# serial_adder_seq_flat

Fig. 1: serial_adder_seq_flat, clock distribution
(6 px per µm)
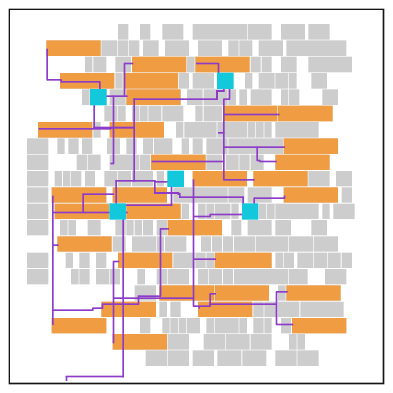

### config.mk
export PLATFORM = sky130hd
export DESIGN_NAME = serial_adder_seq_flat
export DESIGN_NICKNAME = d
export VERILOG_FILES = /design/src/rtl/serial_adder_seq_if.sv /design/src/rtl/serial_adder_seq.sv /design/src/flat_wrapper.sv
export SDC_FILE = /design/constraint.sdc
export NUM_CORES = 1
export LEC_CHECK = 0
export ABC_AREA = 1
export CORE_MARGIN = 2
export CORE_UTILIZATION = 43
export DETAILED_ROUTE_END_ITERATION = 12
export HOLD_SLACK_MARGIN = 0.15
export PLACE_DENSITY = 0.8
export SETUP_SLACK_MARGIN = 0.1
export SLEW_MARGIN = 10
export SYNTH_ARGS = -nofsm -noshare
export SYNTH_HDL_FRONTEND = slang
export SYNTH_SLANG_ARGS = --single-unit
### constraint.sdc
create_clock -name clk -period 1.2 [get_ports clk]
set_clock_uncertainty 0.2 [all_clocks]
set_input_delay 0.24 -clock clk [delete_from_list [all_inputs] [get_ports clk]]
set_output_delay 0.24 -clock clk [all_outputs]
set_load 0.01 [all_outputs]
### src/rtl/serial_adder_seq_if.sv
// Bundles the operand/result handshake and the external full-adder cell connection
// of the bit-serial adder into one port.
interface serial_adder_seq_if #(
    parameter int WIDTH = 8
);
    logic             start;
    logic [WIDTH-1:0] a;
    logic [WIDTH-1:0] b;
    logic             cin;
    logic             busy;
    logic             done;
    logic [WIDTH-1:0] sum;
    logic             cout;
    logic             fa_a;
    logic             fa_b;
    logic             fa_cin;
    logic             fa_s;
    logic             fa_cout;

    modport slave (
        input  start, a, b, cin, fa_s, fa_cout,
        output busy, done, sum, cout, fa_a, fa_b, fa_cin
    );

    modport master (
        output start, a, b, cin, fa_s, fa_cout,
        input  busy, done, sum, cout, fa_a, fa_b, fa_cin
    );
endinterface

### src/rtl/serial_adder_seq.sv
// Bit-serial adder: one external full-adder cell walks WIDTH bits LSB first.
// done pulses in the cycle after edge WIDTH past start; no backpressure, start ignored unless idle.
module serial_adder_seq #(
    parameter int WIDTH = 8
) (
    input logic               clk,
    input logic               rst,
    serial_adder_seq_if.slave io
);
    // One extra count bit so the increment on the final RUN edge cannot wrap.
    localparam int            CW   = $clog2(WIDTH + 1);
    localparam logic [CW-1:0] LAST = CW'(WIDTH - 1);

    typedef enum logic [1:0] {
        IDLE = 2'd0,
        RUN  = 2'd1,
        DONE = 2'd2
    } state_t;

    state_t           state_q, state_d;
    logic [WIDTH-1:0] ar_q, ar_d;
    logic [WIDTH-1:0] br_q, br_d;
    logic             cr_q, cr_d;
    logic [CW-1:0]    cnt_q, cnt_d;
    logic [WIDTH-1:0] sum_q, sum_d;
    logic             cout_q, cout_d;
    logic             run;

    always_ff @(posedge clk or posedge rst) begin
        if (rst) begin
            state_q <= IDLE;
            ar_q    <= '0;
            br_q    <= '0;
            cr_q    <= 1'b0;
            cnt_q   <= '0;
            sum_q   <= '0;
            cout_q  <= 1'b0;
        end else begin
            state_q <= state_d;
            ar_q    <= ar_d;
            br_q    <= br_d;
            cr_q    <= cr_d;
            cnt_q   <= cnt_d;
            sum_q   <= sum_d;
            cout_q  <= cout_d;
        end
    end

    always_comb begin
        state_d = state_q;
        ar_d    = ar_q;
        br_d    = br_q;
        cr_d    = cr_q;
        cnt_d   = cnt_q;
        sum_d   = sum_q;
        cout_d  = cout_q;
        unique case (state_q)
            IDLE: begin
                if (io.start) begin
                    ar_d    = io.a;
                    br_d    = io.b;
                    cr_d    = io.cin;
                    cnt_d   = '0;
                    state_d = RUN;
                end
            end
            RUN: begin
                // Result bits enter at the MSB so after WIDTH shifts bit 0 lands at the LSB.
                sum_d = {io.fa_s, sum_q[WIDTH-1:1]};
                ar_d  = {1'b0, ar_q[WIDTH-1:1]};
                br_d  = {1'b0, br_q[WIDTH-1:1]};
                cr_d  = io.fa_cout;
                cnt_d = cnt_q + CW'(1);
                if (cnt_q == LAST) begin
                    cout_d  = io.fa_cout;
                    state_d = DONE;
                end
            end
            DONE: begin
                state_d = IDLE;
            end
            default: begin
                state_d = IDLE;
            end
        endcase
    end

    assign run       = (state_q == RUN);
    assign io.busy   = run;
    assign io.done   = (state_q == DONE);
    assign io.sum    = sum_q;
    assign io.cout   = cout_q;
    assign io.fa_a   = run & ar_q[0];
    assign io.fa_b   = run & br_q[0];
    assign io.fa_cin = run & cr_q;
endmodule
### src/flat_wrapper.sv
// flat-port wrapper written by rule: the top's interface ports become plain ports
module serial_adder_seq_flat 
#(
    parameter int WIDTH = 8
)
  (clk, rst, io_start, io_a, io_b, io_cin, io_fa_s, io_fa_cout, io_busy, io_done, io_sum, io_cout, io_fa_a, io_fa_b, io_fa_cin);
  serial_adder_seq_if #(.WIDTH(WIDTH)) io_i ();
  input logic clk;
  input logic rst;
  input wire logic [$bits(io_i.start)-1:0] io_start;
  input wire logic [$bits(io_i.a)-1:0] io_a;
  input wire logic [$bits(io_i.b)-1:0] io_b;
  input wire logic [$bits(io_i.cin)-1:0] io_cin;
  input wire logic [$bits(io_i.fa_s)-1:0] io_fa_s;
  input wire logic [$bits(io_i.fa_cout)-1:0] io_fa_cout;
  output wire logic [$bits(io_i.busy)-1:0] io_busy;
  output wire logic [$bits(io_i.done)-1:0] io_done;
  output wire logic [$bits(io_i.sum)-1:0] io_sum;
  output wire logic [$bits(io_i.cout)-1:0] io_cout;
  output wire logic [$bits(io_i.fa_a)-1:0] io_fa_a;
  output wire logic [$bits(io_i.fa_b)-1:0] io_fa_b;
  output wire logic [$bits(io_i.fa_cin)-1:0] io_fa_cin;
  assign io_i.start = io_start;
  assign io_i.a = io_a;
  assign io_i.b = io_b;
  assign io_i.cin = io_cin;
  assign io_i.fa_s = io_fa_s;
  assign io_i.fa_cout = io_fa_cout;
  assign io_busy = io_i.busy;
  assign io_done = io_i.done;
  assign io_sum = io_i.sum;
  assign io_cout = io_i.cout;
  assign io_fa_a = io_i.fa_a;
  assign io_fa_b = io_i.fa_b;
  assign io_fa_cin = io_i.fa_cin;
  serial_adder_seq #(.WIDTH(WIDTH)) u_core (.clk(clk), .rst(rst), .io(io_i));
endmodule
# assignment3

**src/rtl/assignment3.sv**
```systemverilog
// Two-stage operand/result pipeline: the input byte is registered, then one of
// four arithmetic functions selected by op is applied and registered onto out.
module assignment3 (
    input  logic       clock,
    input  logic       reset_n,
    input  logic [7:0] in,
    input  logic [1:0] op,
    output logic [8:0] out
);

    typedef enum logic [1:0] {
        OP_PASS   = 2'd0,
        OP_ADD2   = 2'd1,
        OP_SHL1   = 2'd2,
        OP_POPCNT = 2'd3
    } op_e;

    logic [7:0] r_a;
    logic [8:0] r_result;
    logic [8:0] w_f;
    logic [3:0] w_popcnt;
    op_e        w_op;

    assign w_op = op_e'(op);

    always_comb begin
        w_popcnt = 4'd0;
        for (int i = 0; i < 8; i++) begin
            w_popcnt = w_popcnt + {3'd0, r_a[i]};
        end
    end

    // All results are formed at 9 bits so the +2 carry and the shifted-out MSB survive.
    always_comb begin
        w_f = 9'd0;
        unique case (w_op)
            OP_PASS:   w_f = {1'b0, r_a};
            OP_ADD2:   w_f = {1'b0, r_a} + 9'd2;
            OP_SHL1:   w_f = {r_a, 1'b0};
            OP_POPCNT: w_f = {5'd0, w_popcnt};
            default:   w_f = 9'd0;
        endcase
    end

    always_ff @(posedge clock) begin
        if (!reset_n) begin
            r_a      <= 8'd0;
            r_result <= 9'd0;
        end else begin
            r_a      <= in;
            r_result <= w_f;
        end
    end

    assign out = r_result;

endmodule

```
**config.mk**
```make
export PLATFORM = sky130hd
export DESIGN_NAME = assignment3
export DESIGN_NICKNAME = d
export VERILOG_FILES = /design/src/rtl/assignment3.sv
export SDC_FILE = /design/constraint.sdc
export NUM_CORES = 1
export LEC_CHECK = 0
export ABC_AREA = 0
export CORE_MARGIN = 8
export CORE_UTILIZATION = 44
export DETAILED_ROUTE_END_ITERATION = 10
export PLACE_DENSITY = 0.72
export SYNTH_ARGS = -nofsm -noshare
export SYNTH_HDL_FRONTEND = slang
export SYNTH_SLANG_ARGS = --single-unit
```
**constraint.sdc**
```tcl
create_clock -name clock -period 3.02 [get_ports clock]
set_input_delay 0.604 -clock clock [delete_from_list [all_inputs] [get_ports clock]]
set_output_delay 0.604 -clock clock [all_outputs]
set_load 0.02 [all_outputs]
```
Fig. 2: serial_adder_seq_flat, sequential cells grouped by signal name
(4 px per µm) Other sequential cells in the stronger gray, the rest of the logic in the fainter gray.
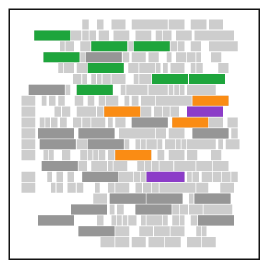
color	name in the netlist	flops
purple	`u_core.state_q`	2
green	`u_core.io.sum`	8
orange	`u_core.cnt_q`	4
not colored	18
Final Core Density: 70.5%
Seq power: 1.83 mW
Sequential Area: 802 µm²
Seq/total area: 34.6%

Fig. 3: serial_adder_seq_flat, wiring by layer
(4 px per µm)
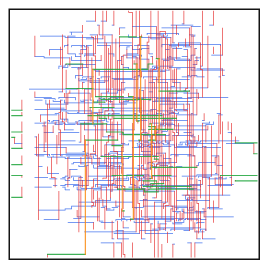
color	layer	wire length
red	metal 2	2110 µm
orange	metal 4	164 µm
blue	metal 1	1620 µm
green	metal 3	277 µm
total track usage: 19.4%
drt wl/cell: 15.3 µm
wirelength, routed: 4170 µm
vias post-DR: 1426

## Picture notes: Fig. 1
[orange] flip-flops | count: 32
[cyan] clock drivers | count: 5
[purple] clock wires | length: 421 µm
routed clock nets	6
flops lie	spread over the die

==> results_dict.tcl, serial_adder_seq_flat <==
# flow metrics
set metrics [dict create \
    nClkBuffers 7 \
    num-nonclk-buffers 63 \
    sw_frac_of_total_pct 39.5 \
    wl_met3_um 276 \
    yosys.stat.seqShare_pct 55.1 \
    slowest_delay_ns 0.39 \
    clkCellAreaFrac_pct 2.81 \
    largest_cell_class "flip-flops and latches" \
    dp_cells 255 \
    violations "setup timing" \
    relSlewSlack_pct 81.9 \
    cellPowerDensity_nw_per_um2 2510 \
    fp.dieH_um 62.1 \
    crit_fanout 5 \
    p_leak_nw 1.11 \
    comb.multi_input.count 117 \
    top_usage_layer "met2" \
    top_area_cell "dfrtp_1" \
    setup.worst_path.start "u_core.state_q[1]$_DFFE_PP0P_" \
    yosys-stat-cells 165 \
    synth_cell_types 21 \
    layout_setup_ws_ns -0.374 \
    p_clk_mw 0.694 \
    ys_sh_mux_pct 0 \
    dp_hpwl_um 2140 \
    ctsLongestPathBuffers 2 \
    power-top-group "combinational cells" \
    drive_above_1_share_pct 40.5 \
    comb_share_pct 29.5 \
    cts-root-buf "clkbuf_4" \
    cp_top_family "flip-flops" \
    status "complete, but fails checks" \
    setup-violations-final 46 \
    syn_nets 188 \
    openroad.warnings 31 \
    synth-simple-area-share_pct 33.2 \
    top_area_share_pct 55.1 \
    cp-endpoint "io_fa_a" \
    logic_area_um2 683 \
    buffer_area_share_pct 28.8 \
    setup_tns_ns -11.07 \
    yosysWarnings 0 \
    grt_util_met1_pct 24.7 \
    r2r_slack_ns -0.32 \
    rsz0062_at_grt "yes" \
]
Fig. 4: assignment3, wiring by layer
(4 px per µm)
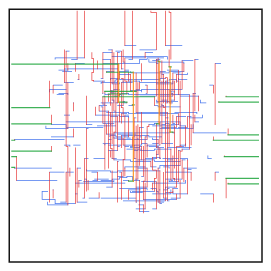
color	layer	wire length
orange	metal 4	68.7 µm
green	metal 3	157 µm
red	metal 2	1070 µm
blue	metal 1	867 µm

Fig. 5: assignment3, clock distribution
(6 px per µm)
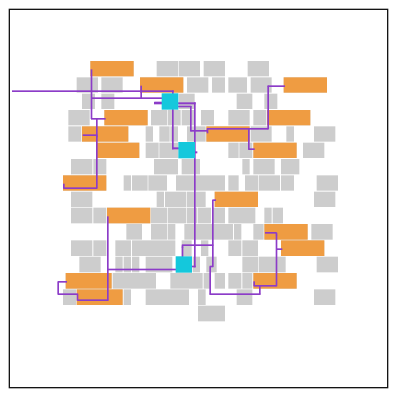
[purple] clock wires | length: 250 µm
[cyan] clock drivers | count: 3
[orange] flip-flops | count: 17
routed clock nets	4

==> results_dict.tcl, assignment3 <==
# flow metrics
set metrics [dict create \
    critPathKind "flop to flop" \
    cts_tree "done" \
    period_minus_slack_ns 3.25 \
    async_flop_share_pct 0 \
    slowest_delay_ns 0.54 \
    drcViolationCount 0 \
    cellPowerDensity_nw_per_um2 414 \
    relSlewSlack_pct 50.8 \
    grt_overflow 0 \
    diodes 0 \
    critPathRequiredTime_ns 3.23 \
    syn_inst 102 \
    first_pass_iters 4 \
    violations "setup timing" \
    tapCellCount 28 \
    power-top-group "registers" \
    drt-total-wl_um 2160 \
    vias_per_cell 5.25 \
    crit_path_cell_trace "inv_2 > fa_1 > fa_1 > fa_1 > inv_1 > ha_2 > inv_2 > fa_2 > xnor2_1 > mux4_2 > and2_1" \
    syn_area_per_cell_um2 9.46 \
    area_growth_pct 28.7 \
    initCoreUtil_pct 44.9 \
    clock-sinks 17 \
    synth-simple-area-share_pct 21.4 \
    ys_sh_mux_pct 6.49 \
    max-vdd-ir-drop_mv 0.245 \
    cts_resized 4 \
    p_comb_share_pct 26.9 \
    comb.multi_input.count 64 \
    critical_path_arrival_ns 3.46 \
    clkCellAreaFrac_pct 2.22 \
    grt_util_met2_pct 18.4 \
    setup-violations-final 1 \
    port-buffer-count 20 \
    vias 803 \
    r2r_slack_ns -0.23 \
    worstHoldPathCells 2 \
    place_ws_ns -0.310 \
    clock_latency_ns 0.30 \
    switching_power_mw 0.155 \
    antenna_found_initial 0 \
    aoi_share_pct 11.8 \
    top_area_cell "dfxtp_1" \
    layout.nets 146 \
    final_common_cell "clkdlybuf4s50_1" \
    cp-endpoint "out[2]$_SDFF_PN0_" \
    status "complete, but fails checks" \
    power_mw 0.514 \
    layout_setup_ws_ns -0.233 \
    whs_endpoint "out[8]$_SDFF_PN0_" \
    cts_buffers 3 \
    wl_per_cell_um 14.1 \
    cts-root-buf "clkbuf_4" \
    met3_usage_pct 4.66 \
    critPathBufInv 3 \
    cp_common_cell "fa_1" \
    nClkBuffers 3 \
    largest_reg_flops 9 \
    ys_sh_adder_pct 13.5 \
    stdcell_area_um2 1240 \
]

==> screenshots <==
M3 wires.
(4 px per µm)
panel A
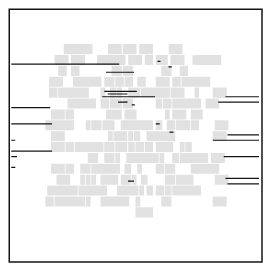
panel B
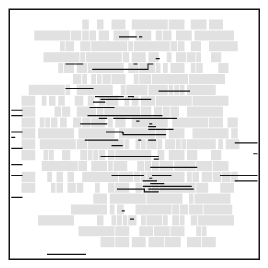
assignment3: panel A
serial_adder_seq_flat: panel B

Key to panel B:
nets with wire on the layer	38
wire length on this layer	277 µm


# be8_sequencer_flat

Fig. 6: be8_sequencer_flat, sequential cells grouped by signal name
(6 px per µm) Other sequential cells in the stronger gray, the rest of the logic in the fainter gray.
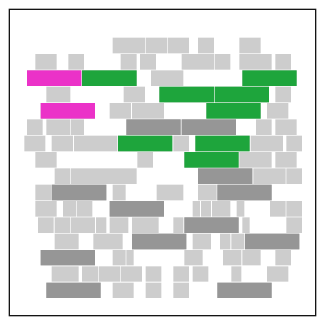

`config.mk`:
```
export PLATFORM = sky130hd
export DESIGN_NAME = be8_sequencer_flat
export DESIGN_NICKNAME = d
export VERILOG_FILES = /design/src/rtl/be8_sequencer_if.sv /design/src/rtl/be8_sequencer.sv /design/src/flat_wrapper.sv
export SDC_FILE = /design/constraint.sdc
export NUM_CORES = 1
export LEC_CHECK = 0
export CORE_MARGIN = 2
export CORE_UTILIZATION = 43
export CTS_CLUSTER_DIAMETER = 40
export DETAILED_ROUTE_END_ITERATION = 8
export PLACE_DENSITY_LB_ADDON = 0.25
export SLEW_MARGIN = 15
export SYNTH_ARGS = -nofsm -noshare
export SYNTH_HDL_FRONTEND = slang
export SYNTH_SLANG_ARGS = --single-unit
```
`constraint.sdc`:
```
create_clock -name clk -period 2.9 [get_ports clk]
set_input_delay 0.29 -clock clk [delete_from_list [all_inputs] [get_ports clk]]
set_output_delay 0.29 -clock clk [all_outputs]
set_load 0.1 [all_outputs]
```
`src/rtl/be8_sequencer_if.sv`:
```
// Decoder-facing signal bundle of the BE8 sequencer.
// Optional single-step inputs appear only when BE8_SINGLE_STEP_EN is defined.
interface be8_sequencer_if;
    logic       ena;
    logic [7:0] bus_in;
    logic       alu_carry;
    logic       alu_zero;
    logic       hlt;
    logic       ir_in_n;
    logic       fi_n;
    logic       next_n;
    logic       resume;
`ifdef BE8_SINGLE_STEP_EN
    logic       step_mode;
    logic       step_req;
`endif
    logic [3:0] opcode;
    logic [3:0] operand;
    logic [1:0] flags;
    logic [1:0] step;
    logic       halted;
    logic       instr_done;
    logic [7:0] instr_count;

    // Strobes carry no valid/ready exchange: the sequencer samples them on every
    // active edge and always accepts; outputs are valid every cycle out of reset.
    modport master (
`ifdef BE8_SINGLE_STEP_EN
        input  step_mode,
        input  step_req,
`endif
        input  ena,
        input  bus_in,
        input  alu_carry,
        input  alu_zero,
        input  hlt,
        input  ir_in_n,
        input  fi_n,
        input  next_n,
        input  resume,
        output opcode,
        output operand,
        output flags,
        output step,
        output halted,
        output instr_done,
        output instr_count
    );

    modport slave (
`ifdef BE8_SINGLE_STEP_EN
        output step_mode,
        output step_req,
`endif
        output ena,
        output bus_in,
        output alu_carry,
        output alu_zero,
        output hlt,
        output ir_in_n,
        output fi_n,
        output next_n,
        output resume,
        input  opcode,
        input  operand,
        input  flags,
        input  step,
        input  halted,
        input  instr_done,
        input  instr_count
    );
endinterface

```
`src/rtl/be8_sequencer.sv`:
```
// BE8 front-end sequencer: IR, flags, microstep counter, halt latch, instruction counter.
// Optional BE8_SINGLE_STEP_EN adds a synchronised single-step gate on active edges.
module be8_sequencer #(
    parameter int unsigned STEP_LAST = 3,
    parameter logic [7:0]  RESET_IR  = 8'h00
) (
    input  logic            clk,
    input  logic            rst_n,
    be8_sequencer_if.master sif,
    output logic [0:0]      dbg_state
);

    typedef enum logic {
        ST_RUN  = 1'b0,
        ST_HALT = 1'b1
    } run_state_e;

    localparam logic [1:0] STEP_LAST_V = 2'(STEP_LAST);

    run_state_e state_q, state_d;
    logic [7:0] ir_q, ir_d;
    logic [1:0] flags_q, flags_d;
    logic [1:0] step_q, step_d;
    logic       done_q, done_d;
    logic [7:0] count_q, count_d;
    logic       boundary;
    logic       step_gate;

`ifdef BE8_SINGLE_STEP_EN
    logic req_s1, req_s2, req_s3;

    // Two-flop synchroniser plus one history flop for rising-edge detection.
    always_ff @(posedge clk or negedge rst_n) begin
        if (!rst_n) begin
            req_s1 <= 1'b0;
            req_s2 <= 1'b0;
            req_s3 <= 1'b0;
        end else begin
            req_s1 <= sif.step_req;
            req_s2 <= req_s1;
            req_s3 <= req_s2;
        end
    end

    assign step_gate = !sif.step_mode || (req_s2 && !req_s3);
`else
    assign step_gate = 1'b1;
`endif

    always_ff @(posedge clk or negedge rst_n) begin
        if (!rst_n) begin
            state_q <= ST_RUN;
            ir_q    <= RESET_IR;
            flags_q <= 2'b00;
            step_q  <= 2'd0;
            done_q  <= 1'b0;
            count_q <= 8'h00;
        end else begin
            state_q <= state_d;
            ir_q    <= ir_d;
            flags_q <= flags_d;
            step_q  <= step_d;
            done_q  <= done_d;
            count_q <= count_d;
        end
    end

    always_comb begin
        state_d  = state_q;
        ir_d     = ir_q;
        flags_d  = flags_q;
        step_d   = step_q;
        boundary = 1'b0;
        if (sif.ena) begin
            case (state_q)
                ST_RUN: begin
                    if (step_gate) begin
                        // Register loads happen alongside halt or boundary on the same edge.
                        if (!sif.ir_in_n) ir_d = sif.bus_in;
                        if (!sif.fi_n) flags_d = {sif.alu_carry, sif.alu_zero};
                        if (sif.hlt) begin
                            state_d = ST_HALT;
                        end else if (!sif.next_n || step_q == STEP_LAST_V) begin
                            step_d   = 2'd0;
                            boundary = 1'b1;
                        end else begin
                            step_d = step_q + 2'd1;
                        end
                    end
                end
                ST_HALT: begin
                    if (sif.resume) begin
                        state_d = ST_RUN;
                        step_d  = 2'd0;
                    end
                end
                default: state_d = ST_RUN;
            endcase
        end
        done_d  = boundary;
        count_d = count_q + {7'd0, boundary};
    end

    assign sif.opcode      = ir_q[7:4];
    assign sif.operand     = ir_q[3:0];
    assign sif.flags       = flags_q;
    assign sif.step        = step_q;
    assign sif.halted      = (state_q == ST_HALT);
    assign sif.instr_done  = done_q;
    assign sif.instr_count = count_q;
    assign dbg_state       = 1'(state_q);

endmodule

```
`src/flat_wrapper.sv`:
```
// flat-port wrapper written by rule: the top's interface ports become plain ports
module be8_sequencer_flat 
#(
    parameter int unsigned STEP_LAST = 3,
    parameter logic [7:0]  RESET_IR  = 8'h00
)
  (clk, rst_n, dbg_state, sif_ena, sif_bus_in, sif_alu_carry, sif_alu_zero, sif_hlt, sif_ir_in_n, sif_fi_n, sif_next_n, sif_resume, sif_opcode, sif_operand, sif_flags, sif_step, sif_halted, sif_instr_done, sif_instr_count);
  be8_sequencer_if sif_i ();
  input  logic clk;
  input  logic rst_n;
  output logic [0:0] dbg_state;
  input wire logic [$bits(sif_i.ena)-1:0] sif_ena;
  input wire logic [$bits(sif_i.bus_in)-1:0] sif_bus_in;
  input wire logic [$bits(sif_i.alu_carry)-1:0] sif_alu_carry;
  input wire logic [$bits(sif_i.alu_zero)-1:0] sif_alu_zero;
  input wire logic [$bits(sif_i.hlt)-1:0] sif_hlt;
  input wire logic [$bits(sif_i.ir_in_n)-1:0] sif_ir_in_n;
  input wire logic [$bits(sif_i.fi_n)-1:0] sif_fi_n;
  input wire logic [$bits(sif_i.next_n)-1:0] sif_next_n;
  input wire logic [$bits(sif_i.resume)-1:0] sif_resume;
  output wire logic [$bits(sif_i.opcode)-1:0] sif_opcode;
  output wire logic [$bits(sif_i.operand)-1:0] sif_operand;
  output wire logic [$bits(sif_i.flags)-1:0] sif_flags;
  output wire logic [$bits(sif_i.step)-1:0] sif_step;
  output wire logic [$bits(sif_i.halted)-1:0] sif_halted;
  output wire logic [$bits(sif_i.instr_done)-1:0] sif_instr_done;
  output wire logic [$bits(sif_i.instr_count)-1:0] sif_instr_count;
  assign sif_i.ena = sif_ena;
  assign sif_i.bus_in = sif_bus_in;
  assign sif_i.alu_carry = sif_alu_carry;
  assign sif_i.alu_zero = sif_alu_zero;
  assign sif_i.hlt = sif_hlt;
  assign sif_i.ir_in_n = sif_ir_in_n;
  assign sif_i.fi_n = sif_fi_n;
  assign sif_i.next_n = sif_next_n;
  assign sif_i.resume = sif_resume;
  assign sif_opcode = sif_i.opcode;
  assign sif_operand = sif_i.operand;
  assign sif_flags = sif_i.flags;
  assign sif_step = sif_i.step;
  assign sif_halted = sif_i.halted;
  assign sif_instr_done = sif_i.instr_done;
  assign sif_instr_count = sif_i.instr_count;
  be8_sequencer #(.STEP_LAST(STEP_LAST), .RESET_IR(RESET_IR)) u_core (.clk(clk), .rst_n(rst_n), .sif(sif_i), .dbg_state(dbg_state));
endmodule
```
# instr_encoder_flat

--- config.mk ---
export PLATFORM = sky130hd
export DESIGN_NAME = instr_encoder_flat
export DESIGN_NICKNAME = d
export VERILOG_FILES = /design/src/rtl/isa_pkg.sv /design/src/rtl/instr_encoder_if.sv /design/src/rtl/enc_fifo.sv /design/src/rtl/instr_encoder.sv /design/src/flat_wrapper.sv
export SDC_FILE = /design/constraint.sdc
export NUM_CORES = 1
export LEC_CHECK = 0
export ABC_AREA = 1
export CAP_MARGIN = 30
export CORE_MARGIN = 2
export CORE_UTILIZATION = 50
export DETAILED_ROUTE_END_ITERATION = 8
export GPL_ROUTABILITY_DRIVEN = 0
export PLACE_DENSITY_LB_ADDON = 0.25
export SYNTH_ARGS = -nofsm -noshare
export SYNTH_HDL_FRONTEND = slang
export SYNTH_HIERARCHICAL = 1
export SYNTH_SLANG_ARGS = --single-unit
--- constraint.sdc ---
create_clock -name clk -period 2.23 [get_ports clk]
set_input_delay 0.3345 -clock clk [delete_from_list [all_inputs] [get_ports clk]]
set_output_delay 0.3345 -clock clk [all_outputs]
set_load 0.02 [all_outputs]
--- src/rtl/isa_pkg.sv ---
// +---------------------------------------------------------------+
// | isa_pkg: opcode map and shared types for the 9-bit core ISA   |
// | rev 1.0                                                       |
// +---------------------------------------------------------------+
`default_nettype none

package isa_pkg;

  typedef logic [8:0] word_t;

  localparam logic [2:0] OP_LDST  = 3'b000;
  localparam logic [2:0] OP_MOV   = 3'b001;
  localparam logic [2:0] OP_ALU   = 3'b010;
  localparam logic [2:0] OP_SHIFT = 3'b011;
  localparam logic [2:0] OP_JUMP  = 3'b100;
  localparam logic [2:0] OP_BLT   = 3'b101;
  localparam logic [2:0] OP_BEQ   = 3'b110;
  localparam logic [2:0] OP_IMM   = 3'b111;

  // ALU in_sub=11 selects the unary group; imm[1:0] picks the unary op
  localparam logic [1:0] ALU_UNARY  = 2'b11;
  localparam logic [1:0] UNOP_0     = 2'b00;
  localparam logic [1:0] UNOP_1     = 2'b01;
  localparam logic [1:0] UNOP_2     = 2'b10;
  localparam logic [1:0] UNOP_RSVD  = 2'b11;

  typedef enum logic [1:0] {
    ST_IDLE  = 2'd0,
    ST_RUN   = 2'd1,
    ST_DRAIN = 2'd2,
    ST_DONE  = 2'd3
  } enc_state_t;

  typedef struct packed {
    logic  legal;
    word_t word;
  } enc_result_t;

endpackage

`default_nettype wire

--- src/rtl/instr_encoder_if.sv ---
// +---------------------------------------------------------------+
// | instr_encoder_if: instruction stream in, memory write port out|
// | rev 1.0                                                       |
// +---------------------------------------------------------------+
`default_nettype none

interface instr_encoder_if #(parameter int ADDR_W = 8);
  import isa_pkg::*;

  logic              in_valid;
  logic              in_ready;
  logic              in_last;
  logic [2:0]        in_op;
  logic [1:0]        in_sub;
  logic [2:0]        in_ra;
  logic [2:0]        in_rb;
  logic [4:0]        in_imm;
  logic              wr_en;
  logic [ADDR_W-1:0] wr_addr;
  word_t             wr_data;

  modport master (
    output in_valid, in_last, in_op, in_sub, in_ra, in_rb, in_imm,
    input  in_ready, wr_en, wr_addr, wr_data
  );

  modport slave (
    input  in_valid, in_last, in_op, in_sub, in_ra, in_rb, in_imm,
    output in_ready, wr_en, wr_addr, wr_data
  );

endinterface

`default_nettype wire

--- src/rtl/enc_fifo.sv ---
// +---------------------------------------------------------------+
// | enc_fifo: synchronous FIFO for encoded words, show-ahead read |
// | rev 1.0                                                       |
// +---------------------------------------------------------------+
`default_nettype none

module enc_fifo #(
  parameter int DEPTH = 4,
  parameter int WIDTH = 9
) (
  input  logic             clk,
  input  logic             rst,
  input  logic             push,
  input  logic [WIDTH-1:0] din,
  input  logic             pop,
  output logic [WIDTH-1:0] dout,
  output logic             full,
  output logic             empty
);

  localparam int AW = $clog2(DEPTH);

  logic [WIDTH-1:0] mem [DEPTH];
  logic [AW:0]      wptr;
  logic [AW:0]      rptr;

  always_ff @(posedge clk) begin
    if (push && !full) mem[wptr[AW-1:0]] <= din;
  end

  always_ff @(posedge clk or posedge rst) begin
    if (rst) begin
      wptr <= '0;
      rptr <= '0;
    end else begin
      if (push && !full) wptr <= wptr + 1'b1;
      if (pop && !empty) rptr <= rptr + 1'b1;
    end
  end

  // extra pointer bit distinguishes full from empty when indices match
  assign dout  = mem[rptr[AW-1:0]];
  assign empty = (wptr == rptr);
  assign full  = (wptr[AW] != rptr[AW]) && (wptr[AW-1:0] == rptr[AW-1:0]);

endmodule

`default_nettype wire

--- src/rtl/instr_encoder.sv ---
// +---------------------------------------------------------------+
// | instr_encoder: packs instruction descriptions into 9-bit words|
// | and writes them to consecutive instruction-memory addresses   |
// | rev 1.0                                                       |
// +---------------------------------------------------------------+
`default_nettype none

module instr_encoder
  import isa_pkg::*;
#(
  parameter int ADDR_W     = 8,
  parameter int FIFO_DEPTH = 4
) (
  input  logic                 clk,
  input  logic                 rst,
  input  logic                 start,
  instr_encoder_if.slave       bus,
  output logic                 busy,
  output logic                 done,
  output logic                 err,
  output logic [3:0]           err_cnt
);

  function automatic enc_result_t encode(input logic [2:0] op, input logic [1:0] sub,
                                         input logic [2:0] ra, input logic [2:0] rb,
                                         input logic [4:0] imm);
    enc_result_t r;
    r.legal = 1'b1;
    r.word  = {op, 6'b0};
    case (op)
      OP_LDST: begin
        if (sub[0]) begin
          r.word[5:0] = {1'b1, ra[1:0], rb};
          r.legal     = !ra[2];
        end else begin
          r.word[5:0] = {1'b0, ra, rb[1:0]};
          r.legal     = !rb[2];
        end
      end
      OP_MOV, OP_BLT, OP_BEQ: r.word[5:0] = {ra, rb};
      OP_ALU: begin
        if (sub == ALU_UNARY) begin
          r.word[5:0] = {sub, imm[1:0], ra[1:0]};
          r.legal     = (imm[1:0] != UNOP_RSVD) && !ra[2];
        end else begin
          r.word[5:0] = {sub, ra[1:0], rb[1:0]};
          r.legal     = !ra[2] && !rb[2];
        end
      end
      OP_SHIFT: begin
        r.word[5:0] = {ra, imm[2:0]};
        r.legal     = (imm[4:3] == 2'b00);
      end
      OP_JUMP: r.word[5:0] = {sub[0], imm};
      OP_IMM: begin
        r.word[5:0] = {sub[0], ra[1:0], imm[2:0]};
        r.legal     = !ra[2] && (imm[4:3] == 2'b00);
      end
      default: r.legal = 1'b0;
    endcase
    return r;
  endfunction

  enc_state_t        state, state_next;
  enc_result_t       enc;
  logic              accept, push, pop, fifo_full, fifo_empty;
  word_t             fifo_dout;
  logic [ADDR_W-1:0] addr;
  logic              addr_full;
  logic              wr_en_q;
  logic [ADDR_W-1:0] wr_addr_q;
  word_t             wr_data_q;

  assign enc          = encode(bus.in_op, bus.in_sub, bus.in_ra, bus.in_rb, bus.in_imm);
  assign bus.in_ready = (state == ST_RUN) && !fifo_full;
  assign accept       = bus.in_valid && bus.in_ready;
  assign push         = accept && enc.legal;
  assign pop          = ((state == ST_RUN) || (state == ST_DRAIN)) && !fifo_empty;
  assign busy         = (state == ST_RUN) || (state == ST_DRAIN);
  assign done         = (state == ST_DONE);
  assign bus.wr_en    = wr_en_q;
  assign bus.wr_addr  = wr_addr_q;
  assign bus.wr_data  = wr_data_q;

  enc_fifo #(.DEPTH(FIFO_DEPTH), .WIDTH(9)) u_fifo (
    .clk   (clk),
    .rst   (rst),
    .push  (push),
    .din   (enc.word),
    .pop   (pop),
    .dout  (fifo_dout),
    .full  (fifo_full),
    .empty (fifo_empty)
  );

  always_comb begin
    state_next = state;
    case (state)
      ST_IDLE:  if (start) state_next = ST_RUN;
      ST_RUN:   if (accept && bus.in_last) state_next = ST_DRAIN;
      // wait for the final strobe to leave the output register before finishing
      ST_DRAIN: if (fifo_empty && !wr_en_q) state_next = ST_DONE;
      ST_DONE:  state_next = ST_IDLE;
      default:  state_next = ST_IDLE;
    endcase
  end

  always_ff @(posedge clk or posedge rst) begin
    if (rst) begin
      state     <= ST_IDLE;
      wr_en_q   <= 1'b0;
      wr_addr_q <= '0;
      wr_data_q <= '0;
      addr      <= '0;
      addr_full <= 1'b0;
      err       <= 1'b0;
      err_cnt   <= '0;
    end else begin
      state   <= state_next;
      wr_en_q <= 1'b0;
      if ((state == ST_IDLE) && start) begin
        addr      <= '0;
        addr_full <= 1'b0;
        err       <= 1'b0;
        err_cnt   <= '0;
      end
      // once the top address is written, remaining words are drained and dropped
      if (pop) begin
        if (addr_full) begin
          err <= 1'b1;
        end else begin
          wr_en_q   <= 1'b1;
          wr_addr_q <= addr;
          wr_data_q <= fifo_dout;
          if (&addr) addr_full <= 1'b1;
          else       addr      <= addr + 1'b1;
        end
      end
      if (accept && !enc.legal) begin
        err <= 1'b1;
        if (err_cnt != 4'hF) err_cnt <= err_cnt + 4'd1;
      end
    end
  end

endmodule

`default_nettype wire

--- src/flat_wrapper.sv ---
// flat-port wrapper written by rule: the top's interface ports become plain ports
module instr_encoder_flat import isa_pkg::*;
#(
  parameter int ADDR_W     = 8,
  parameter int FIFO_DEPTH = 4
)
  (clk, rst, start, busy, done, err, err_cnt, bus_in_valid, bus_in_last, bus_in_op, bus_in_sub, bus_in_ra, bus_in_rb, bus_in_imm, bus_in_ready, bus_wr_en, bus_wr_addr, bus_wr_data);
  instr_encoder_if #(.ADDR_W(ADDR_W)) bus_i ();
  input  logic clk;
  input  logic rst;
  input  logic start;
  output logic busy;
  output logic done;
  output logic err;
  output logic [3:0] err_cnt;
  input wire logic [$bits(bus_i.in_valid)-1:0] bus_in_valid;
  input wire logic [$bits(bus_i.in_last)-1:0] bus_in_last;
  input wire logic [$bits(bus_i.in_op)-1:0] bus_in_op;
  input wire logic [$bits(bus_i.in_sub)-1:0] bus_in_sub;
  input wire logic [$bits(bus_i.in_ra)-1:0] bus_in_ra;
  input wire logic [$bits(bus_i.in_rb)-1:0] bus_in_rb;
  input wire logic [$bits(bus_i.in_imm)-1:0] bus_in_imm;
  output wire logic [$bits(bus_i.in_ready)-1:0] bus_in_ready;
  output wire logic [$bits(bus_i.wr_en)-1:0] bus_wr_en;
  output wire logic [$bits(bus_i.wr_addr)-1:0] bus_wr_addr;
  output wire logic [$bits(bus_i.wr_data)-1:0] bus_wr_data;
  assign bus_i.in_valid = bus_in_valid;
  assign bus_i.in_last = bus_in_last;
  assign bus_i.in_op = bus_in_op;
  assign bus_i.in_sub = bus_in_sub;
  assign bus_i.in_ra = bus_in_ra;
  assign bus_i.in_rb = bus_in_rb;
  assign bus_i.in_imm = bus_in_imm;
  assign bus_in_ready = bus_i.in_ready;
  assign bus_wr_en = bus_i.wr_en;
  assign bus_wr_addr = bus_i.wr_addr;
  assign bus_wr_data = bus_i.wr_data;
  instr_encoder #(.ADDR_W(ADDR_W), .FIFO_DEPTH(FIFO_DEPTH)) u_core (.clk(clk), .rst(rst), .start(start), .bus(bus_i), .busy(busy), .done(done), .err(err), .err_cnt(err_cnt));
endmodule
# bin_to_bcd_seq

<file path="config.mk">
export PLATFORM = sky130hd
export DESIGN_NAME = bin_to_bcd_seq
export DESIGN_NICKNAME = d
export VERILOG_FILES = /design/src/rtl/display_pkg.sv /design/src/rtl/bcd_adj_shift.sv /design/src/rtl/bin_to_bcd_seq.sv
export SDC_FILE = /design/constraint.sdc
export NUM_CORES = 1
export LEC_CHECK = 0
export CORE_ASPECT_RATIO = 0.7
export CORE_UTILIZATION = 55
export CTS_CLUSTER_SIZE = 8
export DETAILED_ROUTE_END_ITERATION = 8
export PLACE_DENSITY = 0.81
export SLEW_MARGIN = 30
export SYNTH_ARGS = -nofsm -noshare
export SYNTH_HDL_FRONTEND = slang
export SYNTH_SLANG_ARGS = --single-unit
</file>
<file path="constraint.sdc">
create_clock -name clk -period 2.05 [get_ports clk]
set_clock_uncertainty 0.2 [all_clocks]
set_input_delay 0.3075 -clock clk [delete_from_list [all_inputs] [get_ports clk]]
set_output_delay 0.3075 -clock clk [all_outputs]
set_load 0.01 [all_outputs]
</file>
<file path="src/rtl/display_pkg.sv">
// Shared definitions for the BCD conversion and seven-segment display blocks.
package display_pkg;

    typedef enum logic [1:0] {
        IDLE,
        CONV,
        FIN
    } state_t;

    localparam logic [3:0] BCD_NINE = 4'h9;

    // Double-dabble correction: a digit of 5 or more overflows past 9 once doubled.
    function automatic logic [3:0] bcd_adj3(input logic [3:0] nibble);
        return (nibble >= 4'd5) ? nibble + 4'd3 : nibble;
    endfunction

endpackage

</file>
<file path="src/rtl/bcd_adj_shift.sv">
// One shift-add-3 step: adjust every BCD digit of the shift register, then shift left by one.
module bcd_adj_shift
    import display_pkg::*;
#(
    parameter int w_bin = 14,
    parameter int n_dig = 4
) (
    input  logic [n_dig*4+w_bin-1:0] sh,
    output logic [n_dig*4+w_bin-1:0] sh_shifted,
    output logic                     carry
);

    localparam int SH_W = n_dig * 4 + w_bin;

    logic [SH_W-1:0] adj;

    assign adj[w_bin-1:0] = sh[w_bin-1:0];

    generate
        for (genvar gi = 0; gi < n_dig; gi++) begin : g_digit
            assign adj[w_bin + gi*4 +: 4] = bcd_adj3(sh[w_bin + gi*4 +: 4]);
        end
    endgenerate

    // The bit leaving the top digit carries weight 10^n_dig.
    assign {carry, sh_shifted} = {adj, 1'b0};

endmodule

</file>
<file path="src/rtl/bin_to_bcd_seq.sv">
// Sequential binary-to-BCD converter, one bit per clock, with saturation on overflow.
module bin_to_bcd_seq
    import display_pkg::*;
#(
    parameter int w_bin = 14,
    parameter int n_dig = 4
) (
    input  logic               clk,
    input  logic               reset,
    input  logic [w_bin-1:0]   bin,
    input  logic               in_valid,
    output logic               in_ready,
    output logic [n_dig*4-1:0] bcd,
    output logic               ovf,
    output logic               done
);

    localparam int BCD_W = n_dig * 4;
    localparam int SH_W  = BCD_W + w_bin;
    localparam int CNT_W = $clog2(w_bin + 1);

    state_t           state_reg, state_next;
    logic [SH_W-1:0]  sh_reg, sh_next;
    logic [CNT_W-1:0] cnt_reg, cnt_next;
    logic             of_reg, of_next;
    logic [BCD_W-1:0] bcd_reg, bcd_next;
    logic             ovf_reg, ovf_next;
    logic             done_reg, done_next;

    logic [SH_W-1:0]  sh_step;
    logic             carry_step;

    bcd_adj_shift #(
        .w_bin(w_bin),
        .n_dig(n_dig)
    ) u_adj_shift (
        .sh        (sh_reg),
        .sh_shifted(sh_step),
        .carry     (carry_step)
    );

    always_ff @(posedge clk or negedge reset) begin
        if (!reset) begin
            state_reg <= IDLE;
            sh_reg    <= '0;
            cnt_reg   <= '0;
            of_reg    <= 1'b0;
            bcd_reg   <= '0;
            ovf_reg   <= 1'b0;
            done_reg  <= 1'b0;
        end else begin
            state_reg <= state_next;
            sh_reg    <= sh_next;
            cnt_reg   <= cnt_next;
            of_reg    <= of_next;
            bcd_reg   <= bcd_next;
            ovf_reg   <= ovf_next;
            done_reg  <= done_next;
        end
    end

    always_comb begin
        state_next = state_reg;
        sh_next    = sh_reg;
        cnt_next   = cnt_reg;
        of_next    = of_reg;
        bcd_next   = bcd_reg;
        ovf_next   = ovf_reg;
        done_next  = 1'b0;
        case (state_reg)
            IDLE: begin
                if (in_valid) begin
                    sh_next    = {{BCD_W{1'b0}}, bin};
                    of_next    = 1'b0;
                    cnt_next   = CNT_W'(w_bin);
                    state_next = CONV;
                end
            end
            CONV: begin
                sh_next  = sh_step;
                of_next  = of_reg | carry_step;
                cnt_next = cnt_reg - CNT_W'(1);
                if (cnt_reg == CNT_W'(1)) begin
                    state_next = FIN;
                end
            end
            FIN: begin
                bcd_next   = of_reg ? {n_dig{BCD_NINE}} : sh_reg[SH_W-1 -: BCD_W];
                ovf_next   = of_reg;
                done_next  = 1'b1;
                state_next = IDLE;
            end
            default: begin
                state_next = IDLE;
            end
        endcase
    end

    assign in_ready = (state_reg == IDLE);
    assign bcd      = bcd_reg;
    assign ovf      = ovf_reg;
    assign done     = done_reg;

endmodule

</file>
Fig. 7: be8_sequencer_flat, M3 wires
(6 px per µm)
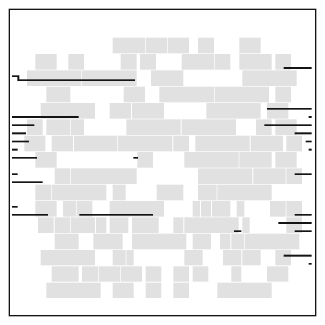
share of all routed wire	6.3%
longest straight run	19.3 µm
wire length on this layer	110 µm
main direction	horizontal
nets with wire on the layer	26
wirelength, routed: 1740 µm
vias post-DR: 652
M3 GR Usage: 5.56%

Notes on Fig. 6 above:
color	name in the netlist	flops
magenta	`u_core.sif.flags`	2
green	`u_core.ir_q`	8
Sequential Area: 551 µm²
Seq/total area: 40.4%
Final Core Density: 67.5%

==> results_dict.tcl, be8_sequencer_flat <==
# flow metrics
set metrics [dict create \
    netlist_top_cells_area "dfrtp_1, mux2_4, mux2_2" \
    ios 41 \
    first_pass_iters 4 \
    path_clk_slew_ns 0.12 \
    syn_area_per_cell_um2 15.0 \
    slowest_delay_ns 0.43 \
    grt_max_degree 23 \
    yosys-top-cells-count "dfrtp_1, mux2_4, mux2_2" \
    stdcell_area_um2 1360 \
    hold_viol_final 0 \
    setup_tns_ns 0 \
    synth-main-ff-cell "dfrtp_1" \
    r2r_cells 7 \
    setup-violations-final 0 \
    wl_met2_um 862 \
    cp.depth 7 \
    status "finished clean" \
    syn_inst 63 \
    cts_resized 0 \
    fin_skew_ns 0.00134 \
    clock_latency_ns 0.30 \
]
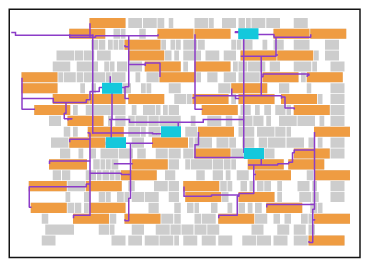
Fig. 8. Clock distribution (bin_to_bcd_seq).
(4 px per µm)
[orange] flip-flops | count: 55
[purple] clock wires | length: 612 µm
[cyan] clock drivers | count: 5
routed clock nets	6
Clock Latency Late Sink: 0.31 ns
power share of the clock group: 12.4%
clk pwr: 0.583 mW

Fig. 9: bin_to_bcd_seq, sequential cells grouped by signal name
(3 px per µm) Other sequential cells in the stronger gray, the rest of the logic in the fainter gray.
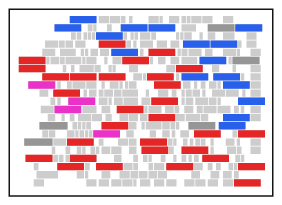
color	name in the netlist	flops
red	`sh_reg`	30
blue	`bcd`	16
magenta	`cnt_reg`	4
Seq/total area: 41.6%
Sequential Area: 1380 µm²
Final Core Density: 68.6%
Seq power: 1.88 mW

==> results_dict.tcl, bin_to_bcd_seq <==
# flow metrics
set metrics [dict create \
    cellPowerDensity_nw_per_um2 1420 \
    openroad.warnings 31 \
    first_pass_iters 5 \
    edf_count 0 \
    ys_sh_mux_pct 0.759 \
    critical_path_arrival_ns 1.46 \
    flops 55 \
    wl_met3_um 352 \
    grt_pass1_wl_um 9860 \
    slowest_stage "clkdlybuf4s50_1" \
    dp_hpwl_um 4220 \
    buffer_area_share_pct 14.0 \
    netlist_top_cells_area "dfrtp_1, nand2_1, ha_1" \
    cts-root-buf "clkbuf_8" \
    fp.dieH_um 61.7 \
    vias_per_cell 5.69 \
    top_area_share_pct 49.1 \
    logic_area_um2 1220 \
    status "finished clean" \
    grt_util_met1_pct 36.3 \
    hold_viol_final 0 \
    comb_share_pct 36.9 \
    drive_above_1_share_pct 11.1 \
    power-top-group "combinational cells" \
    cts_buffers 5 \
    largest_cell_class "flip-flops and latches" \
]
Fig. 10: instr_encoder_flat, routing congestion map
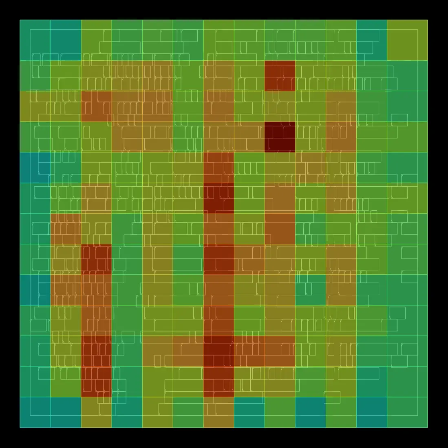
met1 Use GR: 27.3%
GRT met2 Usage: 32.8%

Fig. 11: instr_encoder_flat, wiring by layer
(3 px per µm)
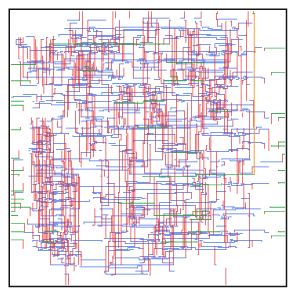
color	layer	wire length
orange	metal 4	53.7 µm
red	metal 2	3820 µm
green	metal 3	354 µm
blue	metal 1	3650 µm
vias post-DR: 3109
drt wl/cell: 12.5 µm

==> results_dict.tcl, instr_encoder_flat <==
# flow metrics
set metrics [dict create \
    max_freq_mhz 475 \
    first_global_vias 3008 \
    cp_top_family "buffers and inverters" \
    p_comb_share_pct 48.6 \
    initCoreUtil_pct 50.8 \
    stdcell_area_um2 4880 \
    ys.flops 76 \
    r2r_start "u_core/u_fifo/wptr[1]$_DFFE_PP0P_" \
    final_common_cell "nand2_1" \
    netlist_top_cells_area "edfxtp_1, dfrtp_1, nand2_1" \
    globalRouteTotalUtil_pct 20.2 \
    ctsLongestPathBuffers 2 \
    synth-simple-area-share_pct 25.2 \
    clkCellAreaFrac_pct 3.44 \
    setup-violations-final 0 \
    grt_pass1_wl_um 13600 \
    first_pass_iters 4 \
    wl_met3_um 353 \
    power_mw 5.79 \
    seqPwrFrac_pct 36.0 \
    h-tree-depth 3 \
    r2r_cells 14 \
    post-cts-setup-buffer-count 0 \
    flops 76 \
    status "finished clean" \
    clock_latency_ns 0.34 \
    ys_chip_area_um2 3870 \
    switching_power_mw 2.49 \
    drive_above_1_share_pct 14.6 \
    critPathKind "flop to output port" \
    syn-cell-area_um2 3870 \
    top_usage_layer "met2" \
    critical_path_arrival_ns 1.77 \
    period_minus_slack_ns 2.11 \
    comb_power_mw 2.82 \
    cp-endpoint "busy" \
]

# mem_arb

Fig. 12: mem_arb, wiring by layer
(2 px per µm)
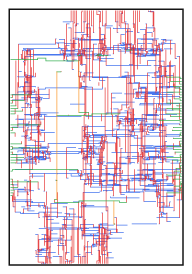

$ cat src/rtl/mem_arb.sv
// mem_arb: two-requester arbiter sharing one memory port with anti-starvation and timeout
module mem_arb #(
  parameter int TIMEOUT = 15
) (
  input  logic        clk,
  input  logic        rst,
  input  logic        i_req,
  input  logic [15:0] i_addr,
  input  logic        d_req,
  input  logic        d_wr,
  input  logic [15:0] d_addr,
  input  logic [15:0] d_wdata,
  output logic        i_done,
  output logic        d_done,
  output logic        i_stall,
  output logic        d_stall,
  output logic [15:0] rdata,
  output logic        mem_en,
  output logic        mem_wr,
  output logic [15:0] mem_addr,
  output logic [15:0] mem_wdata,
  input  logic        mem_done,
  input  logic [15:0] mem_rdata,
  output logic        err
);
  typedef enum logic [1:0] {IDLE, BUSY_I, BUSY_D} state_t;
  state_t     r_state;
  logic [1:0] r_skip;
  logic [3:0] r_cnt;
  logic       w_open, w_gnt_i, w_gnt_d, w_to;
  assign w_open  = (r_state == IDLE) & ~i_done & ~d_done;
  assign w_gnt_i = w_open & i_req & (~d_req | (r_skip == 2'd2));
  assign w_gnt_d = w_open & d_req & ~w_gnt_i;
  assign w_to    = (r_state != IDLE) & ~mem_done & (r_cnt == 4'(TIMEOUT - 1));
  assign i_stall = i_req & ~i_done;
  assign d_stall = d_req & ~d_done;
  // arbitration, transaction tracking and registered outputs
  always_ff @(posedge clk) begin
    if (rst) begin
      r_state   <= IDLE;
      r_skip    <= '0;
      r_cnt     <= '0;
      err       <= 1'b0;
      rdata     <= '0;
      i_done    <= 1'b0;
      d_done    <= 1'b0;
      mem_en    <= 1'b0;
      mem_wr    <= 1'b0;
      mem_addr  <= '0;
      mem_wdata <= '0;
    end else begin
      i_done <= 1'b0;
      d_done <= 1'b0;
      mem_en <= 1'b0;
      if (r_state == IDLE) begin
        r_skip <= (!i_req || w_gnt_i) ? 2'd0 : (w_gnt_d && r_skip != 2'd2) ? r_skip + 2'd1 : r_skip;
        if (w_gnt_i || w_gnt_d) begin
          r_state  <= w_gnt_i ? BUSY_I : BUSY_D;
          r_cnt    <= '0;
          mem_en   <= 1'b1;
          mem_addr <= w_gnt_i ? i_addr : d_addr;
          mem_wr   <= w_gnt_d & d_wr;
          if (w_gnt_d) mem_wdata <= d_wdata;
        end
      end else if (mem_done || w_to) begin
        r_state <= IDLE;
        i_done  <= r_state == BUSY_I;
        d_done  <= r_state == BUSY_D;
        rdata   <= mem_done ? mem_rdata : 16'd0;
        err     <= err | w_to;
      end else begin
        r_cnt <= r_cnt + 4'd1;
      end
    end
  end
endmodule

$ cat config.mk
export PLATFORM = sky130hd
export DESIGN_NAME = mem_arb
export DESIGN_NICKNAME = d
export VERILOG_FILES = /design/src/rtl/mem_arb.sv
export SDC_FILE = /design/constraint.sdc
export NUM_CORES = 1
export LEC_CHECK = 0
export CAP_MARGIN = 40
export CELL_PAD_IN_SITES_DETAIL_PLACEMENT = 0
export CELL_PAD_IN_SITES_GLOBAL_PLACEMENT = 2
export CORE_ASPECT_RATIO = 1.5
export CORE_MARGIN = 2
export CORE_UTILIZATION = 24
export DETAILED_ROUTE_END_ITERATION = 16
export PLACE_DENSITY = 0.89
export SKIP_LAST_GASP = 1
export SLEW_MARGIN = 20
export SYNTH_ARGS = -nofsm -noshare
export SYNTH_HDL_FRONTEND = slang
export SYNTH_SLANG_ARGS = --single-unit
$ cat constraint.sdc
create_clock -name clk -period 5.8 [get_ports clk]
set_clock_uncertainty 0.15 [all_clocks]
set_input_delay 1.45 -clock clk [delete_from_list [all_inputs] [get_ports clk]]
set_output_delay 1.45 -clock clk [all_outputs]
set_load 0.02 [all_outputs]
# seq_gen_8

**src/rtl/seq_gen_8.sv**
```systemverilog
// Serial pattern transmitter with CAN-style bit stuffing; MSB first, each bit held
// BIT_CYCLES clocks. Counterpart of the serial sequence detector for loopback tests.
module seq_gen_8 #(
  parameter int unsigned WIDTH      = 8,
  parameter int unsigned STUFF_LEN  = 5,
  parameter int unsigned BIT_CYCLES = 2
) (
  input  logic             clk,
  input  logic             rst,
  input  logic             load,
  input  logic [WIDTH-1:0] pattern,
  input  logic             start,
  output logic             dout,
  output logic             busy,
  output logic             stuffed,
  output logic             done
);

  localparam int unsigned IdxW = (WIDTH > 1) ? $clog2(WIDTH) : 1;
  localparam int unsigned CycW = (BIT_CYCLES > 1) ? $clog2(BIT_CYCLES) : 1;
  localparam int unsigned RunW = $clog2(STUFF_LEN) + 1;

  typedef enum logic [1:0] {StIdle, StSend, StStuff, StDone} state_e;

  state_e            state_q;
  logic [WIDTH-1:0]  pat_q;
  logic [WIDTH-1:0]  frm_q;
  logic [IdxW-1:0]   idx_q;
  logic [CycW-1:0]   cyc_q;
  logic [RunW-1:0]   run_q;

  logic              bit_end;
  logic              last_bit;
  logic [IdxW-1:0]   idx_nxt;
  logic              nxt_bit;
  logic [RunW-1:0]   run_nxt;
  logic [WIDTH-1:0]  src_pat;

  always_comb begin
    bit_end  = (cyc_q == CycW'(BIT_CYCLES - 1));
    last_bit = (idx_q == '0);
    idx_nxt  = idx_q - IdxW'(1);
    nxt_bit  = frm_q[idx_nxt];
    // dout still holds the bit just finished, so it is the run reference
    run_nxt  = (nxt_bit == dout) ? run_q + RunW'(1) : RunW'(1);
    src_pat  = load ? pattern : pat_q;
  end

  always_ff @(posedge clk or posedge rst) begin
    if (rst) begin
      state_q <= StIdle;
      pat_q   <= '0;
      frm_q   <= '0;
      idx_q   <= '0;
      cyc_q   <= '0;
      run_q   <= '0;
      dout    <= 1'b1;
      busy    <= 1'b0;
      stuffed <= 1'b0;
      done    <= 1'b0;
    end else begin
      done <= 1'b0;
      unique case (state_q)
        StIdle: begin
          dout    <= 1'b1;
          busy    <= 1'b0;
          stuffed <= 1'b0;
          if (load) pat_q <= pattern;
          if (start) begin
            state_q <= StSend;
            frm_q   <= src_pat;
            idx_q   <= IdxW'(WIDTH - 1);
            cyc_q   <= '0;
            run_q   <= RunW'(1);
            dout    <= src_pat[WIDTH-1];
            busy    <= 1'b1;
          end
        end

        StSend: begin
          if (!bit_end) begin
            cyc_q <= cyc_q + CycW'(1);
          end else begin
            cyc_q <= '0;
            if (run_q == RunW'(STUFF_LEN)) begin
              state_q <= StStuff;
              dout    <= ~dout;
              stuffed <= 1'b1;
              run_q   <= RunW'(1);
            end else if (last_bit) begin
              state_q <= StDone;
              dout    <= 1'b1;
              busy    <= 1'b0;
              done    <= 1'b1;
            end else begin
              idx_q <= idx_nxt;
              dout  <= nxt_bit;
              run_q <= run_nxt;
            end
          end
        end

        StStuff: begin
          if (!bit_end) begin
            cyc_q <= cyc_q + CycW'(1);
          end else begin
            cyc_q   <= '0;
            stuffed <= 1'b0;
            if (last_bit) begin
              state_q <= StDone;
              dout    <= 1'b1;
              busy    <= 1'b0;
              done    <= 1'b1;
            end else begin
              state_q <= StSend;
              idx_q   <= idx_nxt;
              dout    <= nxt_bit;
              run_q   <= run_nxt;
            end
          end
        end

        StDone: begin
          state_q <= StIdle;
          run_q   <= '0;
        end

        default: state_q <= StIdle;
      endcase
    end
  end

endmodule

```
**config.mk**
```make
export PLATFORM = sky130hd
export DESIGN_NAME = seq_gen_8
export DESIGN_NICKNAME = d
export VERILOG_FILES = /design/src/rtl/seq_gen_8.sv
export SDC_FILE = /design/constraint.sdc
export NUM_CORES = 1
export LEC_CHECK = 0
export CORE_MARGIN = 2
export CORE_UTILIZATION = 50
export DETAILED_ROUTE_END_ITERATION = 8
export PLACE_DENSITY_LB_ADDON = 0.12
export SLEW_MARGIN = 5
export SYNTH_ARGS = -nofsm -noshare
export SYNTH_HDL_FRONTEND = slang
export SYNTH_SLANG_ARGS = --single-unit
export TNS_END_PERCENT = 100
```
**constraint.sdc**
```tcl
create_clock -name clk -period 2.7 [get_ports clk]
set_input_delay 0.54 -clock clk [delete_from_list [all_inputs] [get_ports clk]]
set_output_delay 0.54 -clock clk [all_outputs]
set_load 0.1 [all_outputs]
```
Fig. 13: mem_arb, clock distribution
(3 px per µm)
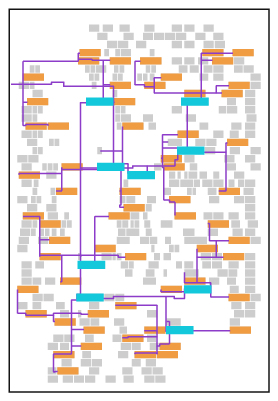
[purple] clock wires | length: 900 µm
[orange] flip-flops | count: 61
[cyan] clock drivers | count: 9
routed clock nets	10
flops lie	spread over the die
power share of the clock group: 40.4%
clk pwr: 0.492 mW

Fig. 14: mem_arb, sequential cells grouped by signal name
(2 px per µm) Other sequential cells in the stronger gray, the rest of the logic in the fainter gray.
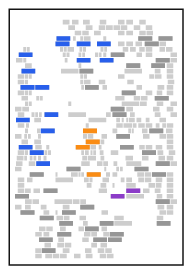
color	name in the netlist	flops
purple	`r_state`	2
orange	`r_cnt`	4
blue	`mem_wdata`	16
not colored	39
Seq power: 0.471 mW
Sequential Area: 1220 µm²

Notes on Fig. 12 above:
color	layer	wire length
red	metal 2	3860 µm
green	metal 3	441 µm
blue	metal 1	3240 µm
orange	metal 4	101 µm

==> results_dict.tcl, mem_arb <==
# flow metrics
set metrics [dict create \
    top_area_cell "dfxtp_1" \
    relSlewSlack_pct 50.1 \
    status "finished clean" \
    grt_util_met1_pct 16.6 \
    syn_area_per_cell_um2 10.2 \
    ios 125 \
    num-nonclk-buffers 130 \
    seq_share_pct 30.3 \
    regToRegEndpoint "mem_addr[7]$_SDFFE_PP0P_" \
    area_growth_pct 66.4 \
    nClkBuffers 14 \
    netlist_top_cells_area "dfxtp_1, a221o_1, a22o_1" \
    setup-violations-final 0 \
    tightest_slew_ns 0.746 \
    p_leak_nw 1.45 \
    wl_met2_um 3860 \
    critPathRequiredTime_ns 4.20 \
    comb_share_pct 27.0 \
    vias 2378 \
]
Fig. 15: seq_gen_8, sequential cells grouped by signal name
(4 px per µm) Other sequential cells in the stronger gray, the rest of the logic in the fainter gray.
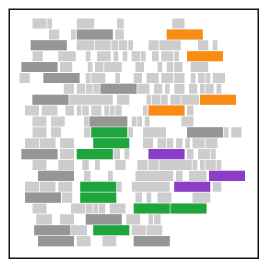
color	name in the netlist	flops
green	`frm_q`	8
purple	`idx_q`	3
orange	`run_q`	4

==> results_dict.tcl, seq_gen_8 <==
# flow metrics
set metrics [dict create \
    status "finished clean" \
    fin_cells 229 \
    wl_met3_um 144 \
    r2r_cells 7 \
    p_leak_nw 0.871 \
    syn-cell-area_um2 1670 \
    path_clk_slew_ns 0.10 \
    critPathCaptureType "flop" \
    ctsLongestPathBuffers 2 \
    r2r_slack_ns 0.48 \
    slowest_stage "dfrtp_1" \
    ys_sh_adder_pct 5.98 \
    comb.multi_input.count 116 \
    antenna_found_initial 0 \
    p_comb_share_pct 52.6 \
    gp_congestion 0.866 \
    synth-main-ff-cell "dfrtp_1" \
    buffer_area_share_pct 8.30 \
    synth_cell_types 41 \
    yosys-stat-cells 161 \
    dpl-instance-area_um2 1880 \
    yosysWarnings 0 \
    drt-total-wl_um 3240 \
    port-buffer-count 15 \
    syn_inst 161 \
    cp_top_family "simple AND/OR/NAND/NOR gates" \
    hold_start "stuffed$_DFFE_PP0P_" \
    sw_frac_of_total_pct 43.0 \
    met3_usage_pct 4.35 \
]

# uart_tx_flat

Fig. 16: uart_tx_flat, M3 wires
(6 px per µm)
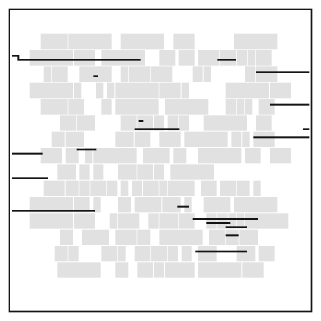

$ cat src/rtl/uart_pkg.sv
// ============================================================================
//  Module      : uart_pkg
//  Description : Definitions shared by the UART transmitter and receiver:
//                frame state encoding, oversampling ratio and the width of the
//                per-bit tick counter.
//  Revision    : 1.0 - initial release
// ============================================================================
`default_nettype none

package uart_pkg;

    // Baud ticks per bit period, as produced by the shared tick generator.
    localparam int OVERSAMPLE = 16;

    // Tick counter must reach max(OVERSAMPLE-1, SB_TICK-1); SB_TICK tops out at 32.
    localparam int TICK_CNT_W = 5;

    typedef enum logic [2:0] {
        ST_IDLE   = 3'd0,
        ST_START  = 3'd1,
        ST_DATA   = 3'd2,
        ST_PARITY = 3'd3,
        ST_STOP   = 3'd4
    } uart_state_t;

endpackage

`default_nettype wire

$ cat src/rtl/uart_tx_if.sv
// ============================================================================
//  Module      : uart_tx_if
//  Description : Request/status bundle between a UART transmitter and its
//                user logic.
//  Ports       : tx_start     - one-cycle request to send din
//                s_tick       - baud x16 enable pulse
//                din          - word to send
//                tx           - serial line (idles high)
//                tx_busy      - frame in progress
//                tx_done_tick - one-cycle frame-complete pulse
//  Modports    : master - user side, slave - transmitter side
//  Revision    : 1.0 - initial release
// ============================================================================
`default_nettype none

interface uart_tx_if #(
    parameter int DATA_WIDTH = 8
);
    logic                  tx_start;
    logic                  s_tick;
    logic [DATA_WIDTH-1:0] din;
    logic                  tx;
    logic                  tx_busy;
    logic                  tx_done_tick;

    modport master (
        output tx_start,
        output s_tick,
        output din,
        input  tx,
        input  tx_busy,
        input  tx_done_tick
    );

    modport slave (
        input  tx_start,
        input  s_tick,
        input  din,
        output tx,
        output tx_busy,
        output tx_done_tick
    );
endinterface

`default_nettype wire

$ cat src/rtl/uart_tx.sv
// ============================================================================
//  Module      : uart_tx
//  Description : UART serial transmitter. Serialises a parallel word LSB first
//                as start bit, DATA_WIDTH data bits, optional even parity bit
//                and SB_TICK ticks of stop, timed by an external x16 baud tick.
//  Parameters  : DATA_WIDTH - data bits per frame (5..8)
//                SB_TICK    - ticks in stop period (16/24/32 = 1/1.5/2 bits)
//  Ports       : clk   - system clock
//                reset - synchronous, active-high reset
//                bus   - uart_tx_if.slave (tx_start, s_tick, din, tx,
//                        tx_busy, tx_done_tick)
//  Macros      : UART_TX_PARITY_EN - adds an even parity bit after the data
//  Revision    : 1.0 - initial release
// ============================================================================
`default_nettype none

module uart_tx
    import uart_pkg::*;
#(
    parameter int DATA_WIDTH = 8,
    parameter int SB_TICK    = 16
) (
    input  wire logic   clk,
    input  wire logic   reset,
    uart_tx_if.slave    bus
);

    localparam logic [TICK_CNT_W-1:0] c_bit_last  = TICK_CNT_W'(OVERSAMPLE - 1);
    localparam logic [TICK_CNT_W-1:0] c_stop_last = TICK_CNT_W'(SB_TICK - 1);
    localparam logic [2:0]            c_data_last = 3'(DATA_WIDTH - 1);

    uart_state_t             r_state, w_state_next;
    logic [TICK_CNT_W-1:0]   r_s, w_s_next;
    logic [2:0]              r_n, w_n_next;
    logic [DATA_WIDTH-1:0]   r_b, w_b_next;
    logic                    r_tx, w_tx_next;
    logic                    r_busy;
    logic                    r_done, w_done_next;
`ifdef UART_TX_PARITY_EN
    logic                    r_par, w_par_next;
`endif

    // ------------------------------------------------------------------
    // Next-state and next-output logic
    // ------------------------------------------------------------------
    always_comb begin
        w_state_next = r_state;
        w_s_next     = r_s;
        w_n_next     = r_n;
        w_b_next     = r_b;
        w_done_next  = 1'b0;
`ifdef UART_TX_PARITY_EN
        w_par_next   = r_par;
`endif

        case (r_state)
            ST_IDLE: begin
                // Acceptance does not wait for a tick; the start bit begins
                // on the accepting edge.
                if (bus.tx_start) begin
                    w_b_next     = bus.din;
                    w_s_next     = '0;
                    w_state_next = ST_START;
`ifdef UART_TX_PARITY_EN
                    w_par_next   = ^bus.din;
`endif
                end
            end

            ST_START: begin
                if (bus.s_tick) begin
                    if (r_s == c_bit_last) begin
                        w_s_next     = '0;
                        w_n_next     = '0;
                        w_state_next = ST_DATA;
                    end else begin
                        w_s_next = r_s + 1'b1;
                    end
                end
            end

            ST_DATA: begin
                if (bus.s_tick) begin
                    if (r_s == c_bit_last) begin
                        w_s_next = '0;
                        w_b_next = r_b >> 1;
                        if (r_n == c_data_last) begin
`ifdef UART_TX_PARITY_EN
                            w_state_next = ST_PARITY;
`else
                            w_state_next = ST_STOP;
`endif
                        end else begin
                            w_n_next = r_n + 1'b1;
                        end
                    end else begin
                        w_s_next = r_s + 1'b1;
                    end
                end
            end

`ifdef UART_TX_PARITY_EN
            ST_PARITY: begin
                if (bus.s_tick) begin
                    if (r_s == c_bit_last) begin
                        w_s_next     = '0;
                        w_state_next = ST_STOP;
                    end else begin
                        w_s_next = r_s + 1'b1;
                    end
                end
            end
`endif

            ST_STOP: begin
                if (bus.s_tick) begin
                    if (r_s == c_stop_last) begin
                        w_state_next = ST_IDLE;
                        w_done_next  = 1'b1;
                    end else begin
                        w_s_next = r_s + 1'b1;
                    end
                end
            end

            default: begin
                w_state_next = ST_IDLE;
            end
        endcase

        // The line level is a function of the state being entered, so it can
        // be registered alongside the state with no input-to-tx path.
        w_tx_next = 1'b1;
        case (w_state_next)
            ST_START:  w_tx_next = 1'b0;
            ST_DATA:   w_tx_next = w_b_next[0];
`ifdef UART_TX_PARITY_EN
            ST_PARITY: w_tx_next = w_par_next;
`endif
            default:   w_tx_next = 1'b1;
        endcase
    end

    // ------------------------------------------------------------------
    // State and output registers
    // ------------------------------------------------------------------
    always_ff @(posedge clk) begin
        if (reset) begin
            r_state <= ST_IDLE;
            r_s     <= '0;
            r_n     <= '0;
            r_b     <= '0;
            r_tx    <= 1'b1;
            r_busy  <= 1'b0;
            r_done  <= 1'b0;
`ifdef UART_TX_PARITY_EN
            r_par   <= 1'b0;
`endif
        end else begin
            r_state <= w_state_next;
            r_s     <= w_s_next;
            r_n     <= w_n_next;
            r_b     <= w_b_next;
            r_tx    <= w_tx_next;
            r_busy  <= (w_state_next != ST_IDLE);
            r_done  <= w_done_next;
`ifdef UART_TX_PARITY_EN
            r_par   <= w_par_next;
`endif
        end
    end

    assign bus.tx           = r_tx;
    assign bus.tx_busy      = r_busy;
    assign bus.tx_done_tick = r_done;

endmodule

`default_nettype wire

$ cat src/flat_wrapper.sv
// flat-port wrapper written by rule: the top's interface ports become plain ports
module uart_tx_flat import uart_pkg::*;
#(
    parameter int DATA_WIDTH = 8,
    parameter int SB_TICK    = 16
)
  (clk, reset, bus_tx_start, bus_s_tick, bus_din, bus_tx, bus_tx_busy, bus_tx_done_tick);
  uart_tx_if #(.DATA_WIDTH(DATA_WIDTH)) bus_i ();
  input  wire logic clk;
  input  wire logic reset;
  input wire logic [$bits(bus_i.tx_start)-1:0] bus_tx_start;
  input wire logic [$bits(bus_i.s_tick)-1:0] bus_s_tick;
  input wire logic [$bits(bus_i.din)-1:0] bus_din;
  output wire logic [$bits(bus_i.tx)-1:0] bus_tx;
  output wire logic [$bits(bus_i.tx_busy)-1:0] bus_tx_busy;
  output wire logic [$bits(bus_i.tx_done_tick)-1:0] bus_tx_done_tick;
  assign bus_i.tx_start = bus_tx_start;
  assign bus_i.s_tick = bus_s_tick;
  assign bus_i.din = bus_din;
  assign bus_tx = bus_i.tx;
  assign bus_tx_busy = bus_i.tx_busy;
  assign bus_tx_done_tick = bus_i.tx_done_tick;
  uart_tx #(.DATA_WIDTH(DATA_WIDTH), .SB_TICK(SB_TICK)) u_core (.clk(clk), .reset(reset), .bus(bus_i));
endmodule
$ cat config.mk
export PLATFORM = sky130hd
export DESIGN_NAME = uart_tx_flat
export DESIGN_NICKNAME = d
export VERILOG_FILES = /design/src/rtl/uart_pkg.sv /design/src/rtl/uart_tx_if.sv /design/src/rtl/uart_tx.sv /design/src/flat_wrapper.sv
export SDC_FILE = /design/constraint.sdc
export NUM_CORES = 1
export LEC_CHECK = 0
export CAP_MARGIN = 15
export CORE_MARGIN = 3
export CORE_UTILIZATION = 57
export DETAILED_ROUTE_END_ITERATION = 8
export PLACE_DENSITY_LB_ADDON = 0.08
export SYNTH_ARGS = -nofsm -noshare
export SYNTH_HDL_FRONTEND = slang
export SYNTH_SLANG_ARGS = --single-unit
$ cat constraint.sdc
create_clock -name clk -period 3.2 [get_ports clk]
set_clock_uncertainty 0.1 [all_clocks]
set_input_delay 0.32 -clock clk [delete_from_list [all_inputs] [get_ports clk]]
set_output_delay 0.32 -clock clk [all_outputs]
set_load 0.005 [all_outputs]
# mux_serializer_flat

<file path="src/rtl/mux_serializer_if.sv">
`default_nettype none
// ============================================================================
// Module   : mux_serializer_if
// Brief    : Handshake and mux-side bundle between mux_serializer and its
//            upstream word source, downstream bit sink and the WIDTH:1 mux.
// Revision : 1.0  initial release
// ============================================================================
interface mux_serializer_if #(
    parameter int WIDTH = 8
) ();
    localparam int SEL_W = $clog2(WIDTH);

    logic [WIDTH-1:0] in_data;
    logic             in_valid;
    logic             in_ready;
    logic [WIDTH-1:0] mux_a;
    logic [SEL_W-1:0] mux_s;
    logic             mux_y;
    logic             ser_bit;
    logic             ser_valid;
    logic             ser_ready;
    logic             ser_last;

    // master: the serializer itself; slave: everything around it
    modport master (
        input  in_data, in_valid, mux_y, ser_ready,
        output in_ready, mux_a, mux_s, ser_bit, ser_valid, ser_last
    );

    modport slave (
        output in_data, in_valid, mux_y, ser_ready,
        input  in_ready, mux_a, mux_s, ser_bit, ser_valid, ser_last
    );
endinterface
`default_nettype wire

</file>
<file path="src/rtl/mux_serializer.sv">
`default_nettype none
// ============================================================================
// Module   : mux_serializer
// Brief    : Holds one WIDTH-bit word on the mux data input and walks the mux
//            select across it, presenting mux_y as a valid/ready bit stream.
// Revision : 1.0  initial release
// ============================================================================
module mux_serializer #(
    parameter int WIDTH     = 8,
    parameter bit MSB_FIRST = 1'b0
) (
    input  logic                 clk,
    input  logic                 rst_n,
    mux_serializer_if.master     bus
);
    localparam int SEL_W = $clog2(WIDTH);

    localparam logic [SEL_W-1:0] c_ONE   = SEL_W'(1);
    localparam logic [SEL_W-1:0] c_MAXI  = SEL_W'(WIDTH - 1);
    localparam logic [SEL_W-1:0] c_FIRST = MSB_FIRST ? c_MAXI : '0;
    localparam logic [SEL_W-1:0] c_LASTI = MSB_FIRST ? '0 : c_MAXI;

    typedef enum logic [0:0] {
        ST_IDLE  = 1'b0,
        ST_SHIFT = 1'b1
    } state_t;

    state_t           r_state;
    state_t           w_state_nxt;
    logic [WIDTH-1:0] r_a;
    logic [WIDTH-1:0] w_a_nxt;
    logic [SEL_W-1:0] r_s;
    logic [SEL_W-1:0] w_s_nxt;
    logic [SEL_W-1:0] w_s_step;
    logic             w_last;
    logic             w_in_ready;
    logic             w_accept;

    generate
        if (MSB_FIRST) begin : g_msb_first
            assign w_s_step = r_s - c_ONE;
        end else begin : g_lsb_first
            assign w_s_step = r_s + c_ONE;
        end
    endgenerate

    // Gated by state so ser_last stays low in IDLE even though r_s parks on LASTI.
    assign w_last     = (r_state == ST_SHIFT) && (r_s == c_LASTI);
    assign w_in_ready = (r_state == ST_IDLE) || (w_last && bus.ser_ready);
    assign w_accept   = bus.in_valid && w_in_ready;

    always_comb begin
        w_state_nxt = r_state;
        w_a_nxt     = r_a;
        w_s_nxt     = r_s;
        case (r_state)
            ST_IDLE: begin
                if (w_accept) begin
                    w_a_nxt     = bus.in_data;
                    w_s_nxt     = c_FIRST;
                    w_state_nxt = ST_SHIFT;
                end
            end
            ST_SHIFT: begin
                if (bus.ser_ready) begin
                    if (!w_last) begin
                        w_s_nxt = w_s_step;
                    end else if (w_accept) begin
                        // Zero-bubble reload: next word's first beat follows directly.
                        w_a_nxt     = bus.in_data;
                        w_s_nxt     = c_FIRST;
                        w_state_nxt = ST_SHIFT;
                    end else begin
                        w_state_nxt = ST_IDLE;
                    end
                end
            end
            default: begin
                w_state_nxt = ST_IDLE;
            end
        endcase
    end

    always_ff @(posedge clk or negedge rst_n) begin
        if (!rst_n) begin
            r_state <= ST_IDLE;
            r_a     <= '0;
            r_s     <= '0;
        end else begin
            r_state <= w_state_nxt;
            r_a     <= w_a_nxt;
            r_s     <= w_s_nxt;
        end
    end

    assign bus.in_ready  = w_in_ready;
    assign bus.mux_a     = r_a;
    assign bus.mux_s     = r_s;
    assign bus.ser_bit   = bus.mux_y;
    assign bus.ser_valid = (r_state == ST_SHIFT);
    assign bus.ser_last  = w_last;

endmodule
`default_nettype wire

</file>
<file path="src/flat_wrapper.sv">
// flat-port wrapper written by rule: the top's interface ports become plain ports
module mux_serializer_flat 
#(
    parameter int WIDTH     = 8,
    parameter bit MSB_FIRST = 1'b0
)
  (clk, rst_n, bus_in_data, bus_in_valid, bus_mux_y, bus_ser_ready, bus_in_ready, bus_mux_a, bus_mux_s, bus_ser_bit, bus_ser_valid, bus_ser_last);
  mux_serializer_if #(.WIDTH(WIDTH)) bus_i ();
  input  logic clk;
  input  logic rst_n;
  input wire logic [$bits(bus_i.in_data)-1:0] bus_in_data;
  input wire logic [$bits(bus_i.in_valid)-1:0] bus_in_valid;
  input wire logic [$bits(bus_i.mux_y)-1:0] bus_mux_y;
  input wire logic [$bits(bus_i.ser_ready)-1:0] bus_ser_ready;
  output wire logic [$bits(bus_i.in_ready)-1:0] bus_in_ready;
  output wire logic [$bits(bus_i.mux_a)-1:0] bus_mux_a;
  output wire logic [$bits(bus_i.mux_s)-1:0] bus_mux_s;
  output wire logic [$bits(bus_i.ser_bit)-1:0] bus_ser_bit;
  output wire logic [$bits(bus_i.ser_valid)-1:0] bus_ser_valid;
  output wire logic [$bits(bus_i.ser_last)-1:0] bus_ser_last;
  assign bus_i.in_data = bus_in_data;
  assign bus_i.in_valid = bus_in_valid;
  assign bus_i.mux_y = bus_mux_y;
  assign bus_i.ser_ready = bus_ser_ready;
  assign bus_in_ready = bus_i.in_ready;
  assign bus_mux_a = bus_i.mux_a;
  assign bus_mux_s = bus_i.mux_s;
  assign bus_ser_bit = bus_i.ser_bit;
  assign bus_ser_valid = bus_i.ser_valid;
  assign bus_ser_last = bus_i.ser_last;
  mux_serializer #(.WIDTH(WIDTH), .MSB_FIRST(MSB_FIRST)) u_core (.clk(clk), .rst_n(rst_n), .bus(bus_i));
endmodule
</file>
<file path="config.mk">
export PLATFORM = sky130hd
export DESIGN_NAME = mux_serializer_flat
export DESIGN_NICKNAME = d
export VERILOG_FILES = /design/src/rtl/mux_serializer_if.sv /design/src/rtl/mux_serializer.sv /design/src/flat_wrapper.sv
export SDC_FILE = /design/constraint.sdc
export NUM_CORES = 1
export LEC_CHECK = 0
export CELL_PAD_IN_SITES_DETAIL_PLACEMENT = 1
export CELL_PAD_IN_SITES_GLOBAL_PLACEMENT = 2
export CORE_ASPECT_RATIO = 1.2
export CORE_MARGIN = 5
export CORE_UTILIZATION = 26
export CTS_CLUSTER_SIZE = 30
export DETAILED_ROUTE_END_ITERATION = 6
export PLACE_DENSITY_LB_ADDON = 0.1
export SKIP_LAST_GASP = 1
export SYNTH_ARGS = -nofsm -noshare
export SYNTH_HDL_FRONTEND = slang
export SYNTH_SLANG_ARGS = --single-unit
</file>
<file path="constraint.sdc">
create_clock -name clk -period 4.11 [get_ports clk]
set_input_delay 0.6165 -clock clk [delete_from_list [all_inputs] [get_ports clk]]
set_output_delay 0.6165 -clock clk [all_outputs]
set_load 0.01 [all_outputs]
</file>
# mp_linefill

==> config.mk <==
export PLATFORM = sky130hd
export DESIGN_NAME = mp_linefill
export DESIGN_NICKNAME = d
export VERILOG_FILES = /design/src/rtl/mp_linefill.sv
export SDC_FILE = /design/constraint.sdc
export NUM_CORES = 1
export LEC_CHECK = 0
export CAP_MARGIN = 10
export CORE_MARGIN = 10
export CORE_UTILIZATION = 40
export DETAILED_ROUTE_END_ITERATION = 10
export GPL_TIMING_DRIVEN = 1
export PLACE_DENSITY = 0.68
export SETUP_SLACK_MARGIN = 0.4
export SLEW_MARGIN = 5
export SYNTH_ARGS = -nofsm -noshare
export SYNTH_HDL_FRONTEND = slang
export SYNTH_SLANG_ARGS = --single-unit
export TNS_END_PERCENT = 5
==> constraint.sdc <==
create_clock -name CLK -period 13.4 [get_ports CLK]
set_clock_uncertainty 0.1 [all_clocks]
set_input_delay 2.68 -clock CLK [delete_from_list [all_inputs] [get_ports CLK]]
set_output_delay 2.68 -clock CLK [all_outputs]
set_load 0.03 [all_outputs]
==> src/rtl/mp_linefill.sv <==
// Memory-side line filler: moves one 128-bit cache line per transaction as four
// linear 32-bit beats on the word bus, returning fills with a replace/finish pulse.
module mp_linefill (
   input  logic         CLK,
   input  logic         sys_rst,
   input  logic         mem_request,
   input  logic         mem_rwn,
   input  logic [15:0]  mem_addr,
   input  logic [127:0] mem_write_data,
   output logic         mem_finish,
   output logic         mem_replace,
   output logic [4:0]   mem_replace_set,
   output logic [6:0]   mem_replace_tag,
   output logic [127:0] mem_read_data,
   output logic         busy,
   output logic         bus_req,
   output logic         bus_we,
   output logic [15:0]  bus_addr,
   output logic [31:0]  bus_wdata,
   input  logic         bus_ack,
   input  logic [31:0]  bus_rdata
);

   typedef enum logic [1:0] {
      S_IDLE  = 2'd0,
      S_READ  = 2'd1,
      S_WRITE = 2'd2,
      S_DONE  = 2'd3
   } state_t;

   state_t         r_state;
   state_t         w_next;

   logic [1:0]     r_beat;
   logic           r_rwn;
   logic [11:0]    r_line;
   logic [127:0]   r_wdata;
   logic [127:0]   r_rdbuf;
   logic [4:0]     r_rep_set;
   logic [6:0]     r_rep_tag;

   logic           w_active;
   logic           w_start;
   logic           w_xfer;
   logic           w_last;
   logic [6:0]     w_beat_lsb;
   logic           w_unused;

   // Byte offset within the line never reaches the word bus.
   assign w_unused   = ^mem_addr[3:0];

   assign w_active   = (r_state == S_READ) || (r_state == S_WRITE);
   assign w_start    = (r_state == S_IDLE) && mem_request;
   assign w_xfer     = w_active && bus_ack;
   assign w_last     = w_xfer && (r_beat == 2'd3);
   assign w_beat_lsb = {r_beat, 5'd0};

   // State register
   always_ff @(posedge CLK or posedge sys_rst) begin
      if (sys_rst) begin
         r_state <= S_IDLE;
      end else begin
         r_state <= w_next;
      end
   end

   // Next-state logic
   always_comb begin
      w_next = r_state;
      case (r_state)
         S_IDLE: begin
            if (mem_request) begin
               w_next = mem_rwn ? S_READ : S_WRITE;
            end
         end
         S_READ, S_WRITE: begin
            if (w_last) begin
               w_next = S_DONE;
            end
         end
         S_DONE:  w_next = S_IDLE;
         default: w_next = S_IDLE;
      endcase
   end

   // Moore outputs; the bus address/data only leave zero while a beat is active.
   always_comb begin
      busy        = 1'b0;
      bus_req     = 1'b0;
      bus_we      = 1'b0;
      bus_addr    = 16'd0;
      bus_wdata   = 32'd0;
      mem_finish  = 1'b0;
      mem_replace = 1'b0;
      case (r_state)
         S_READ, S_WRITE: begin
            busy      = 1'b1;
            bus_req   = 1'b1;
            bus_we    = ~r_rwn;
            bus_addr  = {r_line, r_beat, 2'b00};
            bus_wdata = r_wdata[w_beat_lsb +: 32];
         end
         S_DONE: begin
            busy        = 1'b1;
            mem_finish  = 1'b1;
            mem_replace = r_rwn;
         end
         default: begin
            busy = 1'b0;
         end
      endcase
   end

   // Request capture and beat sequencing
   always_ff @(posedge CLK or posedge sys_rst) begin
      if (sys_rst) begin
         r_rwn   <= 1'b0;
         r_line  <= 12'd0;
         r_wdata <= 128'd0;
         r_beat  <= 2'd0;
      end else begin
         if (w_start) begin
            r_rwn   <= mem_rwn;
            r_line  <= mem_addr[15:4];
            r_wdata <= mem_write_data;
         end
         if (r_state == S_IDLE) begin
            r_beat <= 2'd0;
         end else if (w_xfer) begin
            r_beat <= r_beat + 2'd1;
         end
      end
   end

   // Fill buffer and replace identifiers; only a READ beat may touch the buffer.
   always_ff @(posedge CLK or posedge sys_rst) begin
      if (sys_rst) begin
         r_rdbuf   <= 128'd0;
         r_rep_set <= 5'd0;
         r_rep_tag <= 7'd0;
      end else begin
         if (w_xfer && (r_state == S_READ)) begin
            r_rdbuf[w_beat_lsb +: 32] <= bus_rdata;
         end
         if (w_last) begin
            r_rep_set <= r_line[4:0];
            r_rep_tag <= r_line[11:5];
         end
      end
   end

   assign mem_read_data   = r_rdbuf;
   assign mem_replace_set = r_rep_set;
   assign mem_replace_tag = r_rep_tag;

endmodule

# sig_verify

## config.mk

```make
export PLATFORM = sky130hd
export DESIGN_NAME = sig_verify
export DESIGN_NICKNAME = d
export VERILOG_FILES = /design/src/rtl/sig_verify.sv
export SDC_FILE = /design/constraint.sdc
export NUM_CORES = 1
export LEC_CHECK = 0
export CAP_MARGIN = 20
export CORE_MARGIN = 5
export CORE_UTILIZATION = 25
export CTS_CLUSTER_DIAMETER = 200
export DETAILED_ROUTE_END_ITERATION = 10
export SLEW_MARGIN = 20
export SYNTH_ARGS = -nofsm -noshare
export SYNTH_HDL_FRONTEND = slang
export SYNTH_SLANG_ARGS = --single-unit
```

## constraint.sdc

```tcl
create_clock -name clk -period 9.9 [get_ports clk]
set_clock_uncertainty 0.2 [all_clocks]
set_input_delay 1.98 -clock clk [delete_from_list [all_inputs] [get_ports clk]]
set_output_delay 1.98 -clock clk [all_outputs]
set_load 0.01 [all_outputs]
```

## src/rtl/sig_verify.sv

```systemverilog
// sig_verify: RSA-style signature check.
// Computes s^e mod n by left-to-right square-and-multiply. Each modular
// multiply is an interleaved bit-serial loop with conditional-subtraction
// reduction, so no divider is needed. The result is then compared against
// the expected message m.
module sig_verify #(
   parameter int WIDTH = 8
) (
   input  logic                 clk,
   input  logic                 rst_n,
   input  logic                 start,
   input  logic [2*WIDTH-1:0]   s,
   input  logic [WIDTH-1:0]     e,
   input  logic [2*WIDTH-1:0]   n,
   input  logic [2*WIDTH-1:0]   m,
   output logic [2*WIDTH-1:0]   result,
   output logic                 busy,
   output logic                 finish,
   output logic                 valid,
   output logic                 err,
   output logic [15:0]          cycles
);

   localparam int KW = 2 * WIDTH;
   localparam int IW = (WIDTH > 1) ? $clog2(WIDTH) : 1;
   localparam int BW = $clog2(KW);
   localparam logic [BW-1:0] BCNT_MAX = BW'(KW - 1);
   localparam logic [IW-1:0] IDX_MAX  = IW'(WIDTH - 1);

   typedef enum logic [1:0] {IDLE, SQR, MUL, DONE} state_t;

   state_t          state;
   logic            pend;       // operands latched, range check due next cycle
   logic [IW-1:0]   idx;
   logic [BW-1:0]   bcnt;

   logic [KW-1:0]   s_l, n_l, m_l;
   logic [WIDTH-1:0] e_l;
   logic [KW-1:0]   x;
   logic [KW-1:0]   acc;

   logic            accept;
   logic            range_err;
   logic [KW-1:0]   mul_b;
   logic [KW-1:0]   mm_next;

   // Reduce a value known to be below 2*n into [0, n).
   function automatic logic [KW+1:0] cond_sub(input logic [KW+1:0] t,
                                             input logic [KW+1:0] nx);
      return (t >= nx) ? (t - nx) : t;
   endfunction

   // One interleaved multiply step: acc = ((2*acc mod n) + bit*a) mod n.
   function automatic logic [KW-1:0] mod_step(input logic [KW-1:0] acc_in,
                                              input logic [KW-1:0] a_in,
                                              input logic [KW-1:0] n_in,
                                              input logic          add);
      logic [KW+1:0] t;
      logic [KW+1:0] nx;
      nx = {2'b00, n_in};
      t  = {1'b0, acc_in, 1'b0};
      t  = cond_sub(t, nx);
      if (add) t = t + {2'b00, a_in};
      t  = cond_sub(t, nx);
      return t[KW-1:0];
   endfunction

   // Cycle counter increment that sticks at all-ones.
   function automatic logic [15:0] sat_inc(input logic [15:0] c);
      return (c == 16'hFFFF) ? c : c + 16'd1;
   endfunction

   assign accept    = (state == IDLE) && !pend && start;
   assign range_err = (n_l < KW'(2)) || (s_l >= n_l) || (m_l >= n_l);

   // Multiplier operand selection and the next accumulator value.
   always_comb begin
      mul_b   = (state == MUL) ? s_l : x;
      mm_next = mod_step(acc, x, n_l, mul_b[bcnt]);
   end

   // Control FSM with registered outputs; reset aborts any operation.
   always_ff @(posedge clk or negedge rst_n) begin
      if (!rst_n) begin
         state  <= IDLE;
         pend   <= 1'b0;
         idx    <= '0;
         bcnt   <= '0;
         result <= '0;
         busy   <= 1'b0;
         finish <= 1'b0;
         valid  <= 1'b0;
         err    <= 1'b0;
         cycles <= '0;
      end else begin
         finish <= 1'b0;
         case (state)
            IDLE: begin
               if (pend) begin
                  pend <= 1'b0;
                  if (range_err) begin
                     err   <= 1'b1;
                     state <= DONE;
                  end else begin
                     bcnt  <= BCNT_MAX;
                     state <= SQR;
                  end
               end else if (start) begin
                  pend   <= 1'b1;
                  busy   <= 1'b1;
                  valid  <= 1'b0;
                  err    <= 1'b0;
                  cycles <= '0;
                  idx    <= IDX_MAX;
               end else begin
                  busy <= 1'b0;
               end
            end
            SQR: begin
               cycles <= sat_inc(cycles);
               if (bcnt == '0) begin
                  bcnt <= BCNT_MAX;
                  if (e_l[idx]) begin
                     state <= MUL;
                  end else if (idx == '0) begin
                     state <= DONE;
                  end else begin
                     idx <= idx - 1'b1;
                  end
               end else begin
                  bcnt <= bcnt - 1'b1;
               end
            end
            MUL: begin
               cycles <= sat_inc(cycles);
               if (bcnt == '0) begin
                  bcnt <= BCNT_MAX;
                  if (idx == '0) begin
                     state <= DONE;
                  end else begin
                     idx   <= idx - 1'b1;
                     state <= SQR;
                  end
               end else begin
                  bcnt <= bcnt - 1'b1;
               end
            end
            DONE: begin
               result <= err ? '0 : x;
               valid  <= (x == m_l) && !err;
               finish <= 1'b1;
               state  <= IDLE;
            end
            default: state <= IDLE;
         endcase
      end
   end

   // Datapath: operand capture on accept, bit-serial multiply while busy.
   always_ff @(posedge clk) begin
      if (accept) begin
         s_l <= s;
         e_l <= e;
         n_l <= n;
         m_l <= m;
         x   <= KW'(1);
         acc <= '0;
      end else if ((state == SQR) || (state == MUL)) begin
         if (bcnt == '0) begin
            x   <= mm_next;
            acc <= '0;
         end else begin
            acc <= mm_next;
         end
      end
   end

endmodule

```

Fig. 17: mux_serializer_flat, clock distribution
(6 px per µm)
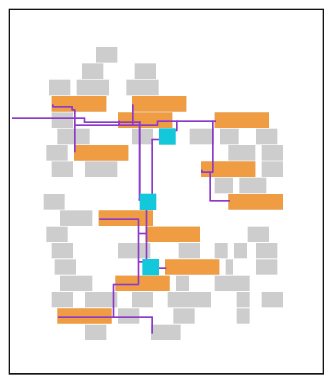
[purple] clock wires | length: 169 µm
[orange] flip-flops | count: 12
[cyan] clock drivers | count: 3
routed clock nets	4
Clock Latency Late Sink: 0.27 ns
clk pwr: 0.0920 mW
Clock Skew: 0.00377 ns
power share of the clock group: 16.5%

==> results_dict.tcl, mux_serializer_flat <==
# flow metrics
set metrics [dict create \
    comb_share_pct 27.8 \
    wl_met3_um 115 \
    ctsLongestPathBuffers 2 \
    top_area_share_pct 54.3 \
    status "finished clean" \
    clock-sinks 12 \
    port-buffer-count 25 \
    p_comb_share_pct 47.2 \
    syn_area_per_cell_um2 16.3 \
    drive_above_1_share_pct 24.2 \
    synth-main-ff-cell "dfrtp_1" \
    hold_viol_final 0 \
    ys.flops 12 \
    buffer_area_share_pct 28.8 \
    fp.dieH_um 60.5 \
    clkCellAreaFrac_pct 4.17 \
    cts_resized 0 \
    fin_cells 92 \
    antenna_found_initial 0 \
    aoi_share_pct 7.24 \
    seqPwrFrac_pct 36.3 \
    top_usage_layer "met2" \
    top_cell "dfrtp_1" \
    hp-class "flop to flop" \
    post-cts-setup-buffer-count 0 \
    yosys-stat-cells 34 \
    grt_max_degree 13 \
    power-top-group "combinational cells" \
    slowest_delay_ns 0.54 \
    setup_tns_ns 0 \
    wl_met1_um 457 \
    yosys-top-cells-count "dfrtp_1, mux2_4, a22o_1, and2_1, ha_1" \
    wl_met2_um 522 \
    switching_power_mw 0.155 \
    ys_sh_mux_pct 23.8 \
    dp_cells 88 \
    grt_overflow 0 \
    final_common_cell "clkdlybuf4s50_1" \
    dieArea_um2 3150 \
    finalCritPeriodShare_pct 59.8 \
    slowest_stage "clkdlybuf4s50_1" \
    drcViolationCount 0 \
    max_cap_viol_count 0 \
    cts-root-buf "clkbuf_4" \
    comb.multi_input.count 20 \
    n_all_inverters 1 \
    crit_path_cell_trace "clkdlybuf4s50_1 > a21bo_4 > clkdlybuf4s50_1" \
    comb_power_mw 0.264 \
    max_freq_mhz 407 \
    whs_endpoint "u_core.bus.mux_a[6]$_DFFE_PN0P_" \
]
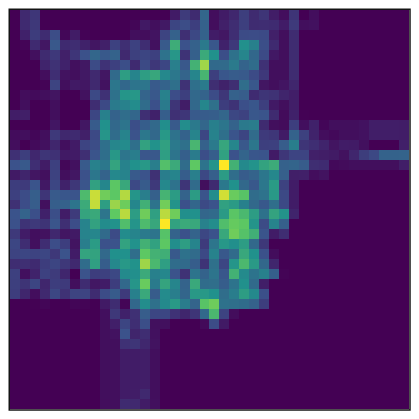
Fig. 18. Wire density map (sig_verify).
(2 px per µm) The die is cut into 40 by 40 equal tiles; dark purple is low, yellow is high, scaled to the fullest tile. Values are wire area over tile area, all layers added.
tiles over half the peak	8.6%
emptiest ninth of the die	lower right
fullest tile	0.66
nearly empty tiles	44%
densest ninth of the die	center
mean over tiles	0.10

Fig. 19: sig_verify, wiring by layer
(1.5 px per µm)
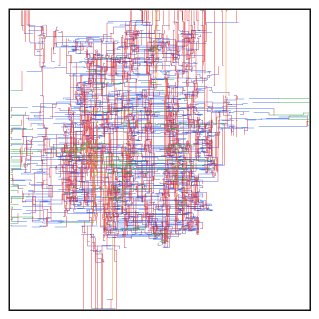
color	layer	wire length
blue	metal 1	12100 µm
green	metal 3	1260 µm
orange	metal 4	719 µm
red	metal 2	12100 µm

==> results_dict.tcl, sig_verify <==
# flow metrics
set metrics [dict create \
    yosys-top-cells-count "ha_1, o21ai_0, nand2_1" \
    first_global_vias 7110 \
    port-buffer-count 94 \
    start_kind "flop" \
    comb.multi_input.count 708 \
    drcViolationCount 0 \
    ys_sh_mux_pct 8.10 \
    critPathBufInv 1 \
    whs_endpoint "acc[9]$_SDFFE_PP0N_" \
    rsz0062_at_grt "no" \
    post-cts-setup-buffer-count 0 \
    worstHoldPathCells 2 \
    h-tree-depth 4 \
    power-top-group "combinational cells" \
    syn-cell-area_um2 8990 \
    slowest_delay_ns 0.66 \
    hold_start "acc[9]$_SDFFE_PP0N_" \
    clockPowerShare_pct 15.4 \
    syn_inst 926 \
    setup.worst_path.start "n_l[1]$_DFFE_PP_" \
    finalCritPeriodShare_pct 78.2 \
    r2r_start "n_l[1]$_DFFE_PP_" \
    async_flop_share_pct 34.3 \
    layout.nets 1167 \
    max-vdd-ir-drop_mv 0.160 \
    sw_frac_of_total_pct 45.9 \
    place_ws_ns 2.38 \
    openroad.warnings 32 \
    clock-sinks 134 \
    edf_count 56 \
    p_comb_share_pct 64.3 \
    clock_latency_ns 0.42 \
    comb_power_mw 2.68 \
    ios 95 \
    seqPwrFrac_pct 20.3 \
    relSlewSlack_pct 27.0 \
    synth-main-ff-cell "edfxtp_1" \
    p_leak_nw 4.49 \
    status "finished clean" \
    clkCellAreaFrac_pct 5.45 \
    fin_hold_ws_ns 0.286 \
    path_clk_slew_ns 0.06 \
    cts_resized 0 \
    largest_cell_class "logic gates" \
    hp-class "flop to flop" \
    wl_met3_um 1260 \
    core-area_um2 35600 \
    grt_max_degree 47 \
    cp.depth 25 \
    syn_area_per_cell_um2 9.71 \
]
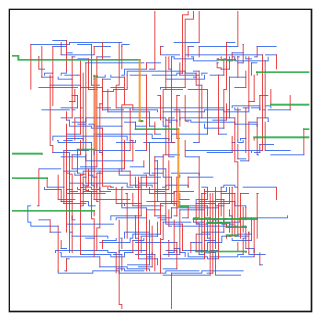
Fig. 20. Wiring by layer (uart_tx_flat).
(6 px per µm)
color	layer	wire length
orange	metal 4	35.4 µm
blue	metal 1	1050 µm
red	metal 2	1120 µm
green	metal 3	113 µm
vias post-DR: 985
total track usage: 21.3%
wirelength, routed: 2320 µm
drt wl/cell: 14.2 µm

Notes on Fig. 16 above:
wire length on this layer	113 µm
share of all routed wire	4.9%
M3 GR Usage: 6.04%

==> results_dict.tcl, uart_tx_flat <==
# flow metrics
set metrics [dict create \
    status "finished clean" \
    p_comb_share_pct 12.4 \
    final_common_cell "dfxtp_1" \
    top_area_cell "dfxtp_1" \
    max_freq_mhz 423 \
    rsz0062_at_grt "no" \
    dieArea_um2 2510 \
    fillers 146 \
    ys_chip_area_um2 1110 \
    fp.dieH_um 50.1 \
    ys.flops 22 \
    p_clk_mw 0.150 \
    drive_above_1_share_pct 7.25 \
    cts_buffers 3 \
    async_flop_share_pct 0 \
    r2r_cells 8 \
    top_area_share_pct 39.7 \
    syn_nets 143 \
    largest_register "u_core.r_b" \
    num-nonclk-buffers 16 \
    hold_start "u_core.r_b[5]$_SDFFE_PP0P_" \
    whs_endpoint "u_core.r_b[5]$_SDFFE_PP0P_" \
    clkCellAreaFrac_pct 2.79 \
    ys_sh_mux_pct 0.902 \
    vias_per_cell 6.04 \
    post-cts-setup-buffer-count 0 \
    wl_met1_um 1050 \
    power-top-group "registers" \
    detail-route-antenna-nets 0 \
    yosys-stat-cells 125 \
    comb.multi_input.count 89 \
]
Fig. 21: mp_linefill, M3 wires
(1.5 px per µm)
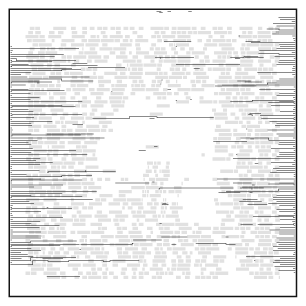
nets with wire on the layer	258
wire length on this layer	4530 µm
main direction	horizontal
share of all routed wire	13%
longest straight run	62.3 µm
vias post-DR: 7942
M3 GR Usage: 8.76%
wirelength, routed: 34300 µm

Fig. 22: mp_linefill, clock distribution
(2 px per µm)
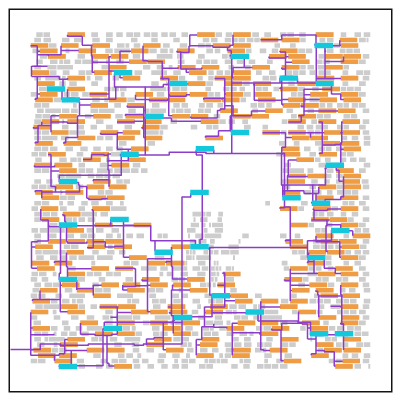
[cyan] clock drivers | count: 31
[purple] clock wires | length: 3550 µm
[orange] flip-flops | count: 285
routed clock nets	32
flops lie	spread over the die

==> results_dict.tcl, mp_linefill <==
# flow metrics
set metrics [dict create \
    flops 285 \
    mostFrequentLayoutCells "clkdlybuf4s50_1, dfrtp_1, mux2_2" \
    rows 62 \
    critPathCaptureType "output port" \
    diodes 3 \
    regToRegEndpoint "r_wdata[25]$_DFFE_PP0P_" \
    setup_tns_ns 0 \
    gp_congestion 0.748 \
    finalCritPeriodShare_pct 44.3 \
    final-seq-area_um2 7130 \
    status "finished clean" \
    hp-class "flop to flop" \
    largest_cell_class "flip-flops and latches" \
    area_growth_pct 43.5 \
    power-top-group "combinational cells" \
    clockPowerShare_pct 20.5 \
    comb_share_pct 25.3 \
    seqPwrFrac_pct 33.6 \
    top_area_share_pct 61.4 \
    start_kind "flop" \
    critical_path_arrival_ns 3.16 \
    drcViolationCount 0 \
    top_area_cell "dfrtp_1" \
    pg_seq_mw 1.39 \
    grt_util_met2_pct 27.9 \
    cp_top_family "buffers and inverters" \
    cts_buffers 31 \
    aoi_share_pct 10.1 \
    vias_per_cell 5.24 \
    final_util_pct 58.1 \
    max_cap_viol_count 0 \
    power_mw 4.13 \
    clock_latency_ns 0.54 \
    layout.nets 1295 \
]

# stack_unit

Fig. 23: stack_unit, M3 wires
(2 px per µm)
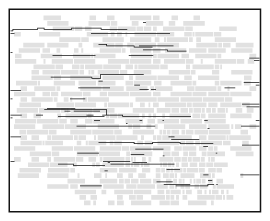

===== config.mk =====
export PLATFORM = sky130hd
export DESIGN_NAME = stack_unit
export DESIGN_NICKNAME = d
export VERILOG_FILES = /design/src/rtl/cpu_pkg.sv /design/src/rtl/stack_mem.sv /design/src/rtl/stack_unit.sv
export SDC_FILE = /design/constraint.sdc
export NUM_CORES = 1
export LEC_CHECK = 0
export ABC_CLOCK_PERIOD_IN_PS = 2500
export CAP_MARGIN = 20
export CORE_ASPECT_RATIO = 0.8
export CORE_MARGIN = 1.5
export CORE_UTILIZATION = 52
export DETAILED_ROUTE_END_ITERATION = 10
export GPL_TIMING_DRIVEN = 0
export PLACE_DENSITY = 0.72
export SLEW_MARGIN = 25
export SYNTH_ARGS = -nofsm -noshare
export SYNTH_HDL_FRONTEND = slang
export SYNTH_SLANG_ARGS = --single-unit

===== constraint.sdc =====
create_clock -name clk -period 2.5 [get_ports clk]
set_input_delay 0.5 -clock clk [delete_from_list [all_inputs] [get_ports clk]]
set_output_delay 0.5 -clock clk [all_outputs]
set_load 0.1 [all_outputs]

===== src/rtl/cpu_pkg.sv =====
// Shared CPU definitions: opcodes, write-data select codes and stack operation decode.
package cpu_pkg;

    localparam logic [3:0] OP_PUSH  = 4'b1110;
    localparam logic [3:0] OP_POP   = 4'b1111;
    localparam logic [1:0] WD_STACK = 2'b10;

    localparam int DEFAULT_DATA_W = 16;

    typedef enum logic [2:0] {
        ST_IDLE,
        ST_PUSH,
        ST_POP,
        ST_REPLACE,
        ST_OVF,
        ST_UNF
    } stack_op_e;

    // Push+pop on an empty stack degrades to a plain push, never an underflow.
    function automatic stack_op_e decode_op(input logic push, input logic pop,
                                            input logic full, input logic empty);
        if (push && pop) return empty ? ST_PUSH : ST_REPLACE;
        if (push)        return full  ? ST_OVF  : ST_PUSH;
        if (pop)         return empty ? ST_UNF  : ST_POP;
        return ST_IDLE;
    endfunction

endpackage


===== src/rtl/stack_mem.sv =====
// Stack storage: one synchronous write port, one asynchronous read port.
module stack_mem #(
    parameter int DATA_W = 16,
    parameter int DEPTH  = 8,
    parameter int AW     = $clog2(DEPTH)
) (
    input  logic              clk,
    input  logic              we,
    input  logic [AW-1:0]     waddr,
    input  logic [DATA_W-1:0] wdata,
    input  logic [AW-1:0]     raddr,
    output logic [DATA_W-1:0] rdata
);

    logic [DATA_W-1:0] mem [DEPTH];

    // NOTE: the array has no reset; the stack pointer alone decides which entries are live.
    always_ff @(posedge clk) begin
        if (we) mem[waddr] <= wdata;
    end

    assign rdata = mem[raddr];

endmodule


===== src/rtl/stack_unit.sv =====
// LIFO stack for PUSH/POP: pointer, error flags and registered pop data around stack_mem.
module stack_unit
    import cpu_pkg::*;
#(
    parameter int DATA_W = DEFAULT_DATA_W,
    parameter int DEPTH  = 8,
    parameter int SP_W   = $clog2(DEPTH + 1)
) (
    input  logic              clk,
    input  logic              rst_n,
    input  logic              push,
    input  logic              pop,
    input  logic [DATA_W-1:0] wr_data,
    input  logic              clr_err,
    output logic [DATA_W-1:0] rd_data,
    output logic              rd_valid,
    output logic [SP_W-1:0]   sp,
    output logic              full,
    output logic              empty,
    output logic              ovf_err,
    output logic              unf_err
);

    localparam int AW = SP_W - 1;

    logic [SP_W-1:0]   sp_q, sp_d;
    logic [DATA_W-1:0] rd_data_q, rd_data_d;
    logic              rd_valid_q, rd_valid_d;
    logic              ovf_q, ovf_d;
    logic              unf_q, unf_d;

    stack_op_e         op;
    logic              mem_we;
    logic [AW-1:0]     wr_idx;
    logic [AW-1:0]     top_idx;
    logic [DATA_W-1:0] top_data;

    assign full    = (sp_q == SP_W'(DEPTH));
    assign empty   = (sp_q == '0);
    // Wraps harmlessly when empty: the result is only used on legal pops/replaces.
    assign top_idx = sp_q[AW-1:0] - AW'(1);

    always_comb begin
        // NOTE: every output of this block gets a default first, so no path can infer a latch.
        op         = decode_op(push, pop, full, empty);
        sp_d       = sp_q;
        rd_data_d  = rd_data_q;
        rd_valid_d = 1'b0;
        mem_we     = 1'b0;
        wr_idx     = sp_q[AW-1:0];
        ovf_d      = ovf_q & ~clr_err;
        unf_d      = unf_q & ~clr_err;
        case (op)
            ST_PUSH: begin
                mem_we = 1'b1;
                sp_d   = sp_q + SP_W'(1);
            end
            ST_POP: begin
                rd_data_d  = top_data;
                rd_valid_d = 1'b1;
                sp_d       = sp_q - SP_W'(1);
            end
            ST_REPLACE: begin
                mem_we     = 1'b1;
                wr_idx     = top_idx;
                rd_data_d  = top_data;
                rd_valid_d = 1'b1;
            end
            ST_OVF:  ovf_d = 1'b1;
            ST_UNF:  unf_d = 1'b1;
            default: ;
        endcase
    end

    // NOTE: state flops use non-blocking assignments only, so every register samples pre-edge values.
    always_ff @(posedge clk or negedge rst_n) begin
        if (!rst_n) begin
            sp_q       <= '0;
            rd_data_q  <= '0;
            rd_valid_q <= 1'b0;
            ovf_q      <= 1'b0;
            unf_q      <= 1'b0;
        end else begin
            sp_q       <= sp_d;
            rd_data_q  <= rd_data_d;
            rd_valid_q <= rd_valid_d;
            ovf_q      <= ovf_d;
            unf_q      <= unf_d;
        end
    end

    stack_mem #(
        .DATA_W (DATA_W),
        .DEPTH  (DEPTH),
        .AW     (AW)
    ) u_mem (
        .clk   (clk),
        .we    (mem_we),
        .waddr (wr_idx),
        .wdata (wr_data),
        .raddr (top_idx),
        .rdata (top_data)
    );

    assign sp       = sp_q;
    assign rd_data  = rd_data_q;
    assign rd_valid = rd_valid_q;
    assign ovf_err  = ovf_q;
    assign unf_err  = unf_q;

endmodule

# v_ctx_admit

--- src/rtl/v_ctx_admit.sv ---
// v_ctx_admit: per-context admission stage in front of `v`.
// Counts outstanding entries per context, admits a command only when its
// context has room, and presents admitted commands through a one-deep
// registered valid/ready output stage. Releases from `v` free entries.
// Optional build macro: V_CTX_ADMIT_REL_BYPASS_EN lets a same-cycle release
// unblock a full context (adds a rel_* -> in_rdy combinational path).
module v_ctx_admit #(
  parameter int CONTEXT_N = 128,
  parameter int ENTRIES_N = 4,
  parameter int DATA_W    = 32
) (
  input  logic                                   clk,
  input  logic                                   rst,
  input  logic                                   in_vld,
  input  logic [$clog2(CONTEXT_N)-1:0]           in_ctx,
  input  logic [DATA_W-1:0]                      in_data,
  output logic                                   in_rdy,
  output logic                                   out_vld,
  output logic [$clog2(CONTEXT_N)-1:0]           out_ctx,
  output logic [DATA_W-1:0]                      out_data,
  input  logic                                   out_rdy,
  input  logic                                   rel_vld,
  input  logic [$clog2(CONTEXT_N)-1:0]           rel_ctx,
  output logic [$clog2(CONTEXT_N*ENTRIES_N+1)-1:0] busy_cnt,
  output logic                                   err_underflow
);

  localparam int CTX_W = $clog2(CONTEXT_N);
  localparam int CNT_W = $clog2(ENTRIES_N + 1);
  localparam int BSY_W = $clog2(CONTEXT_N * ENTRIES_N + 1);

  localparam logic [CNT_W-1:0] CNT_FULL = CNT_W'(ENTRIES_N);
  localparam logic [CNT_W-1:0] CNT_ONE  = CNT_W'(1);
  localparam logic [BSY_W-1:0] BSY_ONE  = BSY_W'(1);

  typedef enum logic {EMPTY = 1'b0, FULL = 1'b1} state_t;

  state_t            state_q, state_d;
  logic [CNT_W-1:0]  cnt_q [CONTEXT_N];
  logic [CTX_W-1:0]  ctx_p0;
  logic [DATA_W-1:0] data_p0;

  logic in_cnt_full;
  logic rel_cnt_zero;
  logic ctx_free;
  logic admit;
  logic rel_ok;

  assign in_cnt_full  = (cnt_q[in_ctx] == CNT_FULL);
  assign rel_cnt_zero = (cnt_q[rel_ctx] == '0);

`ifdef V_CTX_ADMIT_REL_BYPASS_EN
  // A release arriving for the same context frees a slot this very cycle.
  assign ctx_free = !in_cnt_full ||
                    (rel_vld && (rel_ctx == in_ctx) && (cnt_q[in_ctx] != '0));
`else
  assign ctx_free = !in_cnt_full;
`endif

  assign out_vld  = (state_q == FULL);
  assign in_rdy   = (!out_vld || out_rdy) && ctx_free;
  assign admit    = in_vld && in_rdy;
  assign rel_ok   = rel_vld && !rel_cnt_zero;
  assign out_ctx  = ctx_p0;
  assign out_data = data_p0;

  // Output stage next-state: fill on admit, drain on handshake without refill.
  always_comb begin
    state_d = state_q;
    case (state_q)
      EMPTY: if (admit) state_d = FULL;
      FULL:  if (out_rdy && !admit) state_d = EMPTY;
      default: state_d = EMPTY;
    endcase
  end

  // Output stage state register.
  always_ff @(posedge clk or posedge rst) begin
    if (rst) state_q <= EMPTY;
    else     state_q <= state_d;
  end

  // ---- stage p0: capture admitted command, held while stalled ----
  always_ff @(posedge clk or posedge rst) begin
    if (rst) begin
      ctx_p0  <= '0;
      data_p0 <= '0;
    end else if (admit) begin
      ctx_p0  <= in_ctx;
      data_p0 <= in_data;
    end
  end

  // Per-context occupancy: charge at admit, free on non-underflow release.
  always_ff @(posedge clk or posedge rst) begin
    if (rst) begin
      for (int c = 0; c < CONTEXT_N; c++) cnt_q[c] <= '0;
    end else begin
      for (int c = 0; c < CONTEXT_N; c++) begin
        if (admit && (in_ctx == CTX_W'(c)) &&
            !(rel_ok && (rel_ctx == CTX_W'(c))))
          cnt_q[c] <= cnt_q[c] + CNT_ONE;
        else if (rel_ok && (rel_ctx == CTX_W'(c)) &&
                 !(admit && (in_ctx == CTX_W'(c))))
          cnt_q[c] <= cnt_q[c] - CNT_ONE;
      end
    end
  end

  // Aggregate occupancy, tracked alongside the per-context counters.
  always_ff @(posedge clk or posedge rst) begin
    if (rst) busy_cnt <= '0;
    else if (admit && !rel_ok) busy_cnt <= busy_cnt + BSY_ONE;
    else if (rel_ok && !admit) busy_cnt <= busy_cnt - BSY_ONE;
  end

  // Sticky underflow flag on release to an empty context.
  always_ff @(posedge clk or posedge rst) begin
    if (rst) err_underflow <= 1'b0;
    else if (rel_vld && rel_cnt_zero) err_underflow <= 1'b1;
  end

endmodule

--- config.mk ---
export PLATFORM = sky130hd
export DESIGN_NAME = v_ctx_admit
export DESIGN_NICKNAME = d
export VERILOG_FILES = /design/src/rtl/v_ctx_admit.sv
export SDC_FILE = /design/constraint.sdc
export NUM_CORES = 2
export LEC_CHECK = 0
export CORE_MARGIN = 2
export CORE_UTILIZATION = 55
export DETAILED_ROUTE_END_ITERATION = 10
export PLACE_DENSITY_LB_ADDON = 0.05
export SKIP_CTS_REPAIR_TIMING = 1
export SLEW_MARGIN = 20
export SYNTH_ARGS = -nofsm -noshare
export SYNTH_HDL_FRONTEND = slang
export SYNTH_SLANG_ARGS = --single-unit
export TNS_END_PERCENT = 50
--- constraint.sdc ---
create_clock -name clk -period 34.6 [get_ports clk]
set_input_delay 3.46 -clock clk [delete_from_list [all_inputs] [get_ports clk]]
set_output_delay 3.46 -clock clk [all_outputs]
set_load 0.03 [all_outputs]

## Gallery

Sequential cells grouped by signal name.
(a)
(1 px per µm) Other sequential cells in the stronger gray, the rest of the logic in the fainter gray.
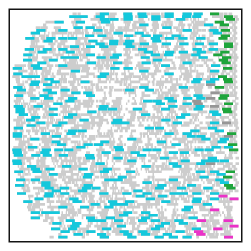
(b)
(2 px per µm) Other sequential cells in the stronger gray, the rest of the logic in the fainter gray.
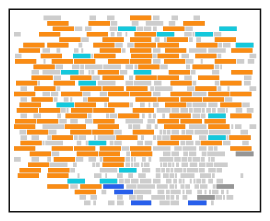
- largest die: (a)
| from | picture |
|---|---|
| v_ctx_admit | (a) |
| stack_unit | (b) |

Fig. 24: v_ctx_admit, M3 wires
(1 px per µm)
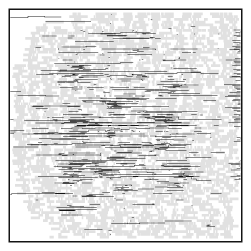
wire length on this layer	7620 µm
nets with wire on the layer	310
main direction	horizontal
wirelength, routed: 84300 µm
M3 GR Usage: 7.12%
vias post-DR: 20800

==> results_dict.tcl, v_ctx_admit <==
# flow metrics
set metrics [dict create \
    status "finished clean" \
    worstHoldPathCells 1 \
    n_all_inverters 150 \
    ys_top_logic_family "adder cells" \
    core-area_um2 51200 \
    dp_cells 3286 \
    ys_chip_area_um2 28400 \
    grt_overflow 0 \
    cts_buffers 50 \
    critPathCaptureType "output port" \
    drive_above_1_share_pct 13.5 \
    final_common_cell "dfrtp_1" \
    place_ws_ns 23.44 \
    setup-violations-final 0 \
    openroad.warnings 32 \
    clock_latency_ns 0.61 \
    synth_cell_types 68 \
    top_area_cell "dfrtp_1" \
    num-nonclk-buffers 122 \
    top_usage_layer "met2" \
    flops 435 \
    wl_met3_um 7620 \
    fin_skew_ns 0.0202 \
    hp-class "flop to flop" \
    drtIter0Drc 1871 \
    ctsLongestPathBuffers 3 \
    detail-route-antenna-nets 0 \
    cp-endpoint "in_rdy" \
    cp.depth 9 \
    seq_share_pct 34.5 \
    ys.flops 435 \
    fp.dieH_um 231 \
    largest_register "cnt_q" \
    clkCellAreaFrac_pct 5.21 \
    layout_setup_ws_ns 23.30 \
    rows 83 \
    wl_met1_um 34200 \
    cts_tree "done" \
    grt_util_met2_pct 49.5 \
    critPathRequiredTime_ns 31.14 \
    regToRegEndpoint "busy_cnt[8]$_DFFE_PP0P_" \
    fillers 4203 \
    dr.max_layer_used "met5" \
    wl_per_cell_um 25.0 \
    relSlewSlack_pct 21.1 \
    r2r_cells 19 \
    hold_start "cnt_q[281]$_DFFE_PP0P_" \
    drcViolationCount 0 \
]
Fig. 25: stack_unit, clock distribution
(3 px per µm)
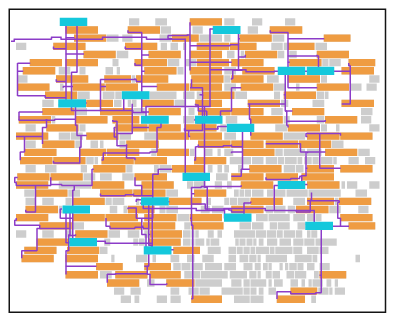
[purple] clock wires | length: 1730 µm
[orange] flip-flops | count: 151
[cyan] clock drivers | count: 17
flops lie	spread over the die
Clock Latency Late Sink: 0.42 ns

Fig. 26: stack_unit, wiring by layer
(2 px per µm)
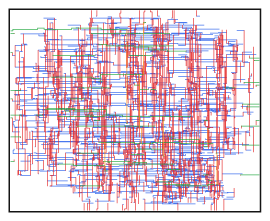
color	layer	wire length
orange	metal 4	165 µm
blue	metal 1	6200 µm
green	metal 3	802 µm
red	metal 2	6810 µm

Notes on Fig. 23 above:
main direction	horizontal
share of all routed wire	5.7%
wire length on this layer	802 µm

==> results_dict.tcl, stack_unit <==
# flow metrics
set metrics [dict create \
    drt-total-wl_um 14000 \
    fin_hold_ws_ns 0.114 \
    critPathRequiredTime_ns 2.64 \
    final_util_pct 67.8 \
    wl_met2_um 6810 \
    synth_cell_types 41 \
    layout_setup_ws_ns 0.0277 \
    status "finished clean" \
    wl_per_cell_um 22.2 \
    cp_top_family "buffers and inverters" \
    async_flop_share_pct 15.2 \
    crit_fanout 8 \
    vias_per_cell 5.82 \
    final-seq-area_um2 4430 \
    slowest_delay_ns 0.72 \
    syn_area_per_cell_um2 16.2 \
    ys_sh_mux_pct 12.1 \
    gp_congestion 0.843 \
    seq_share_pct 56.5 \
    yosys.stat.seqShare_pct 71.5 \
    buffer_area_share_pct 11.2 \
    ctsLongestPathBuffers 2 \
    core-area_um2 11600 \
    cts_resized 21 \
    cp.depth 7 \
    mostFrequentLayoutCells "edfxtp_1, mux2_2, clkdlybuf4s50_1" \
    aoi_share_pct 7.49 \
    start_kind "primary input" \
    ios 46 \
    grt_max_degree 24 \
    post-cts-setup-buffer-count 18 \
    tightest_slew_ns 0.976 \
    syn_inst 382 \
    nClkBuffers 22 \
    fillers 791 \
    diodes 0 \
    cts-root-buf "clkbuf_16" \
    grt_overflow 0 \
    synth-simple-area-share_pct 5.00 \
    ys_sh_adder_pct 0.607 \
    drtIter0Drc 326 \
    wl_met1_um 6200 \
    first_global_vias 3802 \
    initCoreUtil_pct 53.5 \
    comb.multi_input.count 201 \
    tapCellCount 148 \
    max_cap_viol_count 0 \
    xor_share_pct 0.709 \
    dr.max_layer_used "met4" \
    hold_viol_final 0 \
    clkCellAreaFrac_pct 7.15 \
    critPathBufInv 3 \
    yosys-stat-cells 382 \
    top_cell "edfxtp_1" \
    drcViolationCount 0 \
    num-nonclk-buffers 91 \
    finalCritPeriodShare_pct 98.9 \
    drive_above_1_share_pct 35.6 \
    fin_cells 631 \
    largest_register "u_mem.mem" \
    r2r_slack_ns 0.04 \
    detail-route-antenna-nets 0 \
    comb_share_pct 22.1 \
    grt_pass1_wl_um 21600 \
    synth-main-ff-cell "edfxtp_1" \
]


==> layout pictures side by side <==
M3 wires.
Plate I
(3 px per µm)
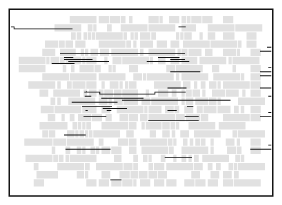
Plate II
(4 px per µm)
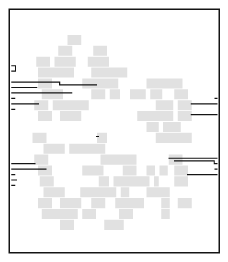
Plate III
(1.5 px per µm)
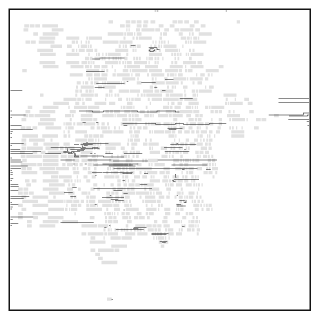
Plate IV
(4 px per µm)
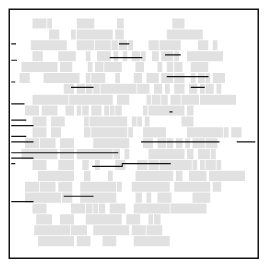
Plate V
(3 px per µm)
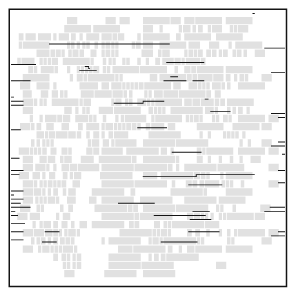
Plate VI
(2 px per µm)
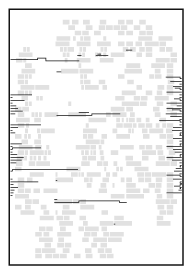
- smallest die: Plate II
- largest die: Plate III
- Plate IV = seq_gen_8
- Plate VI = mem_arb
- Plate I = bin_to_bcd_seq
- Plate V = instr_encoder_flat
- Plate III = sig_verify
- Plate II = mux_serializer_flat

Key to Plate V:
main direction	horizontal
nets with wire on the layer	50


==> layout pictures side by side <==
Sequential cells grouped by signal name.
picture 1
(3 px per µm) Other sequential cells in the stronger gray, the rest of the logic in the fainter gray.
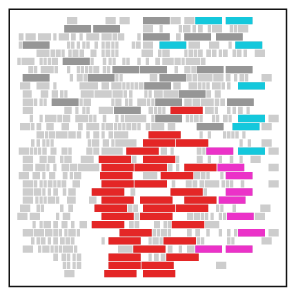
picture 2
(4 px per µm) Other cells in gray.
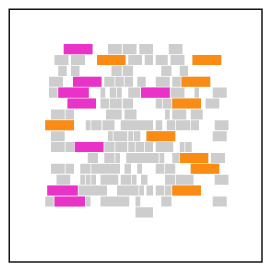
picture 3
(1.5 px per µm) Other sequential cells in the stronger gray, the rest of the logic in the fainter gray.
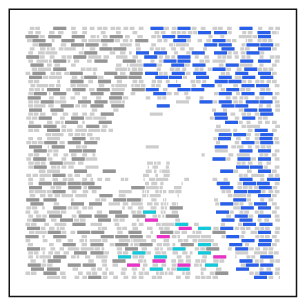
picture 4
(4 px per µm) Other sequential cells in the stronger gray, the rest of the logic in the fainter gray.
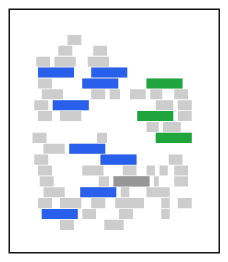
picture 5
(6 px per µm) Other sequential cells in the stronger gray, the rest of the logic in the fainter gray.
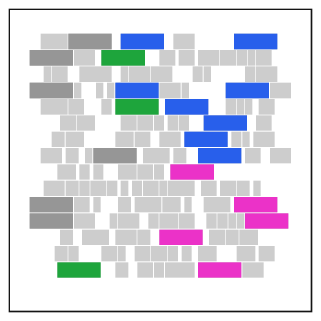
picture 2 -> assignment3
picture 3 -> mp_linefill
picture 5 -> uart_tx_flat
picture 1 -> instr_encoder_flat
picture 4 -> mux_serializer_flat
The one with the most sequential cells is picture 3.

Power is estimated from default activity; no workload was simulated.
